# ---- priority_encoder_q ----
priority_encoder_q, routed metal per tile:
Bar = 10 um. The die is cut into 9 by 9 equal tiles; dark blue is low, red is high, scaled to the fullest tile. Values are wire area over tile area, all layers added.
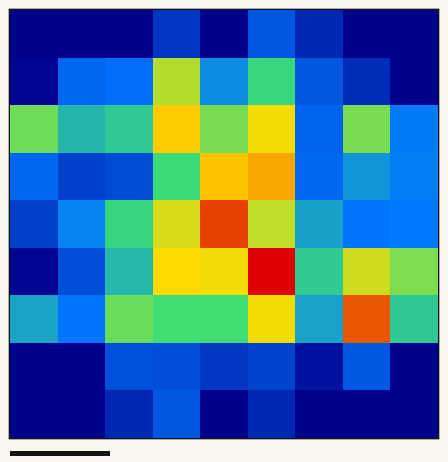

[src/rtl/priority_pkg.sv]
// Shared constants and helpers for the pending-request priority encoder and arbiters.
package priority_pkg;

    localparam logic PRI_FIXED = 1'b0;
    localparam logic PRI_RR    = 1'b1;
    localparam int   PRI_MAX_N = 32;

    // Index width for tools lacking $clog2 in constant contexts; never below 1.
    function automatic int pri_clog2(input int n);
        int w;
        w = 1;
        while ((1 << w) < n) w++;
        return w;
    endfunction

    function automatic logic [PRI_MAX_N-1:0] pri_onehot(input int unsigned idx);
        logic [PRI_MAX_N-1:0] one;
        one = {{(PRI_MAX_N-1){1'b0}}, 1'b1};
        return one << idx;
    endfunction

endpackage

[src/rtl/pri_select.sv]
// Combinational selector: first set bit of vec scanning downward from start-1 (wrapping);
// fixed mode scans from N-1 down to 0.
module pri_select
    import priority_pkg::*;
#(
    parameter int N = 8,
    parameter int W = pri_clog2(N)
) (
    input  logic [N-1:0] vec,
    input  logic [W-1:0] start,
    input  logic         mode,
    output logic [W-1:0] idx,
    output logic [N-1:0] onehot,
    output logic         any
);

    logic [PRI_MAX_N-1:0] oh_full;

    // Fixed priority is the round-robin scan with start=0: N-1, N-2, ..., 0.
    always_comb begin
        int s;
        int j;
        idx = '0;
        any = 1'b0;
        s   = (mode == PRI_RR) ? int'(start) : 0;
        j   = 0;
        for (int k = 1; k <= N; k++) begin
            j = s - k;
            if (j < 0) j = j + N;
            if (!any && vec[j[W-1:0]]) begin
                any = 1'b1;
                idx = j[W-1:0];
            end
        end
    end

    assign oh_full = pri_onehot(int'(idx));
    assign onehot  = any ? oh_full[N-1:0] : '0;

endmodule

[src/rtl/priority_encoder_q.sv]
// Registered priority encoder: latches request pulses and presents one pending index per
// valid/ready handshake. Optional PRI_DROP_CNT_EN adds a saturating merged-request counter.
module priority_encoder_q
    import priority_pkg::*;
#(
    parameter  int N  = 8,
    parameter  int RR = 0,
    localparam int W  = $clog2(N)
) (
    input  logic         clk,
    input  logic         rst_n,
    input  logic [N-1:0] i,
    input  logic         rdy,
    output logic [W-1:0] o,
    output logic         val,
    output logic [N-1:0] pend
`ifdef PRI_DROP_CNT_EN
    ,
    output logic [7:0]   drop_cnt
`endif
);

    logic [W-1:0] sel_idx;
    logic [N-1:0] sel_1h;
    logic         sel_any;
    logic         grant;
    logic [N-1:0] grant_1hot;
    logic [W-1:0] last;

    pri_select #(.N(N), .W(W)) u_sel (
        .vec    (pend),
        .start  (last),
        .mode   ((RR == 1) ? PRI_RR : PRI_FIXED),
        .idx    (sel_idx),
        .onehot (sel_1h),
        .any    (sel_any)
    );

    // val doubles as the EMPTY/HOLD state; a grant happens whenever the output slot frees up.
    assign grant      = sel_any && (!val || rdy);
    assign grant_1hot = grant ? sel_1h : '0;

    always_ff @(posedge clk or negedge rst_n) begin
        if (!rst_n) begin
            pend <= '0;
            o    <= '0;
            val  <= 1'b0;
            last <= W'(N-1);
        end else begin
            // A new request on the bit being granted survives as a fresh event.
            pend <= (pend & ~grant_1hot) | i;
            if (grant) begin
                o    <= sel_idx;
                val  <= 1'b1;
                last <= sel_idx;
            end else if (rdy) begin
                val  <= 1'b0;
            end
        end
    end

`ifdef PRI_DROP_CNT_EN
    logic [N-1:0] merged;
    logic [8:0]   cnt_sum;

    assign merged  = i & pend & ~grant_1hot;
    assign cnt_sum = {1'b0, drop_cnt} + 9'($countones(merged));

    always_ff @(posedge clk or negedge rst_n) begin
        if (!rst_n) drop_cnt <= '0;
        else        drop_cnt <= cnt_sum[8] ? 8'hFF : cnt_sum[7:0];
    end
`endif

endmodule

[config.mk]
export PLATFORM = sky130hd
export DESIGN_NAME = priority_encoder_q
export DESIGN_NICKNAME = d
export VERILOG_FILES = /design/src/rtl/priority_pkg.sv /design/src/rtl/pri_select.sv /design/src/rtl/priority_encoder_q.sv
export SDC_FILE = /design/constraint.sdc
export NUM_CORES = 1
export LEC_CHECK = 0
export ABC_CLOCK_PERIOD_IN_PS = 1750
export CAP_MARGIN = 20
export CORE_MARGIN = 3
export CORE_UTILIZATION = 40
export CTS_CLUSTER_DIAMETER = 40
export DETAILED_ROUTE_END_ITERATION = 12
export GPL_TIMING_DRIVEN = 0
export PLACE_DENSITY_LB_ADDON = 0.05
export SLEW_MARGIN = 20
export SYNTH_ARGS = -nofsm -noshare
export SYNTH_HDL_FRONTEND = slang
export SYNTH_SLANG_ARGS = --single-unit
export TNS_END_PERCENT = 100
[constraint.sdc]
create_clock -name clk -period 1.75 [get_ports clk]
set_clock_uncertainty 0.15 [all_clocks]
set_input_delay 0.35 -clock clk [delete_from_list [all_inputs] [get_ports clk]]
set_output_delay 0.35 -clock clk [all_outputs]
set_load 0.01 [all_outputs]
# ---- mux_pipe_stage_flat ----
### config.mk
export PLATFORM = sky130hd
export DESIGN_NAME = mux_pipe_stage_flat
export DESIGN_NICKNAME = d
export VERILOG_FILES = /design/src/rtl/mux_pipe_stage_if.sv /design/src/rtl/mux_pipe_stage.sv /design/src/flat_wrapper.sv
export SDC_FILE = /design/constraint.sdc
export NUM_CORES = 1
export LEC_CHECK = 0
export CORE_MARGIN = 3
export CORE_UTILIZATION = 42
export DETAILED_ROUTE_END_ITERATION = 16
export GPL_TIMING_DRIVEN = 0
export HOLD_SLACK_MARGIN = 0.03
export PLACE_DENSITY = 0.88
export SLEW_MARGIN = 20
export SYNTH_ARGS = -nofsm -noshare
export SYNTH_HDL_FRONTEND = slang
export SYNTH_SLANG_ARGS = --single-unit
### constraint.sdc
create_clock -name clk -period 2.3 [get_ports clk]
set_input_delay 0.69 -clock clk [delete_from_list [all_inputs] [get_ports clk]]
set_output_delay 0.69 -clock clk [all_outputs]
set_load 0.03 [all_outputs]
### src/rtl/mux_pipe_stage_if.sv
`default_nettype none
// ============================================================================
// Module   : mux_pipe_stage_if
// Purpose  : Handshake/data bundle between upstream, mux_pipe_stage, downstream.
// Revision : 1.0
// ============================================================================
interface mux_pipe_stage_if #(
   parameter int WIDTH  = 64,
   parameter int NUM_IN = 4
);
   localparam int SEL_W = $clog2(NUM_IN);

   logic [NUM_IN*WIDTH-1:0] in_data;
   logic [SEL_W-1:0]        in_sel;
   logic                    in_valid;
   logic                    in_ready;
   logic                    flush;
   logic [WIDTH-1:0]        out_data;
   logic [SEL_W-1:0]        out_idx;
   logic                    out_sel_err;
   logic                    out_valid;
   logic                    out_ready;

   modport master (
      output in_data, in_sel, in_valid, flush, out_ready,
      input  in_ready, out_data, out_idx, out_sel_err, out_valid
   );

   modport slave (
      input  in_data, in_sel, in_valid, flush, out_ready,
      output in_ready, out_data, out_idx, out_sel_err, out_valid
   );
endinterface
`default_nettype wire

### src/rtl/mux_pipe_stage.sv
`default_nettype none
// ============================================================================
// Module   : mux_pipe_stage
// Purpose  : Registered N:1 operand mux with valid/ready and a two-entry skid.
// Revision : 1.0
// ============================================================================
module mux_pipe_stage #(
   parameter int WIDTH  = 64,
   parameter int NUM_IN = 4
) (
   input  wire logic         clk,
   input  wire logic         reset,
   mux_pipe_stage_if.slave   bus
);
   localparam int SEL_W = $clog2(NUM_IN);
   localparam logic [SEL_W:0] c_NUM_IN = (SEL_W+1)'(NUM_IN);

   typedef struct packed {
      logic [WIDTH-1:0] data;
      logic [SEL_W-1:0] idx;
      logic             err;
   } beat_t;

   beat_t r_main;
   beat_t r_skid;
   logic  r_main_valid;
   logic  r_skid_valid;

   beat_t w_beat;
   logic  w_sel_ok;
   logic  w_accept;
   logic  w_emit;

   // Out-of-range selects yield a zero word but keep the raw index for debug.
   always_comb begin
      w_sel_ok    = ({1'b0, bus.in_sel} < c_NUM_IN);
      w_beat.data = '0;
      w_beat.idx  = bus.in_sel;
      w_beat.err  = !w_sel_ok;
      for (int k = 0; k < NUM_IN; k++) begin
         if (bus.in_sel == SEL_W'(k)) begin
            w_beat.data = bus.in_data[k*WIDTH +: WIDTH];
         end
      end
   end

   assign w_accept = bus.in_valid && !r_skid_valid && !bus.flush;
   assign w_emit   = r_main_valid && bus.out_ready;

   always_ff @(posedge clk) begin
      if (reset) begin
         r_main       <= '0;
         r_skid       <= '0;
         r_main_valid <= 1'b0;
         r_skid_valid <= 1'b0;
      end else if (bus.flush) begin
         r_main_valid <= 1'b0;
         r_skid_valid <= 1'b0;
      end else if (!r_main_valid || w_emit) begin
         if (r_skid_valid) begin
            r_main       <= r_skid;
            r_main_valid <= 1'b1;
            r_skid_valid <= 1'b0;
         end else if (w_accept) begin
            r_main       <= w_beat;
            r_main_valid <= 1'b1;
         end else begin
            r_main_valid <= 1'b0;
         end
      end else if (w_accept) begin
         r_skid       <= w_beat;
         r_skid_valid <= 1'b1;
      end
   end

   assign bus.in_ready    = !r_skid_valid;
   assign bus.out_data    = r_main.data;
   assign bus.out_idx     = r_main.idx;
   assign bus.out_sel_err = r_main.err;
   assign bus.out_valid   = r_main_valid;
endmodule
`default_nettype wire

### src/flat_wrapper.sv
// flat-port wrapper written by rule: the top's interface ports become plain ports
module mux_pipe_stage_flat 
#(
   parameter int WIDTH  = 64,
   parameter int NUM_IN = 4
)
  (clk, reset, bus_in_data, bus_in_sel, bus_in_valid, bus_flush, bus_out_ready, bus_in_ready, bus_out_data, bus_out_idx, bus_out_sel_err, bus_out_valid);
  mux_pipe_stage_if #(.WIDTH(WIDTH), .NUM_IN(NUM_IN)) bus_i ();
  input  wire logic clk;
  input  wire logic reset;
  input wire logic [$bits(bus_i.in_data)-1:0] bus_in_data;
  input wire logic [$bits(bus_i.in_sel)-1:0] bus_in_sel;
  input wire logic [$bits(bus_i.in_valid)-1:0] bus_in_valid;
  input wire logic [$bits(bus_i.flush)-1:0] bus_flush;
  input wire logic [$bits(bus_i.out_ready)-1:0] bus_out_ready;
  output wire logic [$bits(bus_i.in_ready)-1:0] bus_in_ready;
  output wire logic [$bits(bus_i.out_data)-1:0] bus_out_data;
  output wire logic [$bits(bus_i.out_idx)-1:0] bus_out_idx;
  output wire logic [$bits(bus_i.out_sel_err)-1:0] bus_out_sel_err;
  output wire logic [$bits(bus_i.out_valid)-1:0] bus_out_valid;
  assign bus_i.in_data = bus_in_data;
  assign bus_i.in_sel = bus_in_sel;
  assign bus_i.in_valid = bus_in_valid;
  assign bus_i.flush = bus_flush;
  assign bus_i.out_ready = bus_out_ready;
  assign bus_in_ready = bus_i.in_ready;
  assign bus_out_data = bus_i.out_data;
  assign bus_out_idx = bus_i.out_idx;
  assign bus_out_sel_err = bus_i.out_sel_err;
  assign bus_out_valid = bus_i.out_valid;
  mux_pipe_stage #(.WIDTH(WIDTH), .NUM_IN(NUM_IN)) u_core (.clk(clk), .reset(reset), .bus(bus_i));
endmodule
# ---- spi_frame_controller_flat ----
[src/rtl/spi_pkg.sv]
// Shared types and constants for the SPI frame controller slice.
// Frame layout, peripheral register map, FSM state codes, sizing helper.
package spi_pkg;

  localparam int FRAME_W = 16;
  localparam int ADDR_W  = 7;
  localparam int DATA_W  = 8;

  localparam logic [ADDR_W-1:0] EN_OUT_7_0  = 7'h00;
  localparam logic [ADDR_W-1:0] EN_OUT_15_8 = 7'h01;
  localparam logic [ADDR_W-1:0] EN_PWM_7_0  = 7'h02;
  localparam logic [ADDR_W-1:0] EN_PWM_15_8 = 7'h03;
  localparam logic [ADDR_W-1:0] PWM_DUTY    = 7'h04;

  typedef logic [2:0] state_t;

  localparam state_t ST_IDLE  = 3'd0;
  localparam state_t ST_SETUP = 3'd1;
  localparam state_t ST_LOW   = 3'd2;
  localparam state_t ST_HIGH  = 3'd3;
  localparam state_t ST_HOLD  = 3'd4;
  localparam state_t ST_GAP   = 3'd5;

  typedef struct packed {
    logic              write;
    logic [ADDR_W-1:0] addr;
    logic [DATA_W-1:0] data;
  } frame_t;

  function automatic int max4(
    int a, int b, int c, int d
  );
    int m;
    m = a;
    if (b > m) m = b;
    if (c > m) m = c;
    if (d > m) m = d;
    return m;
  endfunction

endpackage

[src/rtl/spi_frame_controller_if.sv]
// Request/status bundle between a config master and spi_frame_controller.
// Signals: req_valid/ready/write/addr/data, busy, done (+rsp_data with SPI_FRAME_CTRL_READBACK_EN).
interface spi_frame_controller_if;
  import spi_pkg::*;

  logic              req_valid;
  logic              req_ready;
  logic              req_write;
  logic [ADDR_W-1:0] req_addr;
  logic [DATA_W-1:0] req_data;
  logic              busy;
  logic              done;
`ifdef SPI_FRAME_CTRL_READBACK_EN
  logic [DATA_W-1:0] rsp_data;

  modport master (
    output req_valid, req_write,
    output req_addr, req_data,
    input  req_ready, busy, done,
    input  rsp_data
  );

  modport slave (
    input  req_valid, req_write,
    input  req_addr, req_data,
    output req_ready, busy, done,
    output rsp_data
  );
`else
  modport master (
    output req_valid, req_write,
    output req_addr, req_data,
    input  req_ready, busy, done
  );

  modport slave (
    input  req_valid, req_write,
    input  req_addr, req_data,
    output req_ready, busy, done
  );
`endif

endinterface

[src/rtl/spi_phase_timer.sv]
// Loadable down-counter with zero flag; times every FSM phase.
// Ports: clk, rst_n, load_i, val_i (W), zero_o.
module spi_phase_timer #(
  parameter int W = 3
) (
  input  logic         clk,
  input  logic         rst_n,
  input  logic         load_i,
  input  logic [W-1:0] val_i,
  output logic         zero_o
);

  logic [W-1:0] cnt_q, cnt_d;

  always_comb begin
    cnt_d = cnt_q;
    if (load_i)
      cnt_d = val_i;
    else if (cnt_q != '0)
      cnt_d = cnt_q - 1'b1;
  end

  always_ff @(posedge clk or negedge rst_n)
    if (!rst_n) cnt_q <= '0;
    else        cnt_q <= cnt_d;

  assign zero_o = (cnt_q == '0);

endmodule

[src/rtl/spi_frame_controller.sv]
// SPI mode-0 writer of 16-bit {rw,addr,data} frames, MSB first.
// Ports: clk, rst_n, bus (slave), sclk/ncs/copi; cipo with SPI_FRAME_CTRL_READBACK_EN.
module spi_frame_controller
  import spi_pkg::*;
#(
  parameter int CLK_DIV   = 4,
  parameter int CS_SETUP  = 2,
  parameter int CS_HOLD   = 2,
  parameter int FRAME_GAP = 4
) (
  input  logic clk,
  input  logic rst_n,
  spi_frame_controller_if.slave bus,
`ifdef SPI_FRAME_CTRL_READBACK_EN
  input  logic cipo,
`endif
  output logic sclk,
  output logic ncs,
  output logic copi
);

  localparam int TMAX =
    max4(CLK_DIV, CS_SETUP, CS_HOLD, FRAME_GAP);
  localparam int TW = $clog2(TMAX + 1);

  localparam logic [TW-1:0] LD_DIV  = TW'(CLK_DIV - 1);
  localparam logic [TW-1:0] LD_SET  = TW'(CS_SETUP - 1);
  localparam logic [TW-1:0] LD_HOLD = TW'(CS_HOLD - 1);
  localparam logic [TW-1:0] LD_GAP  = TW'(FRAME_GAP - 1);

  state_t         state_q, state_d;
  logic [15:0]    sh_q, sh_d;
  logic [3:0]     cnt_q, cnt_d;
  logic           ld;
  logic [TW-1:0]  ld_val;
  logic           tmr_zero;
  logic           active;
  logic           ready_q, busy_q, fin_q, done_q;
  logic           sclk_q, ncs_q, copi_q;
  frame_t         req_f;

  assign req_f = '{bus.req_write, bus.req_addr, bus.req_data};

  spi_phase_timer #(.W(TW)) u_tmr (
    .clk    (clk),
    .rst_n  (rst_n),
    .load_i (ld),
    .val_i  (ld_val),
    .zero_o (tmr_zero)
  );

  always_comb begin
    state_d = state_q;
    sh_d    = sh_q;
    cnt_d   = cnt_q;
    ld      = 1'b0;
    ld_val  = '0;
    unique case (state_q)
      ST_IDLE: if (bus.req_valid) begin
        sh_d    = req_f;
        cnt_d   = 4'd0;
        state_d = ST_SETUP;
        ld      = 1'b1;
        ld_val  = LD_SET;
      end
      ST_SETUP, ST_LOW: if (tmr_zero) begin
        state_d = (state_q == ST_LOW) ? ST_HIGH : ST_LOW;
        ld      = 1'b1;
        ld_val  = LD_DIV;
      end
      ST_HIGH: if (tmr_zero) begin
        ld = 1'b1;
        if (cnt_q == 4'd15) begin
          state_d = ST_HOLD;
          ld_val  = LD_HOLD;
        end else begin
          state_d = ST_LOW;
          ld_val  = LD_DIV;
          cnt_d   = cnt_q + 4'd1;
          sh_d    = {sh_q[14:0], 1'b0};
        end
      end
      ST_HOLD: if (tmr_zero) begin
        state_d = ST_GAP;
        ld      = 1'b1;
        ld_val  = LD_GAP;
      end
      ST_GAP: if (tmr_zero) state_d = ST_IDLE;
      default: state_d = ST_IDLE;
    endcase
  end

  assign active = (state_q == ST_SETUP) || (state_q == ST_LOW)
               || (state_q == ST_HIGH)  || (state_q == ST_HOLD);

  // Pins follow state_q one cycle late, so nCS falls the cycle
  // after the accept edge and done lines up with the nCS rise.
  always_ff @(posedge clk or negedge rst_n)
    if (!rst_n) begin
      state_q <= ST_IDLE;
      sh_q    <= '0;
      cnt_q   <= '0;
      ready_q <= 1'b1;
      busy_q  <= 1'b0;
      fin_q   <= 1'b0;
      done_q  <= 1'b0;
      sclk_q  <= 1'b0;
      ncs_q   <= 1'b1;
      copi_q  <= 1'b0;
    end else begin
      state_q <= state_d;
      sh_q    <= sh_d;
      cnt_q   <= cnt_d;
      ready_q <= (state_d == ST_IDLE);
      busy_q  <= (state_d != ST_IDLE);
      fin_q   <= (state_q == ST_HOLD) && tmr_zero;
      done_q  <= fin_q;
      sclk_q  <= (state_q == ST_HIGH);
      ncs_q   <= !active;
      copi_q  <= active && sh_q[15];
    end

  assign bus.req_ready = ready_q;
  assign bus.busy      = busy_q;
  assign bus.done      = done_q;
  assign sclk          = sclk_q;
  assign ncs           = ncs_q;
  assign copi          = copi_q;

`ifdef SPI_FRAME_CTRL_READBACK_EN
  logic [7:0] rx_q, rsp_q;

  // Data-phase bits (bit_cnt 8..15) sampled at the end of HIGH.
  always_ff @(posedge clk or negedge rst_n)
    if (!rst_n) begin
      rx_q  <= '0;
      rsp_q <= '0;
    end else begin
      if (state_q == ST_HIGH && tmr_zero && cnt_q[3])
        rx_q <= {rx_q[6:0], cipo};
      if (fin_q)
        rsp_q <= rx_q;
    end

  assign bus.rsp_data = rsp_q;
`endif

endmodule

[src/flat_wrapper.sv]
// flat-port wrapper written by rule: the top's interface ports become plain ports
module spi_frame_controller_flat import spi_pkg::*;
#(
  parameter int CLK_DIV   = 4,
  parameter int CS_SETUP  = 2,
  parameter int CS_HOLD   = 2,
  parameter int FRAME_GAP = 4
)
  (clk, rst_n, sclk, ncs, copi, bus_req_valid, bus_req_write, bus_req_addr, bus_req_data, bus_req_ready, bus_busy, bus_done);
  spi_frame_controller_if bus_i ();
  input  logic clk;
  input  logic rst_n;
  output logic sclk;
  output logic ncs;
  output logic copi;
  input wire logic [$bits(bus_i.req_valid)-1:0] bus_req_valid;
  input wire logic [$bits(bus_i.req_write)-1:0] bus_req_write;
  input wire logic [$bits(bus_i.req_addr)-1:0] bus_req_addr;
  input wire logic [$bits(bus_i.req_data)-1:0] bus_req_data;
  output wire logic [$bits(bus_i.req_ready)-1:0] bus_req_ready;
  output wire logic [$bits(bus_i.busy)-1:0] bus_busy;
  output wire logic [$bits(bus_i.done)-1:0] bus_done;
  assign bus_i.req_valid = bus_req_valid;
  assign bus_i.req_write = bus_req_write;
  assign bus_i.req_addr = bus_req_addr;
  assign bus_i.req_data = bus_req_data;
  assign bus_req_ready = bus_i.req_ready;
  assign bus_busy = bus_i.busy;
  assign bus_done = bus_i.done;
  spi_frame_controller #(.CLK_DIV(CLK_DIV), .CS_SETUP(CS_SETUP), .CS_HOLD(CS_HOLD), .FRAME_GAP(FRAME_GAP)) u_core (.clk(clk), .rst_n(rst_n), .bus(bus_i), .sclk(sclk), .ncs(ncs), .copi(copi));
endmodule
[config.mk]
export PLATFORM = sky130hd
export DESIGN_NAME = spi_frame_controller_flat
export DESIGN_NICKNAME = d
export VERILOG_FILES = /design/src/rtl/spi_pkg.sv /design/src/rtl/spi_frame_controller_if.sv /design/src/rtl/spi_phase_timer.sv /design/src/rtl/spi_frame_controller.sv /design/src/flat_wrapper.sv
export SDC_FILE = /design/constraint.sdc
export NUM_CORES = 1
export LEC_CHECK = 0
export CAP_MARGIN = 10
export CORE_MARGIN = 2
export CORE_UTILIZATION = 56
export CTS_CLUSTER_SIZE = 10
export DETAILED_ROUTE_END_ITERATION = 12
export PLACE_DENSITY = 0.93
export SLEW_MARGIN = 15
export SYNTH_ARGS = -nofsm -noshare
export SYNTH_HDL_FRONTEND = slang
export SYNTH_SLANG_ARGS = --single-unit
[constraint.sdc]
create_clock -name clk -period 3.17 [get_ports clk]
set_input_delay 0.4755 -clock clk [delete_from_list [all_inputs] [get_ports clk]]
set_output_delay 0.4755 -clock clk [all_outputs]
set_load 0.02 [all_outputs]
# ---- axi_to_umi_wr ----
File: src/rtl/axi_to_umi_wr_pkg.sv
// Shared constants and types for the AXI write-channel to UMI bridge.
package axi_to_umi_wr_pkg;

  // UMI field widths
  localparam int UMI_OPCODE_W = 8;
  localparam int UMI_SIZE_W   = 4;
  localparam int UMI_USER_W   = 20;
  localparam int UMI_ADDR_W   = 64;
  localparam int UMI_DATA_W   = 256;
  localparam int UMI_PACKET_W = 256;

  // The command word sits in the low bits of every packet.
  localparam int UMI_CMD_W = UMI_OPCODE_W + UMI_SIZE_W + UMI_USER_W;

  // Payload bits that fit after cmd, dstaddr, srcaddr and the burst flag.
  localparam int UMI_DATA_CARRIED_W = UMI_PACKET_W - UMI_CMD_W - 2 * UMI_ADDR_W - 1;

  // UMI write request opcode
  localparam logic [UMI_OPCODE_W-1:0] UMI_REQ_WRITE = 8'h01;

  // AXI OKAY response code
  localparam logic [1:0] AXI_RESP_OKAY = 2'b00;

  typedef struct packed {
    logic [UMI_USER_W-1:0]   user;
    logic [UMI_SIZE_W-1:0]   size;
    logic [UMI_OPCODE_W-1:0] opcode;
  } umi_cmd_t;

endpackage

File: src/rtl/axi_to_umi_wr_umi_id_fifo.sv
// Synchronous FIFO of AXI IDs used as the B-response queue.
// Push when full and pop when empty are ignored.
module umi_id_fifo #(
  parameter int WIDTH = 4,
  parameter int DEPTH = 4
) (
  input  logic                       clk,
  input  logic                       rst,
  input  logic                       push,
  input  logic [WIDTH-1:0]           din,
  input  logic                       pop,
  output logic [WIDTH-1:0]           dout,
  output logic                       empty,
  output logic                       full,
  output logic [$clog2(DEPTH+1)-1:0] count
);

  localparam int PW = $clog2(DEPTH);
  localparam int CW = $clog2(DEPTH + 1);

  logic [WIDTH-1:0] mem_q [DEPTH];
  logic [WIDTH-1:0] mem_d [DEPTH];
  logic [PW-1:0]    wr_ptr_q, wr_ptr_d;
  logic [PW-1:0]    rd_ptr_q, rd_ptr_d;
  logic [CW-1:0]    count_q, count_d;
  logic             do_push, do_pop;

  assign empty   = (count_q == '0);
  assign full    = (count_q == CW'(DEPTH));
  assign count   = count_q;
  assign dout    = mem_q[rd_ptr_q];
  assign do_push = push & ~full;
  assign do_pop  = pop & ~empty;

  // Next pointers, count and storage; pointers wrap modulo DEPTH.
  always_comb begin
    mem_d    = mem_q;
    wr_ptr_d = wr_ptr_q;
    rd_ptr_d = rd_ptr_q;
    count_d  = count_q;
    if (do_push) begin
      mem_d[wr_ptr_q] = din;
      wr_ptr_d        = wr_ptr_q + 1'b1;
    end
    if (do_pop) begin
      rd_ptr_d = rd_ptr_q + 1'b1;
    end
    case ({do_push, do_pop})
      2'b10:   count_d = count_q + 1'b1;
      2'b01:   count_d = count_q - 1'b1;
      default: count_d = count_q;
    endcase
  end

  // Control state register with synchronous reset.
  always_ff @(posedge clk) begin
    if (rst) begin
      wr_ptr_q <= '0;
      rd_ptr_q <= '0;
      count_q  <= '0;
    end else begin
      wr_ptr_q <= wr_ptr_d;
      rd_ptr_q <= rd_ptr_d;
      count_q  <= count_d;
    end
  end

  // Storage needs no reset; entries are only read when counted valid.
  always_ff @(posedge clk) begin
    mem_q <= mem_d;
  end

endmodule

File: src/rtl/umi_pack.sv
// Packs UMI command, addresses and payload into one 256-bit packet.
// Layout, LSB first: cmd[31:0], dstaddr[95:32], srcaddr[159:96],
// burst[160], data[255:161] (the low 95 payload bits).
module umi_pack
  import axi_to_umi_wr_pkg::*;
(
  input  logic [UMI_OPCODE_W-1:0] opcode,
  input  logic [UMI_SIZE_W-1:0]   size,
  input  logic [UMI_USER_W-1:0]   user,
  input  logic                    burst,
  input  logic [UMI_ADDR_W-1:0]   dstaddr,
  input  logic [UMI_ADDR_W-1:0]   srcaddr,
  input  logic [UMI_DATA_W-1:0]   data,
  output logic [UMI_PACKET_W-1:0] packet
);

  umi_cmd_t cmd;
  logic     unused_data;

  // Assemble the command word and the packet.
  always_comb begin
    cmd.opcode = opcode;
    cmd.size   = size;
    cmd.user   = user;
    packet     = {data[UMI_DATA_CARRIED_W-1:0], burst, srcaddr, dstaddr, cmd};
  end

  // Payload bits beyond the packet capacity are intentionally dropped.
  assign unused_data = ^data[UMI_DATA_W-1:UMI_DATA_CARRIED_W];

endmodule

File: src/rtl/axi_to_umi_wr.sv
// AXI write (AW/W/B) to UMI write-packet bridge.
// Handshake rule on every channel: a transfer happens on a rising clk edge
// where valid and ready are both high; valid, once raised, holds its payload
// until that transfer. umi_valid never depends on umi_ready; the only
// combinational input-to-output path is umi_ready -> axi_awready/axi_wready.
module axi_to_umi_wr
  import axi_to_umi_wr_pkg::*;
#(
  parameter int               AW       = 64,
  parameter int               DW       = 256,
  parameter int               IDW      = 4,
  parameter int               BQ_DEPTH = 4,
  parameter logic [7:0]       OPCODE   = 8'd0,
  parameter logic [3:0]       SIZE     = 4'd0
) (
  input  logic                            clk,
  input  logic                            rst,
  input  logic                            axi_awvalid,
  output logic                            axi_awready,
  input  logic [AW-1:0]                   axi_awaddr,
  input  logic [IDW-1:0]                  axi_awid,
  input  logic                            axi_wvalid,
  output logic                            axi_wready,
  input  logic [DW-1:0]                   axi_wdata,
  output logic                            axi_bvalid,
  input  logic                            axi_bready,
  output logic [IDW-1:0]                  axi_bid,
  output logic [1:0]                      axi_bresp,
  output logic [UMI_PACKET_W-1:0]         umi_packet,
  output logic                            umi_valid,
  input  logic                            umi_ready,
  output logic [$clog2(BQ_DEPTH+1)-1:0]   bq_count
);

  logic                  aw_full_q, aw_full_d;
  logic [AW-1:0]         aw_addr_q, aw_addr_d;
  logic [IDW-1:0]        aw_id_q, aw_id_d;
  logic                  w_full_q, w_full_d;
  logic [DW-1:0]         w_data_q, w_data_d;
  logic                  fire, aw_hs, w_hs;
  logic                  bq_full, bq_empty;
  logic [UMI_ADDR_W-1:0] dst_ext;
  logic [UMI_DATA_W-1:0] data_ext;

  // A held register frees up in the same cycle its packet is accepted.
  assign fire        = umi_valid & umi_ready;
  assign axi_awready = ~aw_full_q | fire;
  assign axi_wready  = ~w_full_q | fire;
  assign aw_hs       = axi_awvalid & axi_awready;
  assign w_hs        = axi_wvalid & axi_wready;

  // Registered count only: a same-cycle B pop cannot unblock umi_valid.
  assign umi_valid   = aw_full_q & w_full_q & ~bq_full;
  assign axi_bvalid  = ~bq_empty;
  assign axi_bresp   = AXI_RESP_OKAY;

  // Next state of the AW and W holding registers.
  always_comb begin
    aw_full_d = (aw_full_q & ~fire) | aw_hs;
    aw_addr_d = aw_addr_q;
    aw_id_d   = aw_id_q;
    w_full_d  = (w_full_q & ~fire) | w_hs;
    w_data_d  = w_data_q;
    if (aw_hs) begin
      aw_addr_d = axi_awaddr;
      aw_id_d   = axi_awid;
    end
    if (w_hs) begin
      w_data_d = axi_wdata;
    end
  end

  // Occupancy flags, cleared by reset.
  always_ff @(posedge clk) begin
    if (rst) begin
      aw_full_q <= 1'b0;
      w_full_q  <= 1'b0;
    end else begin
      aw_full_q <= aw_full_d;
      w_full_q  <= w_full_d;
    end
  end

  // Payload registers; only meaningful while the matching flag is set.
  always_ff @(posedge clk) begin
    aw_addr_q <= aw_addr_d;
    aw_id_q   <= aw_id_d;
    w_data_q  <= w_data_d;
  end

  // Zero-extend held address and data into the UMI field widths.
  always_comb begin
    dst_ext              = '0;
    dst_ext[AW-1:0]      = aw_addr_q;
    data_ext             = '0;
    data_ext[DW-1:0]     = w_data_q;
  end

  umi_pack u_pack (
    .opcode  (OPCODE),
    .size    (SIZE),
    .user    ({UMI_USER_W{1'b0}}),
    .burst   (1'b0),
    .dstaddr (dst_ext),
    .srcaddr ({UMI_ADDR_W{1'b0}}),
    .data    (data_ext),
    .packet  (umi_packet)
  );

  // B queue: ids pushed when UMI accepts, popped on the B handshake.
  umi_id_fifo #(
    .WIDTH (IDW),
    .DEPTH (BQ_DEPTH)
  ) u_bq (
    .clk   (clk),
    .rst   (rst),
    .push  (fire),
    .din   (aw_id_q),
    .pop   (axi_bvalid & axi_bready),
    .dout  (axi_bid),
    .empty (bq_empty),
    .full  (bq_full),
    .count (bq_count)
  );

endmodule
File: config.mk
export PLATFORM = sky130hd
export DESIGN_NAME = axi_to_umi_wr
export DESIGN_NICKNAME = d
export VERILOG_FILES = /design/src/rtl/axi_to_umi_wr_pkg.sv /design/src/rtl/axi_to_umi_wr_umi_id_fifo.sv /design/src/rtl/umi_pack.sv /design/src/rtl/axi_to_umi_wr.sv
export SDC_FILE = /design/constraint.sdc
export NUM_CORES = 1
export LEC_CHECK = 0
export CORE_AREA = 2 2 236 238
export DETAILED_ROUTE_END_ITERATION = 12
export DIE_AREA = 0 0 238 240
export PLACE_DENSITY = 0.43
export SYNTH_ARGS = -nofsm -noshare
export SYNTH_HDL_FRONTEND = slang
export SYNTH_SLANG_ARGS = --single-unit
File: constraint.sdc
create_clock -name clk -period 17.9 [get_ports clk]
set_input_delay 1.79 -clock clk [delete_from_list [all_inputs] [get_ports clk]]
set_output_delay 1.79 -clock clk [all_outputs]
set_load 0.005 [all_outputs]
axi_to_umi_wr, routing congestion map:
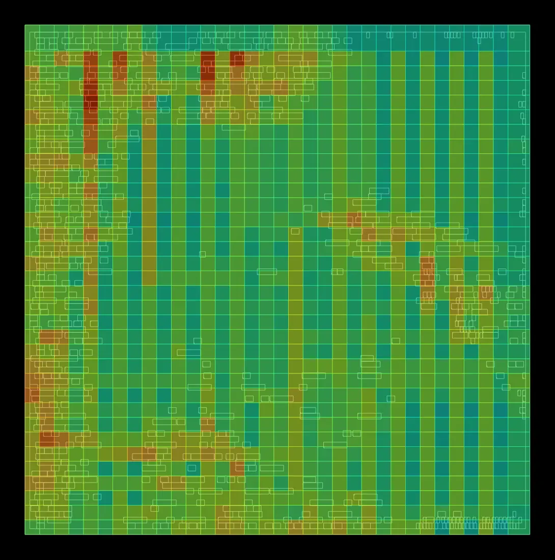
grt met1 use: 0.0834
GRT busiest layer: met2
gr usage total: 0.0806

==> impl_metrics.ini, axi_to_umi_wr <==
; flow metrics
[run_status]
status = finished, final reports clean

[synth]
edf_count = 179
synthArstFlopShare = 0
synth_cell_types = 27
yosysTopAreaCell = edfxtp_1

[timing]
finalClockSkew_ns = 0.0168
max-slew-margin-rel = 0.355
period_used_share = 0.280

[clocking]
cts_tree = yes
post_cts_buffers = 0

[power_and_ir_drop]
p_seq_frac = 0.492
p_clk_frac = 0.399
p_comb_frac = 0.110

[die]
initial_core_util = 0.123
io_pins = 599

[route]
wl_per_cell_um = 16.3
dr_wl_met2_um = 10200

[setup_path]
r2r-end = data_ext[16]

[finish]
combGateArea_um2 = 786
final_cells = 1418

[global_routing]
grt_pass1_wl_um = 30500

[place]
place_inst = 1386

[worst_hold_path]
hold_path.class = reg2reg
-- axi_to_umi_wr: area by class of cell --
cell class / count / share of cell area
clock buffer: 17 / 0.0376
timing repair buffer: 341 / 0.301
multi-input combinational: 145 / 0.0694
inverter: 8 / 0.00265
clock inverter: 15 / 0.0206
sequential: 188 / 0.491
tap: 704 / 0.0778
-- axi_to_umi_wr: sequential cells by signal, summed over array words and instances (netlist names) --
register,flops
data_ext,95
u_bq.rd_ptr_q,2
aw_id_q,4
u_bq.count,3
u_bq.wr_ptr_q,2
u_bq.mem_q,16
w_full_q,1
aw_full_q,1
aw_addr_q,64
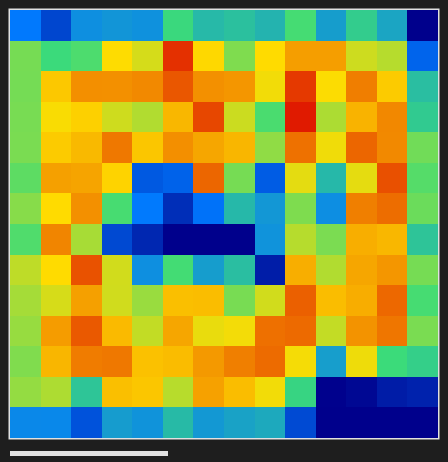
mux_pipe_stage_flat: local utilization
Bar = 50 um. The die is cut into 14 by 14 equal tiles; dark blue is low, red is high, 0 to 100% covered.
38% of the tiles are over 75% full. The fullest tile reaches 97%. 5.1% of the tiles are nearly empty. The mean over all tiles is 59%.

==> impl_metrics.ini, mux_pipe_stage_flat <==
; flow metrics
[setup_path]
slowest_delay_ns = 0.89
cp_cell_sequence = clkdlybuf4s50_1 > nand2b_1 > nor4_4 > buf_6 > a22o_1

[synth]
ys_sh_simple = 0.0800
netlist_area_mm2 = 0.00701
avgSynthCellArea_um2 = 11.4
synthXorXnorAreaFrac = 0

[die]
initial_core_util = 0.435

[route]
top_layer = met5
routed_wl_um = 25200
dr_wl_met2_um = 13000

[run_status]
status = finished, final reports clean

[timing]
rsz0062_at_grt = false

[global_routing]
use_met3 = 0.0698
track_usage = 0.267

[power_and_ir_drop]
power_leakage_nw = 3.99
powerClk_mw = 2.60
ir_worst_vdd_uv = 548

[clocking]
path_clk_slew_ns = 0.06

[finish]
combGateArea_mm2 = 0.00385

[run]
tool_warnings = 26
==> mux_pipe_stage_flat: Yosys cell counts, types with 3 or more instances <==
library cell    n  area [um^2]
a211oi_1        3         22.5
a21oi_1        68          340
a311oi_1       16          140
buf_2          26          130
clkbuf_1       28          105
mux4_2         61         1370
mux4_1          3         78.8
buf_12          3         60.1
a311oi_2       48          721
nand2_1       128          480
buf_6           9          101
buf_4           6         45.0
a22o_1         64          561
dfxtp_1       134         2680
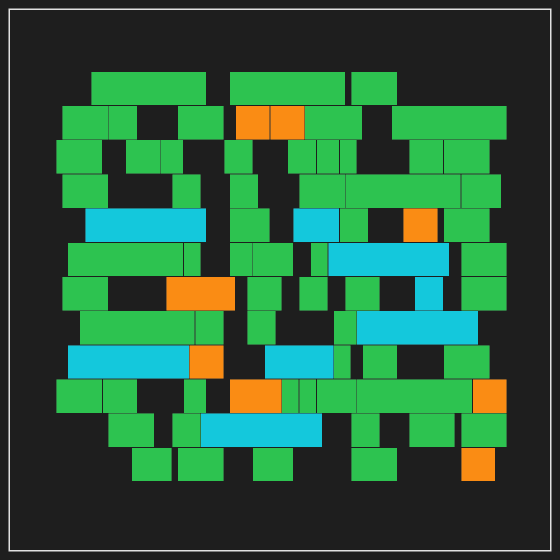
priority_encoder_q: cell sizes after repair
Cyan shows _2 cells, cells 8. Orange shows _3 and _4 cells, cells 8. Green shows _0 and _1 cells, cells 60.

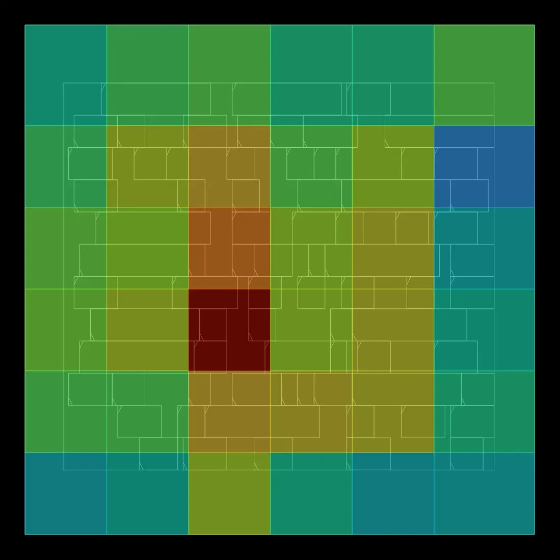
priority_encoder_q: routing congestion map
grt met1 use: 0.190
GRT busiest layer: met2

About 'routed metal per tile' of priority_encoder_q:
The fullest tile reaches 0.33. 22% of the tiles are nearly empty. 26% of the tiles are over half the peak.
Post-Route WL: 1170 um
post-DR wirelength/cell: 13.0 um
vias post-DR: 472
gr usage total: 0.148

==> impl_metrics.ini, priority_encoder_q <==
; flow metrics
[power_and_ir_drop]
switching_share = 0.226
ir_worst_vdd_uv = 430
p_seq_frac = 0.560
p_comb_frac = 0.137

[setup_path]
path_class = reg2out
cp_max_fo = 3

[finish]
largest_cell_class = flip-flops and latches
final_cells = 90
buffer_area_frac = 0.288
top_register = pend

[die]
die_h_um = 43.0

[synth]
fa_ha_area_frac = 0
ys_sh_simple = 0.220

[place]
dpl_cell_area_um2 = 785

[timing]
setup_viol = 0

[run_status]
status = finished, final reports clean

[global_routing]
antenna_found_initial = 0
[priority_encoder_q: how the worst max path moves through the flow]
stage               startpoint       to  slack (ns)  cells after the start
floorplan              pend[4]     o[1]        0.20                      4
global route               val      val        0.01                      1
detailed placement         rdy     o[1]       -0.12                      4
finish                     val      val        0.06                      1
global placement           rdy     o[1]       -0.12                      4
CTS                    pend[1]  pend[1]       0.004                      1
[priority_encoder_q: metal layers]
metal	up-vias	global-route usage	wire [um]
li1	236	-	-
met1	221	0.190	531
met2	15	0.243	562
met3	0	0.0424	76
met4	0	0.0361	0
met5	-	0	0
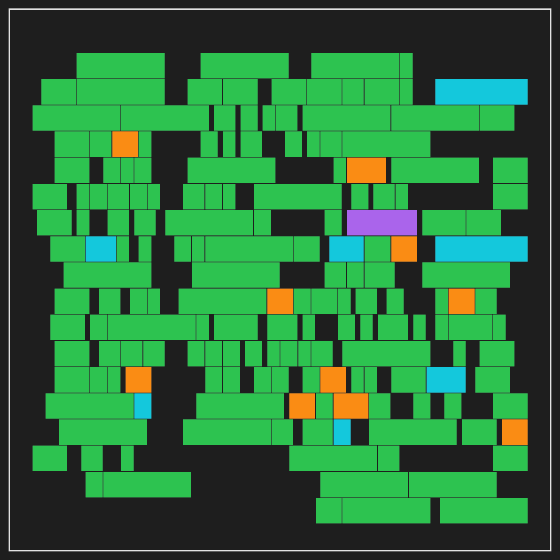
spi_frame_controller_flat: cell sizes after repair
Purple shows _6 and larger, cells 1. Green shows _0 and _1 cells, cells 156. Cyan shows _2 cells, cells 7. Orange shows _3 and _4 cells, cells 10.
fin area: 0.00180 mm^2
Area Overhead vs Synth: 18.4%
Buffers, non-clock: 27

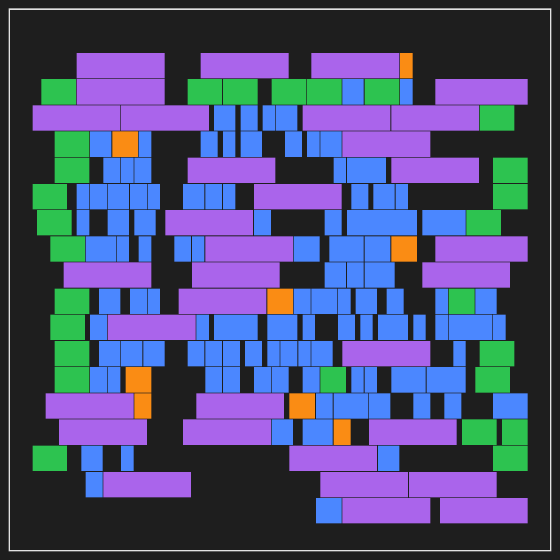
spi_frame_controller_flat: cells coloured by class
Green shows remaining buffers and delay cells, cells 27, share of their area 15%. Purple shows sequential cells, cells 33, share of their area 47%. Orange shows clock drivers and dummy loads, cells 8, share of their area 2.9%. Blue shows combinational and other logic, cells 106, share of their area 35%.
core region area: 0.00252 mm^2
flop share of the area: 0.460
row count: 18

==> impl_metrics.ini, spi_frame_controller_flat <==
; flow metrics
[global_routing]
grt_busiest_layer = met2
grtUsageMet1 = 0.213
grtUsageMet2 = 0.328
grt_pass1_wl_um = 4620

[finish]
nClkBuffers = 6
numSequentialCells = 33
largest_cell_class = flip-flops and latches
logic_gates = 102
inv_count = 4

[route]
routed_wl_um = 2840
first_pass_iters = 4

[timing]
worst_slew_pin_slew_ns = 0.645
hold_viol_final = 0
setup_viol = 0
period_used_share = 0.622

[power_and_ir_drop]
internal_power_mw = 0.956
ir_worst_vdd_uv = 588
p_per_area_mw_per_mm2 = 847

[clocking]
htree_levels = 2

[run]
tool_warnings = 27

[setup_path]
r2r-end = u_core.cnt_q[3]
cp-start-kind = flop
crit_path_start = u_core.u_tmr.cnt_q[0]

[synth]
yosys.area.top_type_share = 0.510

[die]
nWellTaps = 30

[run_status]
status = finished, final reports clean
==> spi_frame_controller_flat: critical path, stage by stage, from the launching register on <==
cell and delay (ns):
dfrtp_1 0.41, inv_1 0.09, ha_1 0.17, nor2b_1 0.13, buf_4 0.18, nand4_1 0.10, buf_4 0.26, or3_1 0.39
a21oi_1 0.14
==> spi_frame_controller_flat: cells by family after synthesis <==
group | after synthesis | synth area share
AND-OR/OR-AND | 48 | 0.189
AND/OR/NAND/NOR | 48 | 0.163
flip-flops | 33 | 0.545
buffers and inverters | 15 | 0.0576
multiplexers | 3 | 0.0206
adder cells (fa/ha/maj) | 3 | 0.0247

# ---- pwm_soft_start ----
## config.mk

```make
export PLATFORM = sky130hd
export DESIGN_NAME = pwm_soft_start
export DESIGN_NICKNAME = d
export VERILOG_FILES = /design/src/rtl/pwm_soft_start.sv
export SDC_FILE = /design/constraint.sdc
export NUM_CORES = 1
export LEC_CHECK = 0
export CAP_MARGIN = 25
export CORE_ASPECT_RATIO = 0.6
export CORE_MARGIN = 2
export CORE_UTILIZATION = 35
export DETAILED_ROUTE_END_ITERATION = 6
export PLACE_DENSITY = 0.54
export SYNTH_ARGS = -nofsm -noshare
export SYNTH_HDL_FRONTEND = slang
export SYNTH_SLANG_ARGS = --single-unit
```

## constraint.sdc

```tcl
create_clock -name clk -period 7.3 [get_ports clk]
set_input_delay 0.73 -clock clk [delete_from_list [all_inputs] [get_ports clk]]
set_output_delay 0.73 -clock clk [all_outputs]
set_load 0.1 [all_outputs]
```

## src/rtl/pwm_soft_start.sv

```systemverilog
// Soft-start controller for a downstream PWM stage.
// A start request latches a target duty, a period, a ramp step and a tick
// divider, then walks the duty toward the target one step per tick. A stop
// request walks the duty down to zero and then drops the counter enable.
// A done pulse marks the end of every ramp, whether up, retarget or down.
module pwm_soft_start #(
   parameter int DIV_W = 16
) (
   input  logic             clk,
   input  logic             reset_n,
   input  logic             start,
   input  logic             stop,
   input  logic [7:0]       target_duty,
   input  logic [7:0]       target_period,
   input  logic [7:0]       step,
   input  logic [DIV_W-1:0] tick_div,
   output logic [7:0]       period,
   output logic [7:0]       duty,
   output logic             enable,
   output logic             busy,
   output logic             done
);

   typedef enum logic [1:0] {
      IDLE      = 2'd0,
      RAMP      = 2'd1,
      HOLD      = 2'd2,
      RAMP_DOWN = 2'd3
   } state_t;

   state_t           state, state_next;
   logic [7:0]       tgt, tgt_next;
   logic [7:0]       stp, stp_next;
   logic [DIV_W-1:0] div, div_next;
   logic [DIV_W-1:0] cnt, cnt_next;
   logic [7:0]       duty_next;
   logic [7:0]       period_next;
   logic             enable_next;
   logic             done_next;

   // Values captured on an accepted start. The target can never exceed the
   // period, and a zero step or zero divider behaves as one so the ramp
   // always makes progress.
   logic [7:0]       samp_tgt;
   logic [7:0]       samp_stp;
   logic [DIV_W-1:0] samp_div;

   assign samp_tgt = (target_duty < target_period) ? target_duty : target_period;
   assign samp_stp = (step == 8'd0) ? 8'd1 : step;
   assign samp_div = (tick_div == '0) ? DIV_W'(1) : tick_div;

   // Candidate duty values for one tick. The upward sum is carried in nine
   // bits so a large step near the top of the range clamps instead of wrapping.
   logic [8:0] up_sum;
   logic [8:0] dn_floor;
   logic [7:0] up_val;
   logic [7:0] dn_val;
   logic [7:0] zero_val;
   logic       tick;

   assign up_sum   = {1'b0, duty} + {1'b0, stp};
   assign up_val   = (up_sum >= {1'b0, tgt}) ? tgt : up_sum[7:0];
   assign dn_floor = {1'b0, tgt} + {1'b0, stp};
   assign dn_val   = ({1'b0, duty} >= dn_floor) ? (duty - stp) : tgt;
   assign zero_val = (duty > stp) ? (duty - stp) : 8'd0;
   assign tick     = (cnt == (div - DIV_W'(1)));

   assign busy = (state == RAMP) || (state == RAMP_DOWN);

   // Next-state and datapath decisions; stop outranks start everywhere.
   always_comb begin
      state_next  = state;
      tgt_next    = tgt;
      stp_next    = stp;
      div_next    = div;
      cnt_next    = cnt;
      duty_next   = duty;
      period_next = period;
      enable_next = enable;
      done_next   = 1'b0;

      case (state)
         IDLE: begin
            if (start && !stop) begin
               state_next  = RAMP;
               tgt_next    = samp_tgt;
               stp_next    = samp_stp;
               div_next    = samp_div;
               cnt_next    = '0;
               period_next = target_period;
               enable_next = 1'b1;
            end
         end

         RAMP: begin
            if (stop) begin
               state_next = RAMP_DOWN;
               cnt_next   = '0;
            end else if (start) begin
               tgt_next    = samp_tgt;
               stp_next    = samp_stp;
               div_next    = samp_div;
               cnt_next    = '0;
               period_next = target_period;
            end else if (duty == tgt) begin
               state_next = HOLD;
               done_next  = 1'b1;
               cnt_next   = '0;
            end else if (tick) begin
               duty_next = (duty < tgt) ? up_val : dn_val;
               cnt_next  = '0;
            end else begin
               cnt_next = cnt + DIV_W'(1);
            end
         end

         HOLD: begin
            if (stop) begin
               state_next = RAMP_DOWN;
               cnt_next   = '0;
            end else if (start) begin
               state_next  = RAMP;
               tgt_next    = samp_tgt;
               stp_next    = samp_stp;
               div_next    = samp_div;
               cnt_next    = '0;
               period_next = target_period;
            end
         end

         RAMP_DOWN: begin
            if (duty == 8'd0) begin
               state_next  = IDLE;
               enable_next = 1'b0;
               done_next   = 1'b1;
               cnt_next    = '0;
            end else if (tick) begin
               duty_next = zero_val;
               cnt_next  = '0;
            end else begin
               cnt_next = cnt + DIV_W'(1);
            end
         end

         default: begin
            state_next = IDLE;
         end
      endcase
   end

   // State and output registers; reset clears everything with no done pulse.
   always_ff @(posedge clk or negedge reset_n) begin
      if (!reset_n) begin
         state  <= IDLE;
         tgt    <= 8'd0;
         stp    <= 8'd0;
         div    <= '0;
         cnt    <= '0;
         duty   <= 8'd0;
         period <= 8'd0;
         enable <= 1'b0;
         done   <= 1'b0;
      end else begin
         state  <= state_next;
         tgt    <= tgt_next;
         stp    <= stp_next;
         div    <= div_next;
         cnt    <= cnt_next;
         duty   <= duty_next;
         period <= period_next;
         enable <= enable_next;
         done   <= done_next;
      end
   end

endmodule
```

# ---- mux_n_pipe ----
<file path="src/rtl/mips_pkg.sv">
// Shared constants for the MIPS datapath blocks.
// FSM state encodings and the default word width.
package mips_pkg;

    localparam int WORD = 32;

    localparam logic [1:0] ST_EMPTY = 2'd0;
    localparam logic [1:0] ST_ONE   = 2'd1;
    localparam logic [1:0] ST_TWO   = 2'd2;

endpackage

</file>
<file path="src/rtl/mux_n_comb.sv">
// Combinational N:1 word select with illegal-select flag.
// Ports: in_data (N packed words), sel, data (selected word), err.
module mux_n_comb
    import mips_pkg::*;
#(
    parameter int WIDTH = WORD,
    parameter int N     = 2,
    parameter int SELW  = 1
) (
    input  logic [N*WIDTH-1:0] in_data,
    input  logic [SELW-1:0]    sel,
    output logic [WIDTH-1:0]   data,
    output logic               err
);

    // Default is the illegal case. A select holding X/Z never compares
    // equal to any code, so it falls through to zero data with err set.
    always_comb begin
        data = '0;
        err  = 1'b1;
        for (int k = 0; k < N; k++) begin
            if (sel == SELW'(k)) begin
                data = in_data[k*WIDTH +: WIDTH];
                err  = 1'b0;
            end
        end
    end

endmodule

</file>
<file path="src/rtl/mux_n_pipe.sv">
// N:1 word mux with registered valid/ready output and 2-entry skid buffer.
// Ports: clk, rst_n (sync, active low), in_data/sel/in_valid/in_ready upstream,
//        out_data/out_valid/out_ready/sel_err downstream, err_count/clr_err.
module mux_n_pipe
    import mips_pkg::*;
#(
    parameter int WIDTH = WORD,
    parameter int N     = 2,
    parameter int SELW  = 1,
    parameter int ERRCW = 8
) (
    input  logic               clk,
    input  logic               rst_n,
    input  logic [N*WIDTH-1:0] in_data,
    input  logic [SELW-1:0]    sel,
    input  logic               in_valid,
    output logic               in_ready,
    output logic [WIDTH-1:0]   out_data,
    output logic               out_valid,
    input  logic               out_ready,
    output logic               sel_err,
    output logic [ERRCW-1:0]   err_count,
    input  logic               clr_err
);

    logic [WIDTH-1:0] m_data;
    logic             m_err;

    logic [1:0]       state;
    logic [WIDTH-1:0] out_q;
    logic             out_err_q;
    logic [WIDTH-1:0] skid_q;
    logic             skid_err_q;
    logic             rst_q;

    logic             acc;
    logic             emit;
    logic             acc_err;

    mux_n_comb #(
        .WIDTH (WIDTH),
        .N     (N),
        .SELW  (SELW)
    ) u_mux (
        .in_data (in_data),
        .sel     (sel),
        .data    (m_data),
        .err     (m_err)
    );

    // rst_q holds in_ready low for the cycle following a reset edge, so
    // in_ready depends on registers only and never on out_ready.
    assign in_ready  = (state != ST_TWO) && !rst_q;
    assign out_valid = (state != ST_EMPTY);
    assign out_data  = out_q;
    assign sel_err   = out_err_q && out_valid;

    assign acc     = in_valid && in_ready;
    assign emit    = out_valid && out_ready;
    assign acc_err = acc && m_err;

    always_ff @(posedge clk) begin
        if (!rst_n) begin
            state      <= ST_EMPTY;
            out_q      <= '0;
            out_err_q  <= 1'b0;
            skid_q     <= '0;
            skid_err_q <= 1'b0;
            err_count  <= '0;
            rst_q      <= 1'b1;
        end else begin
            rst_q <= 1'b0;

            case (state)
                ST_EMPTY: begin
                    if (acc) begin
                        out_q     <= m_data;
                        out_err_q <= m_err;
                        state     <= ST_ONE;
                    end
                end
                ST_ONE: begin
                    if (acc && emit) begin
                        out_q     <= m_data;
                        out_err_q <= m_err;
                    end else if (acc) begin
                        skid_q     <= m_data;
                        skid_err_q <= m_err;
                        state      <= ST_TWO;
                    end else if (emit) begin
                        state <= ST_EMPTY;
                    end
                end
                ST_TWO: begin
                    if (emit) begin
                        out_q     <= skid_q;
                        out_err_q <= skid_err_q;
                        state     <= ST_ONE;
                    end
                end
                default: state <= ST_EMPTY;
            endcase

            // Clear wins over count, but an illegal accept in the same
            // cycle still registers as the first new error.
            if (clr_err) begin
                err_count <= ERRCW'(acc_err);
            end else if (acc_err && (err_count != '1)) begin
                err_count <= err_count + 1'b1;
            end
        end
    end

endmodule

</file>
<file path="config.mk">
export PLATFORM = sky130hd
export DESIGN_NAME = mux_n_pipe
export DESIGN_NICKNAME = d
export VERILOG_FILES = /design/src/rtl/mips_pkg.sv /design/src/rtl/mux_n_comb.sv /design/src/rtl/mux_n_pipe.sv
export SDC_FILE = /design/constraint.sdc
export NUM_CORES = 1
export LEC_CHECK = 0
export CAP_MARGIN = 20
export CORE_UTILIZATION = 35
export DETAILED_ROUTE_END_ITERATION = 10
export GPL_TIMING_DRIVEN = 0
export PLACE_DENSITY = 0.69
export SYNTH_ARGS = -nofsm -noshare
export SYNTH_HDL_FRONTEND = slang
export SYNTH_SLANG_ARGS = --single-unit
export TNS_END_PERCENT = 10
</file>
<file path="constraint.sdc">
create_clock -name clk -period 1.6 [get_ports clk]
set_input_delay 0.16 -clock clk [delete_from_list [all_inputs] [get_ports clk]]
set_output_delay 0.16 -clock clk [all_outputs]
set_load 0.05 [all_outputs]
</file>
# ---- muldiv_sequencer ----
## src/rtl/muldiv_sequencer.sv

```systemverilog
// Iterative signed multiply / restoring divide engine; sole writer of HI/LO.
// Optional unsigned operations (multu/divu) via `define MULDIV_UNSIGNED_EN.
module muldiv_sequencer #(
    parameter int unsigned WIDTH = 32
) (
    input  logic             clk,
    input  logic             reset,
    input  logic             mult_start,
    input  logic             div_start,
`ifdef MULDIV_UNSIGNED_EN
    input  logic             unsigned_op,
`endif
    input  logic [WIDTH-1:0] a,
    input  logic [WIDTH-1:0] b,
    output logic [WIDTH-1:0] hi_out,
    output logic [WIDTH-1:0] lo_out,
    output logic             hilo_wr,
    output logic             ready,
    output logic             busy,
    output logic             div_zero
);

    localparam int unsigned AW = 2 * WIDTH;
    localparam int unsigned CW = (WIDTH > 1) ? $clog2(WIDTH) : 1;

    typedef enum logic [2:0] {
        S_IDLE  = 3'd0,
        S_MULT  = 3'd1,
        S_DIV   = 3'd2,
        S_DONE  = 3'd3,
        S_DZERO = 3'd4
    } state_t;

    state_t state;
    state_t state_nxt;

    // iteration state
    logic [CW-1:0]    counter;
    logic [WIDTH-1:0] mcand;
    logic [AW-1:0]    acc;
    logic [WIDTH-1:0] divisor;
    logic [WIDTH-1:0] quo;
    logic [WIDTH-1:0] rem;
    logic             sign;
    logic             qsign;
    logic             rsign;

    // next-cycle values of the registered outputs
    logic [WIDTH-1:0] hi_d;
    logic [WIDTH-1:0] lo_d;
    logic             hilo_wr_d;
    logic             ready_d;
    logic             busy_d;
    logic             div_zero_d;

    logic             signed_op;
    logic [WIDTH-1:0] a_mag;
    logic [WIDTH-1:0] b_mag;
    logic             b_zero;
    logic             take_mult;
    logic             take_div;

    logic [WIDTH:0]   mult_sum;
    logic [AW-1:0]    acc_nxt;
    logic [WIDTH:0]   div_shift;
    logic             div_ge;
    logic [WIDTH-1:0] rem_nxt;
    logic [WIDTH-1:0] quo_nxt;
    logic [AW-1:0]    prod_fin;
    logic [WIDTH-1:0] quo_fin;
    logic [WIDTH-1:0] rem_fin;

`ifdef MULDIV_UNSIGNED_EN
    assign signed_op = ~unsigned_op;
`else
    assign signed_op = 1'b1;
`endif

    // Operand magnitudes; |most-negative| is representable as WIDTH-bit unsigned.
    assign a_mag  = (signed_op && a[WIDTH-1]) ? WIDTH'(-a) : a;
    assign b_mag  = (signed_op && b[WIDTH-1]) ? WIDTH'(-b) : b;
    assign b_zero = (b == '0);

    // Multiply has priority when both starts arrive together.
    assign take_mult = (state == S_IDLE) && mult_start;
    assign take_div  = (state == S_IDLE) && !mult_start && div_start;

    // One shift-add step: low half of acc holds the remaining multiplier bits.
    assign mult_sum = {1'b0, acc[AW-1:WIDTH]} + (acc[0] ? {1'b0, mcand} : '0);
    assign acc_nxt  = {mult_sum, acc[WIDTH-1:1]};

    // One restoring-divide step: quo shifts dividend bits out and quotient bits in.
    assign div_shift = {rem, quo[WIDTH-1]};
    assign div_ge    = (div_shift >= {1'b0, divisor});
    assign rem_nxt   = div_ge ? WIDTH'(div_shift - {1'b0, divisor}) : div_shift[WIDTH-1:0];
    assign quo_nxt   = {quo[WIDTH-2:0], div_ge};

    // Sign fix-up applied to the final iteration result.
    assign prod_fin = sign  ? AW'(-acc_nxt)    : acc_nxt;
    assign quo_fin  = qsign ? WIDTH'(-quo_nxt) : quo_nxt;
    assign rem_fin  = rsign ? WIDTH'(-rem_nxt) : rem_nxt;

    // State register
    always_ff @(posedge clk) begin
        if (reset) begin
            state <= S_IDLE;
        end else begin
            state <= state_nxt;
        end
    end

    // Next-state logic
    always_comb begin
        state_nxt = state;
        case (state)
            S_IDLE: begin
                if (take_mult) begin
                    state_nxt = S_MULT;
                end else if (take_div) begin
                    state_nxt = b_zero ? S_DZERO : S_DIV;
                end
            end
            S_MULT:  if (counter == '0) state_nxt = S_DONE;
            S_DIV:   if (counter == '0) state_nxt = S_DONE;
            S_DONE:  state_nxt = S_IDLE;
            S_DZERO: state_nxt = S_IDLE;
            default: state_nxt = S_IDLE;
        endcase
    end

    // Output logic: results land in the registers as the state enters DONE/DZERO.
    always_comb begin
        hi_d       = hi_out;
        lo_d       = lo_out;
        hilo_wr_d  = 1'b0;
        ready_d    = 1'b0;
        div_zero_d = 1'b0;
        busy_d     = (state_nxt != S_IDLE);
        case (state)
            S_IDLE: begin
                if (take_div && b_zero) begin
                    div_zero_d = 1'b1;
                    ready_d    = 1'b1;
                end
            end
            S_MULT: begin
                if (counter == '0) begin
                    hi_d      = prod_fin[AW-1:WIDTH];
                    lo_d      = prod_fin[WIDTH-1:0];
                    hilo_wr_d = 1'b1;
                    ready_d   = 1'b1;
                end
            end
            S_DIV: begin
                if (counter == '0) begin
                    hi_d      = rem_fin;
                    lo_d      = quo_fin;
                    hilo_wr_d = 1'b1;
                    ready_d   = 1'b1;
                end
            end
            default: ;
        endcase
    end

    // Registered outputs
    always_ff @(posedge clk) begin
        if (reset) begin
            hi_out   <= '0;
            lo_out   <= '0;
            hilo_wr  <= 1'b0;
            ready    <= 1'b0;
            busy     <= 1'b0;
            div_zero <= 1'b0;
        end else begin
            hi_out   <= hi_d;
            lo_out   <= lo_d;
            hilo_wr  <= hilo_wr_d;
            ready    <= ready_d;
            busy     <= busy_d;
            div_zero <= div_zero_d;
        end
    end

    // Operand capture and iteration datapath
    always_ff @(posedge clk) begin
        if (reset) begin
            counter <= '0;
            mcand   <= '0;
            acc     <= '0;
            divisor <= '0;
            quo     <= '0;
            rem     <= '0;
            sign    <= 1'b0;
            qsign   <= 1'b0;
            rsign   <= 1'b0;
        end else begin
            case (state)
                S_IDLE: begin
                    if (take_mult) begin
                        mcand   <= a_mag;
                        acc     <= {{WIDTH{1'b0}}, b_mag};
                        sign    <= signed_op & (a[WIDTH-1] ^ b[WIDTH-1]);
                        counter <= CW'(WIDTH - 1);
                    end else if (take_div && !b_zero) begin
                        divisor <= b_mag;
                        quo     <= a_mag;
                        rem     <= '0;
                        qsign   <= signed_op & (a[WIDTH-1] ^ b[WIDTH-1]);
                        rsign   <= signed_op & a[WIDTH-1];
                        counter <= CW'(WIDTH - 1);
                    end
                end
                S_MULT: begin
                    acc <= acc_nxt;
                    if (counter != '0) counter <= counter - CW'(1);
                end
                S_DIV: begin
                    quo <= quo_nxt;
                    rem <= rem_nxt;
                    if (counter != '0) counter <= counter - CW'(1);
                end
                default: ;
            endcase
        end
    end

endmodule

```

## config.mk

```make
export PLATFORM = sky130hd
export DESIGN_NAME = muldiv_sequencer
export DESIGN_NICKNAME = d
export VERILOG_FILES = /design/src/rtl/muldiv_sequencer.sv
export SDC_FILE = /design/constraint.sdc
export NUM_CORES = 1
export LEC_CHECK = 0
export ABC_CLOCK_PERIOD_IN_PS = 6000
export CORE_MARGIN = 2
export CORE_UTILIZATION = 30
export DETAILED_ROUTE_END_ITERATION = 8
export SLEW_MARGIN = 0
export SYNTH_ARGS = -nofsm -noshare
export SYNTH_HDL_FRONTEND = slang
export SYNTH_SLANG_ARGS = --single-unit
```

## constraint.sdc

```tcl
create_clock -name clk -period 6 [get_ports clk]
set_input_delay 0.6 -clock clk [delete_from_list [all_inputs] [get_ports clk]]
set_output_delay 0.6 -clock clk [all_outputs]
set_load 0.02 [all_outputs]
```

# ---- uart_tx_sched_flat ----
**config.mk**
```make
export PLATFORM = sky130hd
export DESIGN_NAME = uart_tx_sched_flat
export DESIGN_NICKNAME = d
export VERILOG_FILES = /design/src/rtl/uart_tx_sched_pkg.sv /design/src/rtl/uart_tx_sched_if.sv /design/src/rtl/uart_tx_fifo.sv /design/src/rtl/uart_tx_sched.sv /design/src/flat_wrapper.sv
export SDC_FILE = /design/constraint.sdc
export NUM_CORES = 1
export LEC_CHECK = 0
export CORE_MARGIN = 10
export CORE_UTILIZATION = 47
export CTS_BUF_LIST = sky130_fd_sc_hd__clkbuf_8
export CTS_CLUSTER_DIAMETER = 100
export CTS_CLUSTER_SIZE = 30
export DETAILED_ROUTE_END_ITERATION = 7
export GPL_TIMING_DRIVEN = 0
export HOLD_SLACK_MARGIN = 0.12
export PLACE_DENSITY = 0.83
export SYNTH_ARGS = -nofsm -noshare
export SYNTH_HDL_FRONTEND = slang
export SYNTH_SLANG_ARGS = --single-unit
export TNS_END_PERCENT = 5
```
**constraint.sdc**
```tcl
create_clock -name clk -period 2.3 [get_ports clk]
set_clock_uncertainty 0.05 [all_clocks]
set_input_delay 0.23 -clock clk [delete_from_list [all_inputs] [get_ports clk]]
set_output_delay 0.23 -clock clk [all_outputs]
set_load 0.005 [all_outputs]
```
**src/rtl/uart_tx_sched_pkg.sv**
```systemverilog
// Shared FSM state encoding and UART register map for the TX scheduler.
package uart_tx_sched_pkg;

  typedef enum logic [2:0] {
    StIdle,
    StCfgBrg,
    StCfgCtl,
    StReady,
    StSend,
    StWait,
    StCfgOff
  } state_e;

  localparam logic [1:0]  AddrBrg    = 2'd0;
  localparam logic [1:0]  AddrCtl    = 2'd1;
  localparam logic [1:0]  AddrTxr    = 2'd2;

  localparam logic [15:0] CtlEnable  = 16'h0001;
  localparam logic [15:0] CtlDisable = 16'h0000;

endpackage

```
**src/rtl/uart_tx_sched_if.sv**
```systemverilog
// Requester byte stream plus UART register bus; the scheduler is the master,
// the requester/UART side is the slave.
interface uart_tx_sched_if;

  logic        inValid;
  logic [7:0]  inData;
  logic        inReady;
  logic        busEn;
  logic        busWr;
  logic [1:0]  busAddr;
  logic [15:0] busWrData;
  logic        sigTxInt;

  modport master (
    input  inValid, inData, sigTxInt,
    output inReady, busEn, busWr, busAddr, busWrData
  );

  modport slave (
    output inValid, inData, sigTxInt,
    input  inReady, busEn, busWr, busAddr, busWrData
  );

endinterface

```
**src/rtl/uart_tx_fifo.sv**
```systemverilog
// DEPTH x 8 byte FIFO with synchronous flush; pointers wrap modulo DEPTH,
// so DEPTH must be a power of two.
module uart_tx_fifo #(
  parameter int DEPTH = 4,
  localparam int AW = $clog2(DEPTH)
) (
  input  logic          clk,
  input  logic          rstn,
  input  logic          push_i,
  input  logic          pop_i,
  input  logic          flush_i,
  input  logic [7:0]    data_i,
  output logic [7:0]    head_o,
  output logic [AW:0]   count_o,
  output logic          full_o,
  output logic          empty_o
);

  logic [7:0]    mem_q [DEPTH];
  logic [AW-1:0] wrPtr_q;
  logic [AW-1:0] rdPtr_q;
  logic [AW:0]   count_q;
  logic          doPush;
  logic          doPop;

  assign full_o  = (count_q == (AW+1)'(DEPTH));
  assign empty_o = (count_q == '0);
  assign doPush  = push_i & ~full_o;
  assign doPop   = pop_i & ~empty_o;
  assign head_o  = mem_q[rdPtr_q];
  assign count_o = count_q;

  always_ff @(posedge clk) begin
    if (doPush) begin
      mem_q[wrPtr_q] <= data_i;
    end
  end

  // Flush wins over push/pop so a stop always leaves the FIFO empty.
  always_ff @(posedge clk) begin
    if (!rstn || flush_i) begin
      wrPtr_q <= '0;
      rdPtr_q <= '0;
      count_q <= '0;
    end else begin
      if (doPush) begin
        wrPtr_q <= wrPtr_q + 1'b1;
      end
      if (doPop) begin
        rdPtr_q <= rdPtr_q + 1'b1;
      end
      case ({doPush, doPop})
        2'b10:   count_q <= count_q + 1'b1;
        2'b01:   count_q <= count_q - 1'b1;
        default: count_q <= count_q;
      endcase
    end
  end

endmodule

```
**src/rtl/uart_tx_sched.sv**
```systemverilog
// Configures a UART and feeds it queued bytes one at a time, waiting for each
// TX-done pulse. Optional WAIT watchdog: define UART_TX_SCHED_TIMEOUT_EN.
module uart_tx_sched
  import uart_tx_sched_pkg::*;
#(
  parameter int DEPTH   = 4,
  parameter int TIMEOUT = 720896
) (
  input  logic                   clk,
  input  logic                   rstn,
  input  logic [15:0]            cfgBaud,
  input  logic                   cfgStart,
  input  logic                   cfgStop,
  uart_tx_sched_if.master        bus,
  output logic                   busy,
  output logic [$clog2(DEPTH):0] fifoCount,
  output logic                   errTimeout
);

  state_e      state_q;
  logic        stopPend_q;
  logic        busEn_q;
  logic [1:0]  busAddr_q;
  logic [15:0] busWrData_q;

  logic        fifoPush;
  logic        fifoPop;
  logic        fifoFlush;
  logic        fifoFull;
  logic        fifoEmpty;
  logic [7:0]  fifoHead;

`ifdef UART_TX_SCHED_TIMEOUT_EN
  localparam logic [23:0] TimeoutLast = 24'(TIMEOUT - 1);
  logic [23:0] timer_q;
  logic        errTimeout_q;
  assign errTimeout = errTimeout_q;
`else
  assign errTimeout = 1'b0;
`endif

  // Gated by rstn so the requester sees no room while reset is held.
  assign bus.inReady   = rstn & ~fifoFull & (state_q != StCfgOff);
  assign fifoPush      = bus.inValid & bus.inReady;
  assign fifoPop       = (state_q == StSend);
  assign fifoFlush     = (state_q == StCfgOff);

  assign bus.busEn     = busEn_q;
  assign bus.busWr     = busEn_q;
  assign bus.busAddr   = busAddr_q;
  assign bus.busWrData = busWrData_q;

  assign busy = ((state_q != StIdle) && (state_q != StReady)) || !fifoEmpty;

  uart_tx_fifo #(.DEPTH(DEPTH)) u_fifo (
    .clk     (clk),
    .rstn    (rstn),
    .push_i  (fifoPush),
    .pop_i   (fifoPop),
    .flush_i (fifoFlush),
    .data_i  (bus.inData),
    .head_o  (fifoHead),
    .count_o (fifoCount),
    .full_o  (fifoFull),
    .empty_o (fifoEmpty)
  );

  // Bus outputs are loaded on entry to the state that owns the write, so they
  // line up with that state for exactly one cycle and idle at zero otherwise.
  always_ff @(posedge clk) begin
    if (!rstn) begin
      state_q     <= StIdle;
      stopPend_q  <= 1'b0;
      busEn_q     <= 1'b0;
      busAddr_q   <= '0;
      busWrData_q <= '0;
`ifdef UART_TX_SCHED_TIMEOUT_EN
      timer_q      <= '0;
      errTimeout_q <= 1'b0;
`endif
    end else begin
      busEn_q     <= 1'b0;
      busAddr_q   <= '0;
      busWrData_q <= '0;
      case (state_q)
        StIdle: begin
          if (cfgStart) begin
            state_q     <= StCfgBrg;
            busEn_q     <= 1'b1;
            busAddr_q   <= AddrBrg;
            busWrData_q <= cfgBaud;
`ifdef UART_TX_SCHED_TIMEOUT_EN
            errTimeout_q <= 1'b0;
`endif
          end
        end
        StCfgBrg: begin
          state_q     <= StCfgCtl;
          busEn_q     <= 1'b1;
          busAddr_q   <= AddrCtl;
          busWrData_q <= CtlEnable;
        end
        StCfgCtl: begin
          state_q <= StReady;
        end
        StReady: begin
          if (cfgStop || stopPend_q) begin
            state_q     <= StCfgOff;
            busEn_q     <= 1'b1;
            busAddr_q   <= AddrCtl;
            busWrData_q <= CtlDisable;
          end else if (!fifoEmpty) begin
            state_q     <= StSend;
            busEn_q     <= 1'b1;
            busAddr_q   <= AddrTxr;
            busWrData_q <= {8'h00, fifoHead};
          end
        end
        StSend: begin
          state_q <= StWait;
          if (cfgStop) begin
            stopPend_q <= 1'b1;
          end
`ifdef UART_TX_SCHED_TIMEOUT_EN
          timer_q <= '0;
`endif
        end
        StWait: begin
          if (cfgStop) begin
            stopPend_q <= 1'b1;
          end
          if (bus.sigTxInt) begin
            state_q <= StReady;
          end
`ifdef UART_TX_SCHED_TIMEOUT_EN
          else if (timer_q == TimeoutLast) begin
            state_q      <= StCfgOff;
            busEn_q      <= 1'b1;
            busAddr_q    <= AddrCtl;
            busWrData_q  <= CtlDisable;
            errTimeout_q <= 1'b1;
          end else begin
            timer_q <= timer_q + 24'd1;
          end
`endif
        end
        StCfgOff: begin
          state_q    <= StIdle;
          stopPend_q <= 1'b0;
        end
        default: begin
          state_q <= StIdle;
        end
      endcase
    end
  end

endmodule

```
**src/flat_wrapper.sv**
```systemverilog
// flat-port wrapper written by rule: the top's interface ports become plain ports
module uart_tx_sched_flat import uart_tx_sched_pkg::*;
#(
  parameter int DEPTH   = 4,
  parameter int TIMEOUT = 720896
)
  (clk, rstn, cfgBaud, cfgStart, cfgStop, busy, fifoCount, errTimeout, bus_inValid, bus_inData, bus_sigTxInt, bus_inReady, bus_busEn, bus_busWr, bus_busAddr, bus_busWrData);
  uart_tx_sched_if bus_i ();
  input  logic clk;
  input  logic rstn;
  input  logic [15:0] cfgBaud;
  input  logic cfgStart;
  input  logic cfgStop;
  output logic busy;
  output logic [$clog2(DEPTH):0] fifoCount;
  output logic errTimeout;
  input wire logic [$bits(bus_i.inValid)-1:0] bus_inValid;
  input wire logic [$bits(bus_i.inData)-1:0] bus_inData;
  input wire logic [$bits(bus_i.sigTxInt)-1:0] bus_sigTxInt;
  output wire logic [$bits(bus_i.inReady)-1:0] bus_inReady;
  output wire logic [$bits(bus_i.busEn)-1:0] bus_busEn;
  output wire logic [$bits(bus_i.busWr)-1:0] bus_busWr;
  output wire logic [$bits(bus_i.busAddr)-1:0] bus_busAddr;
  output wire logic [$bits(bus_i.busWrData)-1:0] bus_busWrData;
  assign bus_i.inValid = bus_inValid;
  assign bus_i.inData = bus_inData;
  assign bus_i.sigTxInt = bus_sigTxInt;
  assign bus_inReady = bus_i.inReady;
  assign bus_busEn = bus_i.busEn;
  assign bus_busWr = bus_i.busWr;
  assign bus_busAddr = bus_i.busAddr;
  assign bus_busWrData = bus_i.busWrData;
  uart_tx_sched #(.DEPTH(DEPTH), .TIMEOUT(TIMEOUT)) u_core (.clk(clk), .rstn(rstn), .cfgBaud(cfgBaud), .cfgStart(cfgStart), .cfgStop(cfgStop), .bus(bus_i), .busy(busy), .fifoCount(fifoCount), .errTimeout(errTimeout));
endmodule
```
pwm_soft_start, routing congestion map:
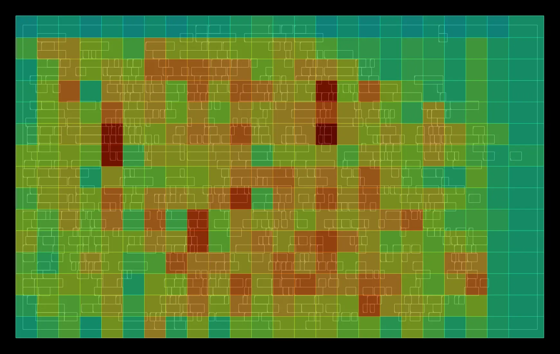
post-DR wirelength/cell: 18.8 um
GRT met3 Usage: 0.0439

==> impl_metrics.ini, pwm_soft_start <==
; flow metrics
[run_status]
status = finished, final reports clean

[clocking]
worstSkewPairLatency_ns = 0.34
holdBufCountCts = 0
path_clk_slew_ns = 0.06

[die]
chip_area_mm2 = 0.0176

[finish]
drive_above_1_share = 0.0919
diodes = 0
layout_top_cell = dfrtp_1
num-fill-cells = 1631

[timing]
fin_tns_setup_ns = 0
min_period_ns = 5.04
finalMaxSlewViolations = 0

[worst_hold_path]
hold_path.class = reg2reg

[place]
hpwl_um = 13500
gp_congestion = 0.903

[synth]
synth_cells = 653
edf_count = 0
yosys.area.top_type_share = 0.294
top_cells_by_count = dfrtp_1, ha_1, a21oi_1, inv_1, nand2_1

[setup_path]
crit_end = duty[0]
cp.depth = 12

[power_and_ir_drop]
switching_share = 0.510
comb-power_mw = 2.05
powerClk_mw = 0.445

[route]
top_layer = met4

[global_routing]
grtUsageMet1 = 0.335
==> pwm_soft_start: final cells by class <==
cell class                      instances  share of cell area
Clock buffer                            9              0.0328
Clock inverter                          6             0.00949
Inverter                               49              0.0268
Multi-Input combinational cell        510               0.551
Sequential cell                        68               0.248
Tap cell                              209              0.0381
Timing Repair Buffer                   65              0.0931
==> pwm_soft_start: sequential cells by signal, summed over array words and instances (netlist names) <==
name    cells
cnt        16
div        16
done        1
duty        8
enable      1
period      8
state       2
stp         8
tgt         8
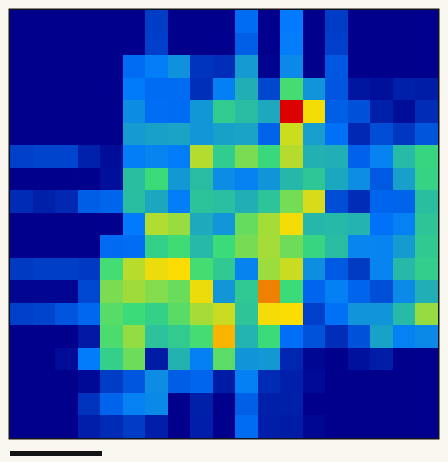
uart_tx_sched_flat: routed metal per tile
Bar = 20 um. The die is cut into 19 by 19 equal tiles; dark blue is low, red is high, scaled to the fullest tile. Values are wire area over tile area, all layers added.
31% of the tiles are nearly empty. The mean over all tiles is 0.096. 12% of the tiles are over half the peak.

==> impl_metrics.ini, uart_tx_sched_flat <==
; flow metrics
[run_status]
status = finished, final reports clean

[synth]
synthXorXnorAreaFrac = 0.0105
ys_warn_count = 0
avgSynthCellArea_um2 = 13.6
topCellsByArea = edfxtp_1, dfxtp_1, mux4_2
netlist_area_mm2 = 0.00250

[setup_path]
rr_worst_depth = 9
slowest_delay_ns = 0.33
regToRegSetupSlack_ns = 0.06
regToRegStartpoint = u_core.state_q[0]

[clocking]
root_buffer = clkbuf_8
holdBufCountCts = 0
path_clk_slew_ns = 0.07

[power_and_ir_drop]
power.group.top = registers

[finish]
mostFrequentLayoutCells = clkdlybuf4s50_1, edfxtp_1, dfxtp_1
clkCellAreaFrac = 0.0561
==> uart_tx_sched_flat: through the flow <==
| stage | instances | util | instance area (um^2) | setup WS, ns |
|---|---|---|---|---|
| 2_1_floorplan | 183 | - | 2500 | 0.0444 |
| 3_3_place_gp | 306 | 0.607 | 3120 | -0.159 |
| 3_5_place_dp | 306 | 0.607 | 3120 | -0.168 |
| 4_1_cts | 321 | 0.644 | 3310 | 0.0133 |
| 5_1_grt | 324 | 0.651 | 3350 | -0.0838 |
| 6_report | 324 | 0.651 | 3350 | 0.0625 |
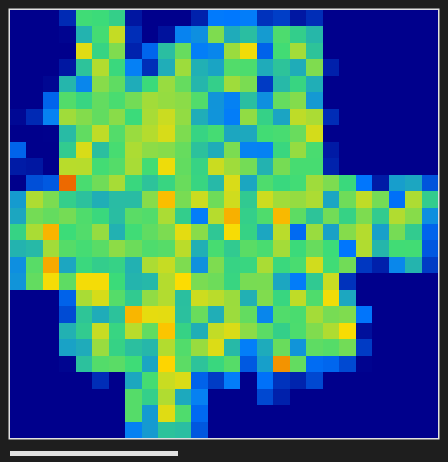
muldiv_sequencer: local utilization
Bar = 100 um. The die is cut into 26 by 26 equal tiles; dark blue is low, red is high, 0 to 100% covered.
32% of the tiles are nearly empty. The densest ninth of the die: middle. The emptiest ninth of the die: top right.
Floorplan Utilization: 0.302
final core utilization: 0.351

==> impl_metrics.ini, muldiv_sequencer <==
; flow metrics
[run_status]
status = finished, final reports clean

[route]
wl_per_cell_um = 19.9
wl_met3_um = 4520
first_pass_iters = 6

[synth]
synthFlopType = dfxtp_1
netlist_area_mm2 = 0.0190
synthArstFlopShare = 0
muxShareOfSynthArea = 0.0100

[finish]
design_area_mm2 = 0.0221
n_all_buffers = 165
final_cells = 3436
combGateArea_mm2 = 0.0127
clkCellAreaFrac = 0.0469
layout_top_cell = nand2_1

[timing]
finalMaxSlewViolations = 0
period_used_share = 0.929
rsz0062_at_grt = false
fin_tns_setup_ns = 0

[clocking]
clk_path_buf_depth = 3
numCtsBuffers = 34
cts_resized = 0
root_buffer = clkbuf_16
cts.sinks = 271

[place]
hpwl_um = 51400
gp_congestion = 1.00

[setup_path]
crit_path_start = rem[15]
path_delay_family = AND-OR/OR-AND gates
regToRegSetupSlack_ns = 0.42
slowest_delay_ns = 0.66

[worst_hold_path]
hold_path.class = reg2reg
## muldiv_sequencer: report_power, final
group	leakage (nW)	total (mW)	switching, mW	internal [mW]
Clock	0.513	1.98	0.848	1.13
Sequential	2.21	2.16	0.200	1.96
Combinational	5.54	2.99	1.96	1.04
Total	8.26	7.14	3.01	4.13
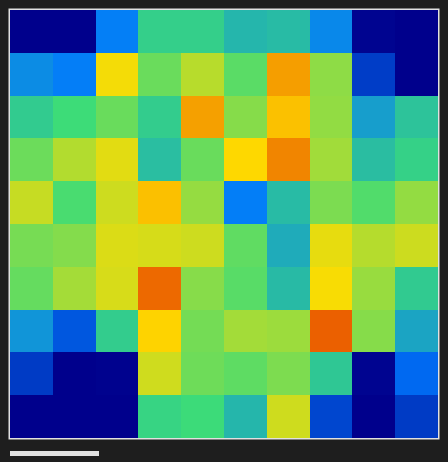
mux_n_pipe: local utilization
Bar = 20 um. The die is cut into 10 by 10 equal tiles; dark blue is low, red is high, 0 to 100% covered.
9.0% of the tiles are over 75% full. The mean over all tiles is 48%. The fullest tile reaches 89%.

==> impl_metrics.ini, mux_n_pipe <==
; flow metrics
[synth]
yosysTopAreaCell = dfxtp_1
topCellsByArea = dfxtp_1, mux2i_1, o2111ai_1
ys_sh_simple = 0.144
ys.flops = 67
netlist_area_mm2 = 0.00307
ys_warn_count = 0

[setup_path]
end_kind = flop
regToRegSetupSlack_ns = 0.06
cp_max_fo = 10
r2r-end = out_data[4]
path_class = reg2reg
crit_path_start = state[1]

[finish]
regArea_mm2 = 0.00135
n_all_buffers = 145
buffer_area_frac = 0.274
inv_count = 1

[timing]
fin_ws_ns = 0.0608
worst_slew_pin_slew_ns = 0.512
setup_viol = 0
hold_viol_final = 0
rsz0062_at_grt = true
fin_tns_setup_ns = 0

[global_routing]
track_usage = 0.193
grt-ovfl-total = 0
grt_pass1_wl_um = 13500

[run]
tool_warnings = 28

[run_status]
status = finished, final reports clean

[die]
die_width_um = 95.6

[place]
io_buffer_count = 101

[clocking]
root_buffer = clkbuf_8
mux_n_pipe: power breakdown:
| part | internal, mW | switching, mW |
|---|---|---|
| Sequential | 1.75 | 0.0460 |
| Clock | 0.954 | 0.636 |
| Combinational | 0.365 | 0.560 |
mux_n_pipe: registers in the layout, summed over array words and instances, names as in the netlist:
name and count:
out_data 32, state 2, rst_q 1, skid_q 32
mux_n_pipe: critical path: stages (launching register included):
cell	delay (ns)
dfxtp_4	0.38
nor2b_2	0.17
a211o_1	0.29
buf_4	0.18
buf_6	0.15
o2111ai_1	0.11
o21ai_0	0.12

## Gallery

Cell sizes after repair.
picture 1
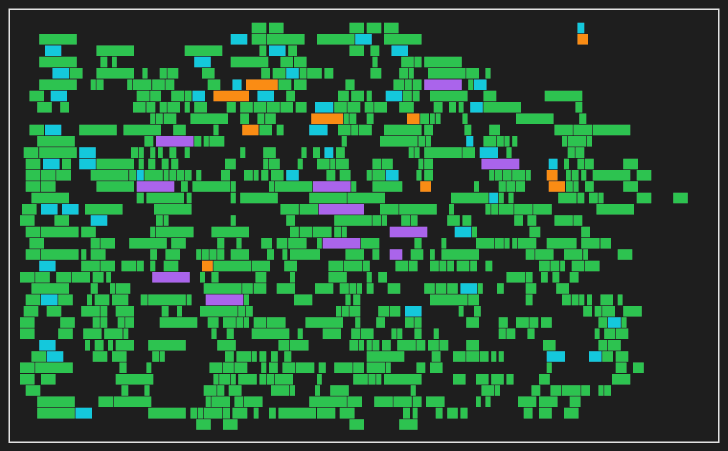
picture 2
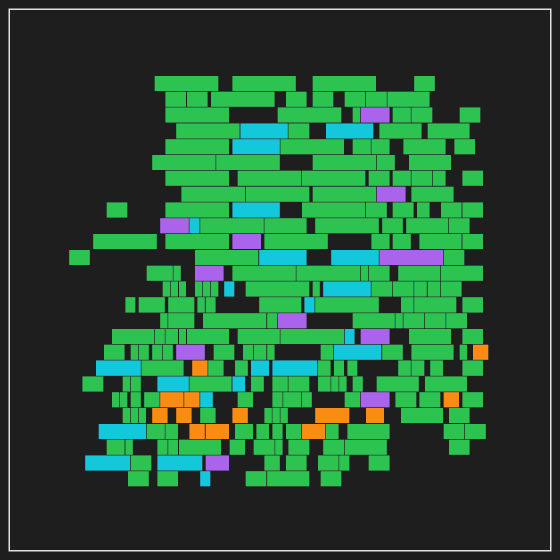
picture 3
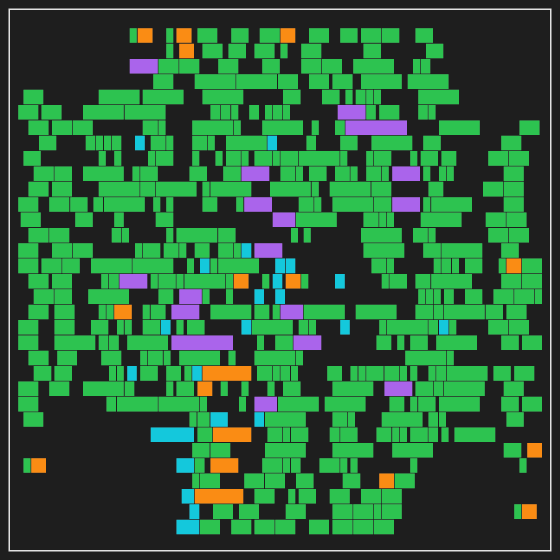
picture 4
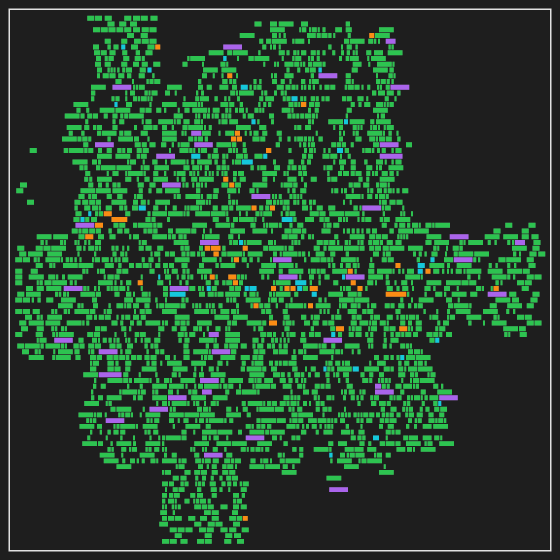
picture 2: uart_tx_sched_flat
picture 1: pwm_soft_start
picture 3: mux_n_pipe
picture 4: muldiv_sequencer
The one with the most cells is picture 4.
The one with the fewest cells is picture 2.

Key to picture 3:
Orange shows _3 and _4 cells, cells 17. Green shows _0 and _1 cells, cells 421. Purple shows _6 and larger, cells 17. Cyan shows _2 cells, cells 23.



==> gallery <==
Cells coloured by class.
shot_01.png
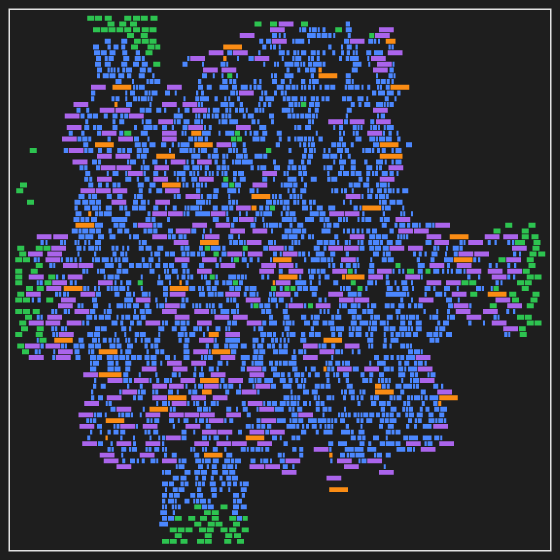
shot_02.png
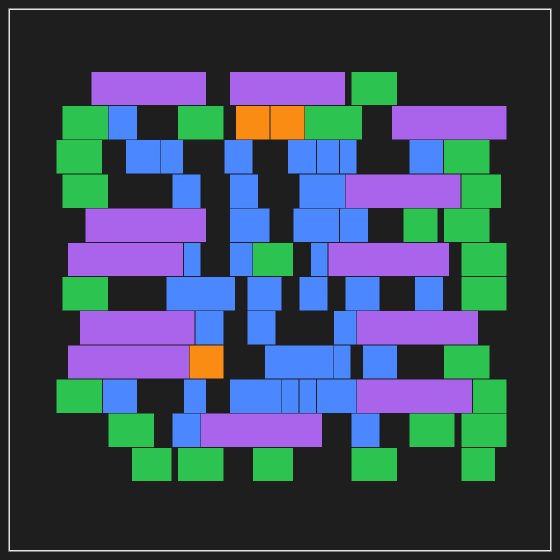
shot_03.png
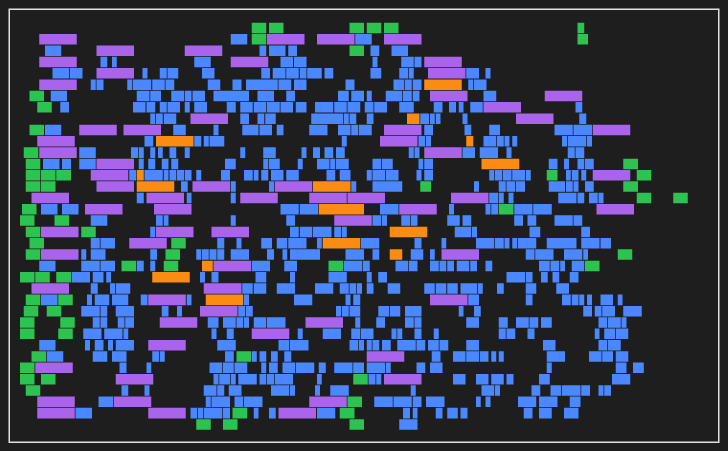
shot_04.png
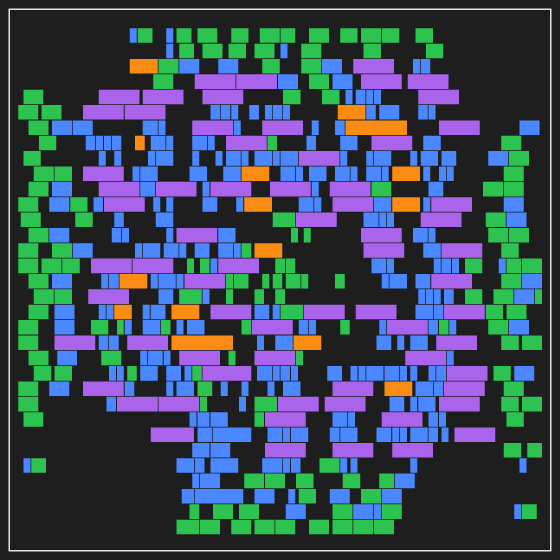
shot_05.png
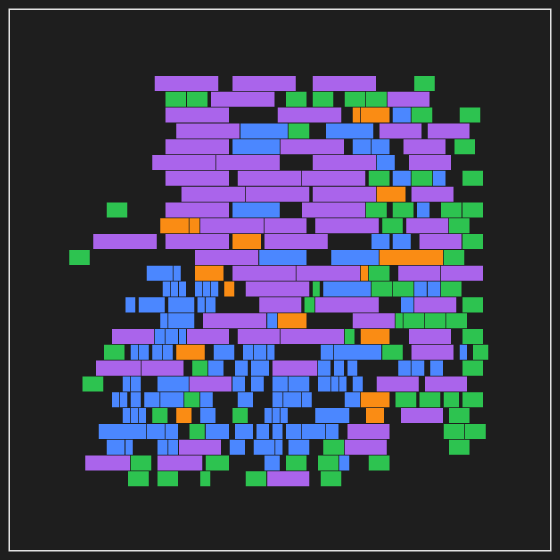
shot_06.png
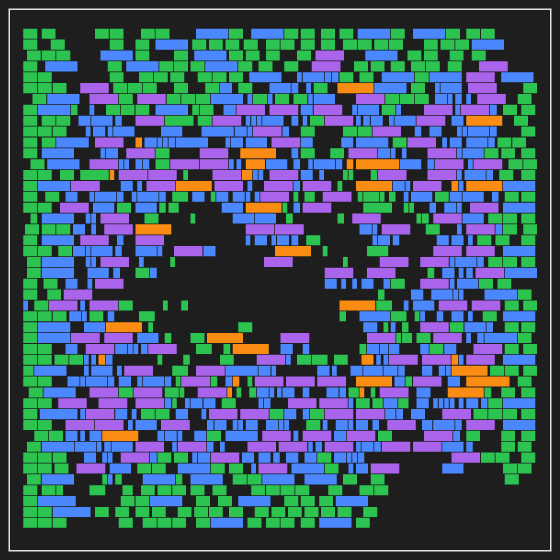
mux_n_pipe is shot_04.png.
uart_tx_sched_flat is shot_05.png.
mux_pipe_stage_flat is shot_06.png.
pwm_soft_start is shot_03.png.
muldiv_sequencer is shot_01.png.
priority_encoder_q is shot_02.png.

Key to shot_02.png:
Purple shows sequential cells, cells 12, share of their area 38%. Orange shows clock drivers, cells 3, share of their area 2.8%. Green shows remaining buffers and delay cells, cells 25, share of their area 29%. Blue shows combinational and other logic, cells 36, share of their area 30%.


==> notes/layouts.md <==
Pictures saved along the way, in no particular order.

Routed metal per tile.
(a)
Bar = 100 um. The die is cut into 26 by 26 equal tiles; dark blue is low, red is high, scaled to the fullest tile. Values are wire area over tile area, all layers added.
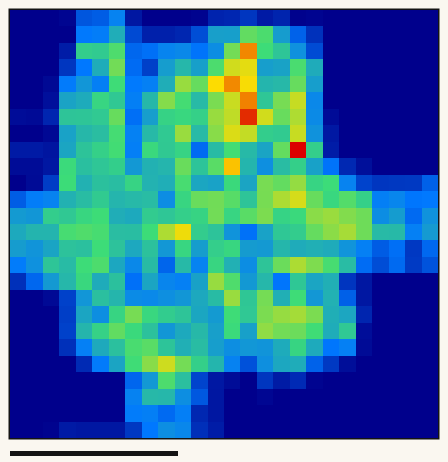
(b)
Bar = 50 um. The die is cut into 24 by 24 equal tiles; dark blue is low, red is high, scaled to the fullest tile. Values are wire area over tile area, all layers added.
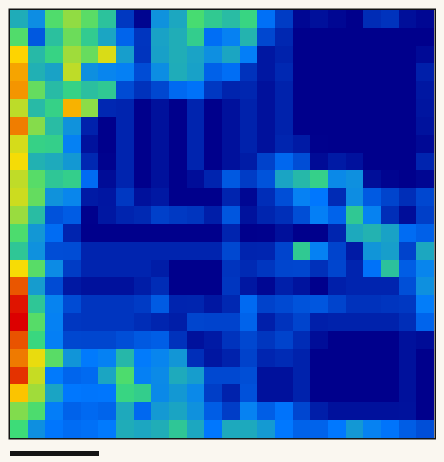
(c)
Bar = 20 um. The die is cut into 19 by 19 equal tiles; dark blue is low, red is high, scaled to the fullest tile. Values are wire area over tile area, all layers added.
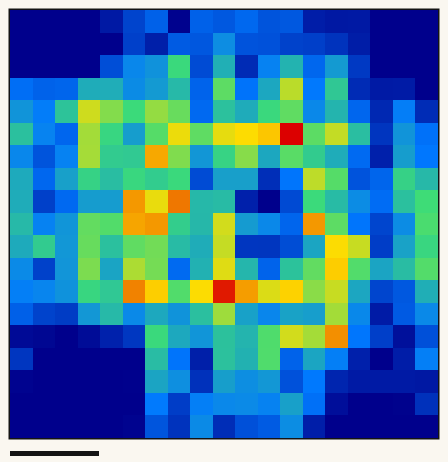
(d)
Bar = 50 um. The die is cut into 34 by 21 equal tiles; dark blue is low, red is high, scaled to the fullest tile. Values are wire area over tile area, all layers added.
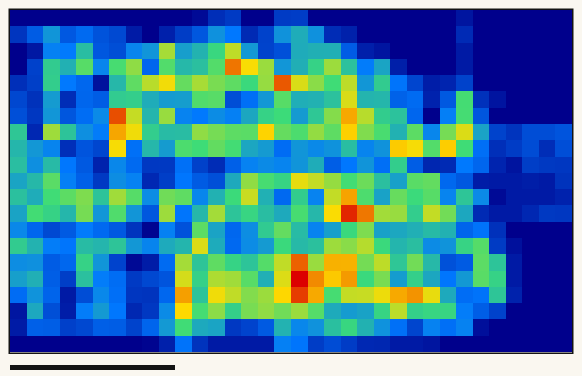
(e)
Bar = 20 um. The die is cut into 11 by 11 equal tiles; dark blue is low, red is high, scaled to the fullest tile. Values are wire area over tile area, all layers added.
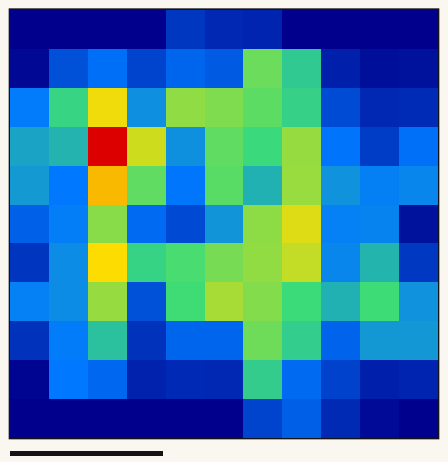
(f)
Bar = 50 um. The die is cut into 27 by 27 equal tiles; dark blue is low, red is high, scaled to the fullest tile. Values are wire area over tile area, all layers added.
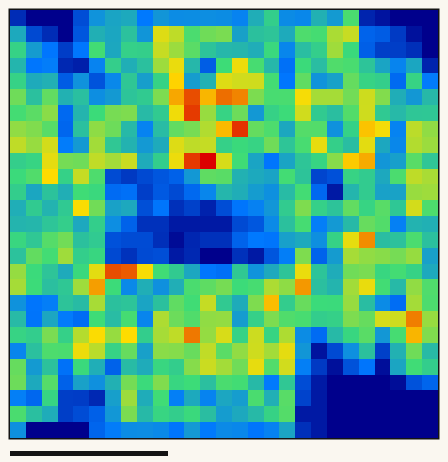
- smallest die: (e)
For spi_frame_controller_flat, see (e).
For mux_pipe_stage_flat, see (f).
For muldiv_sequencer, see (a).
For axi_to_umi_wr, see (b).
For mux_n_pipe, see (c).
For pwm_soft_start, see (d).

Key to (f):
The fullest tile reaches 0.54. 5.5% of the tiles are nearly empty. The mean over all tiles is 0.22. 34% of the tiles are over half the peak. The emptiest ninth of the die: bottom right.

No activity file was given, so power comes from the tool's default toggle rates.
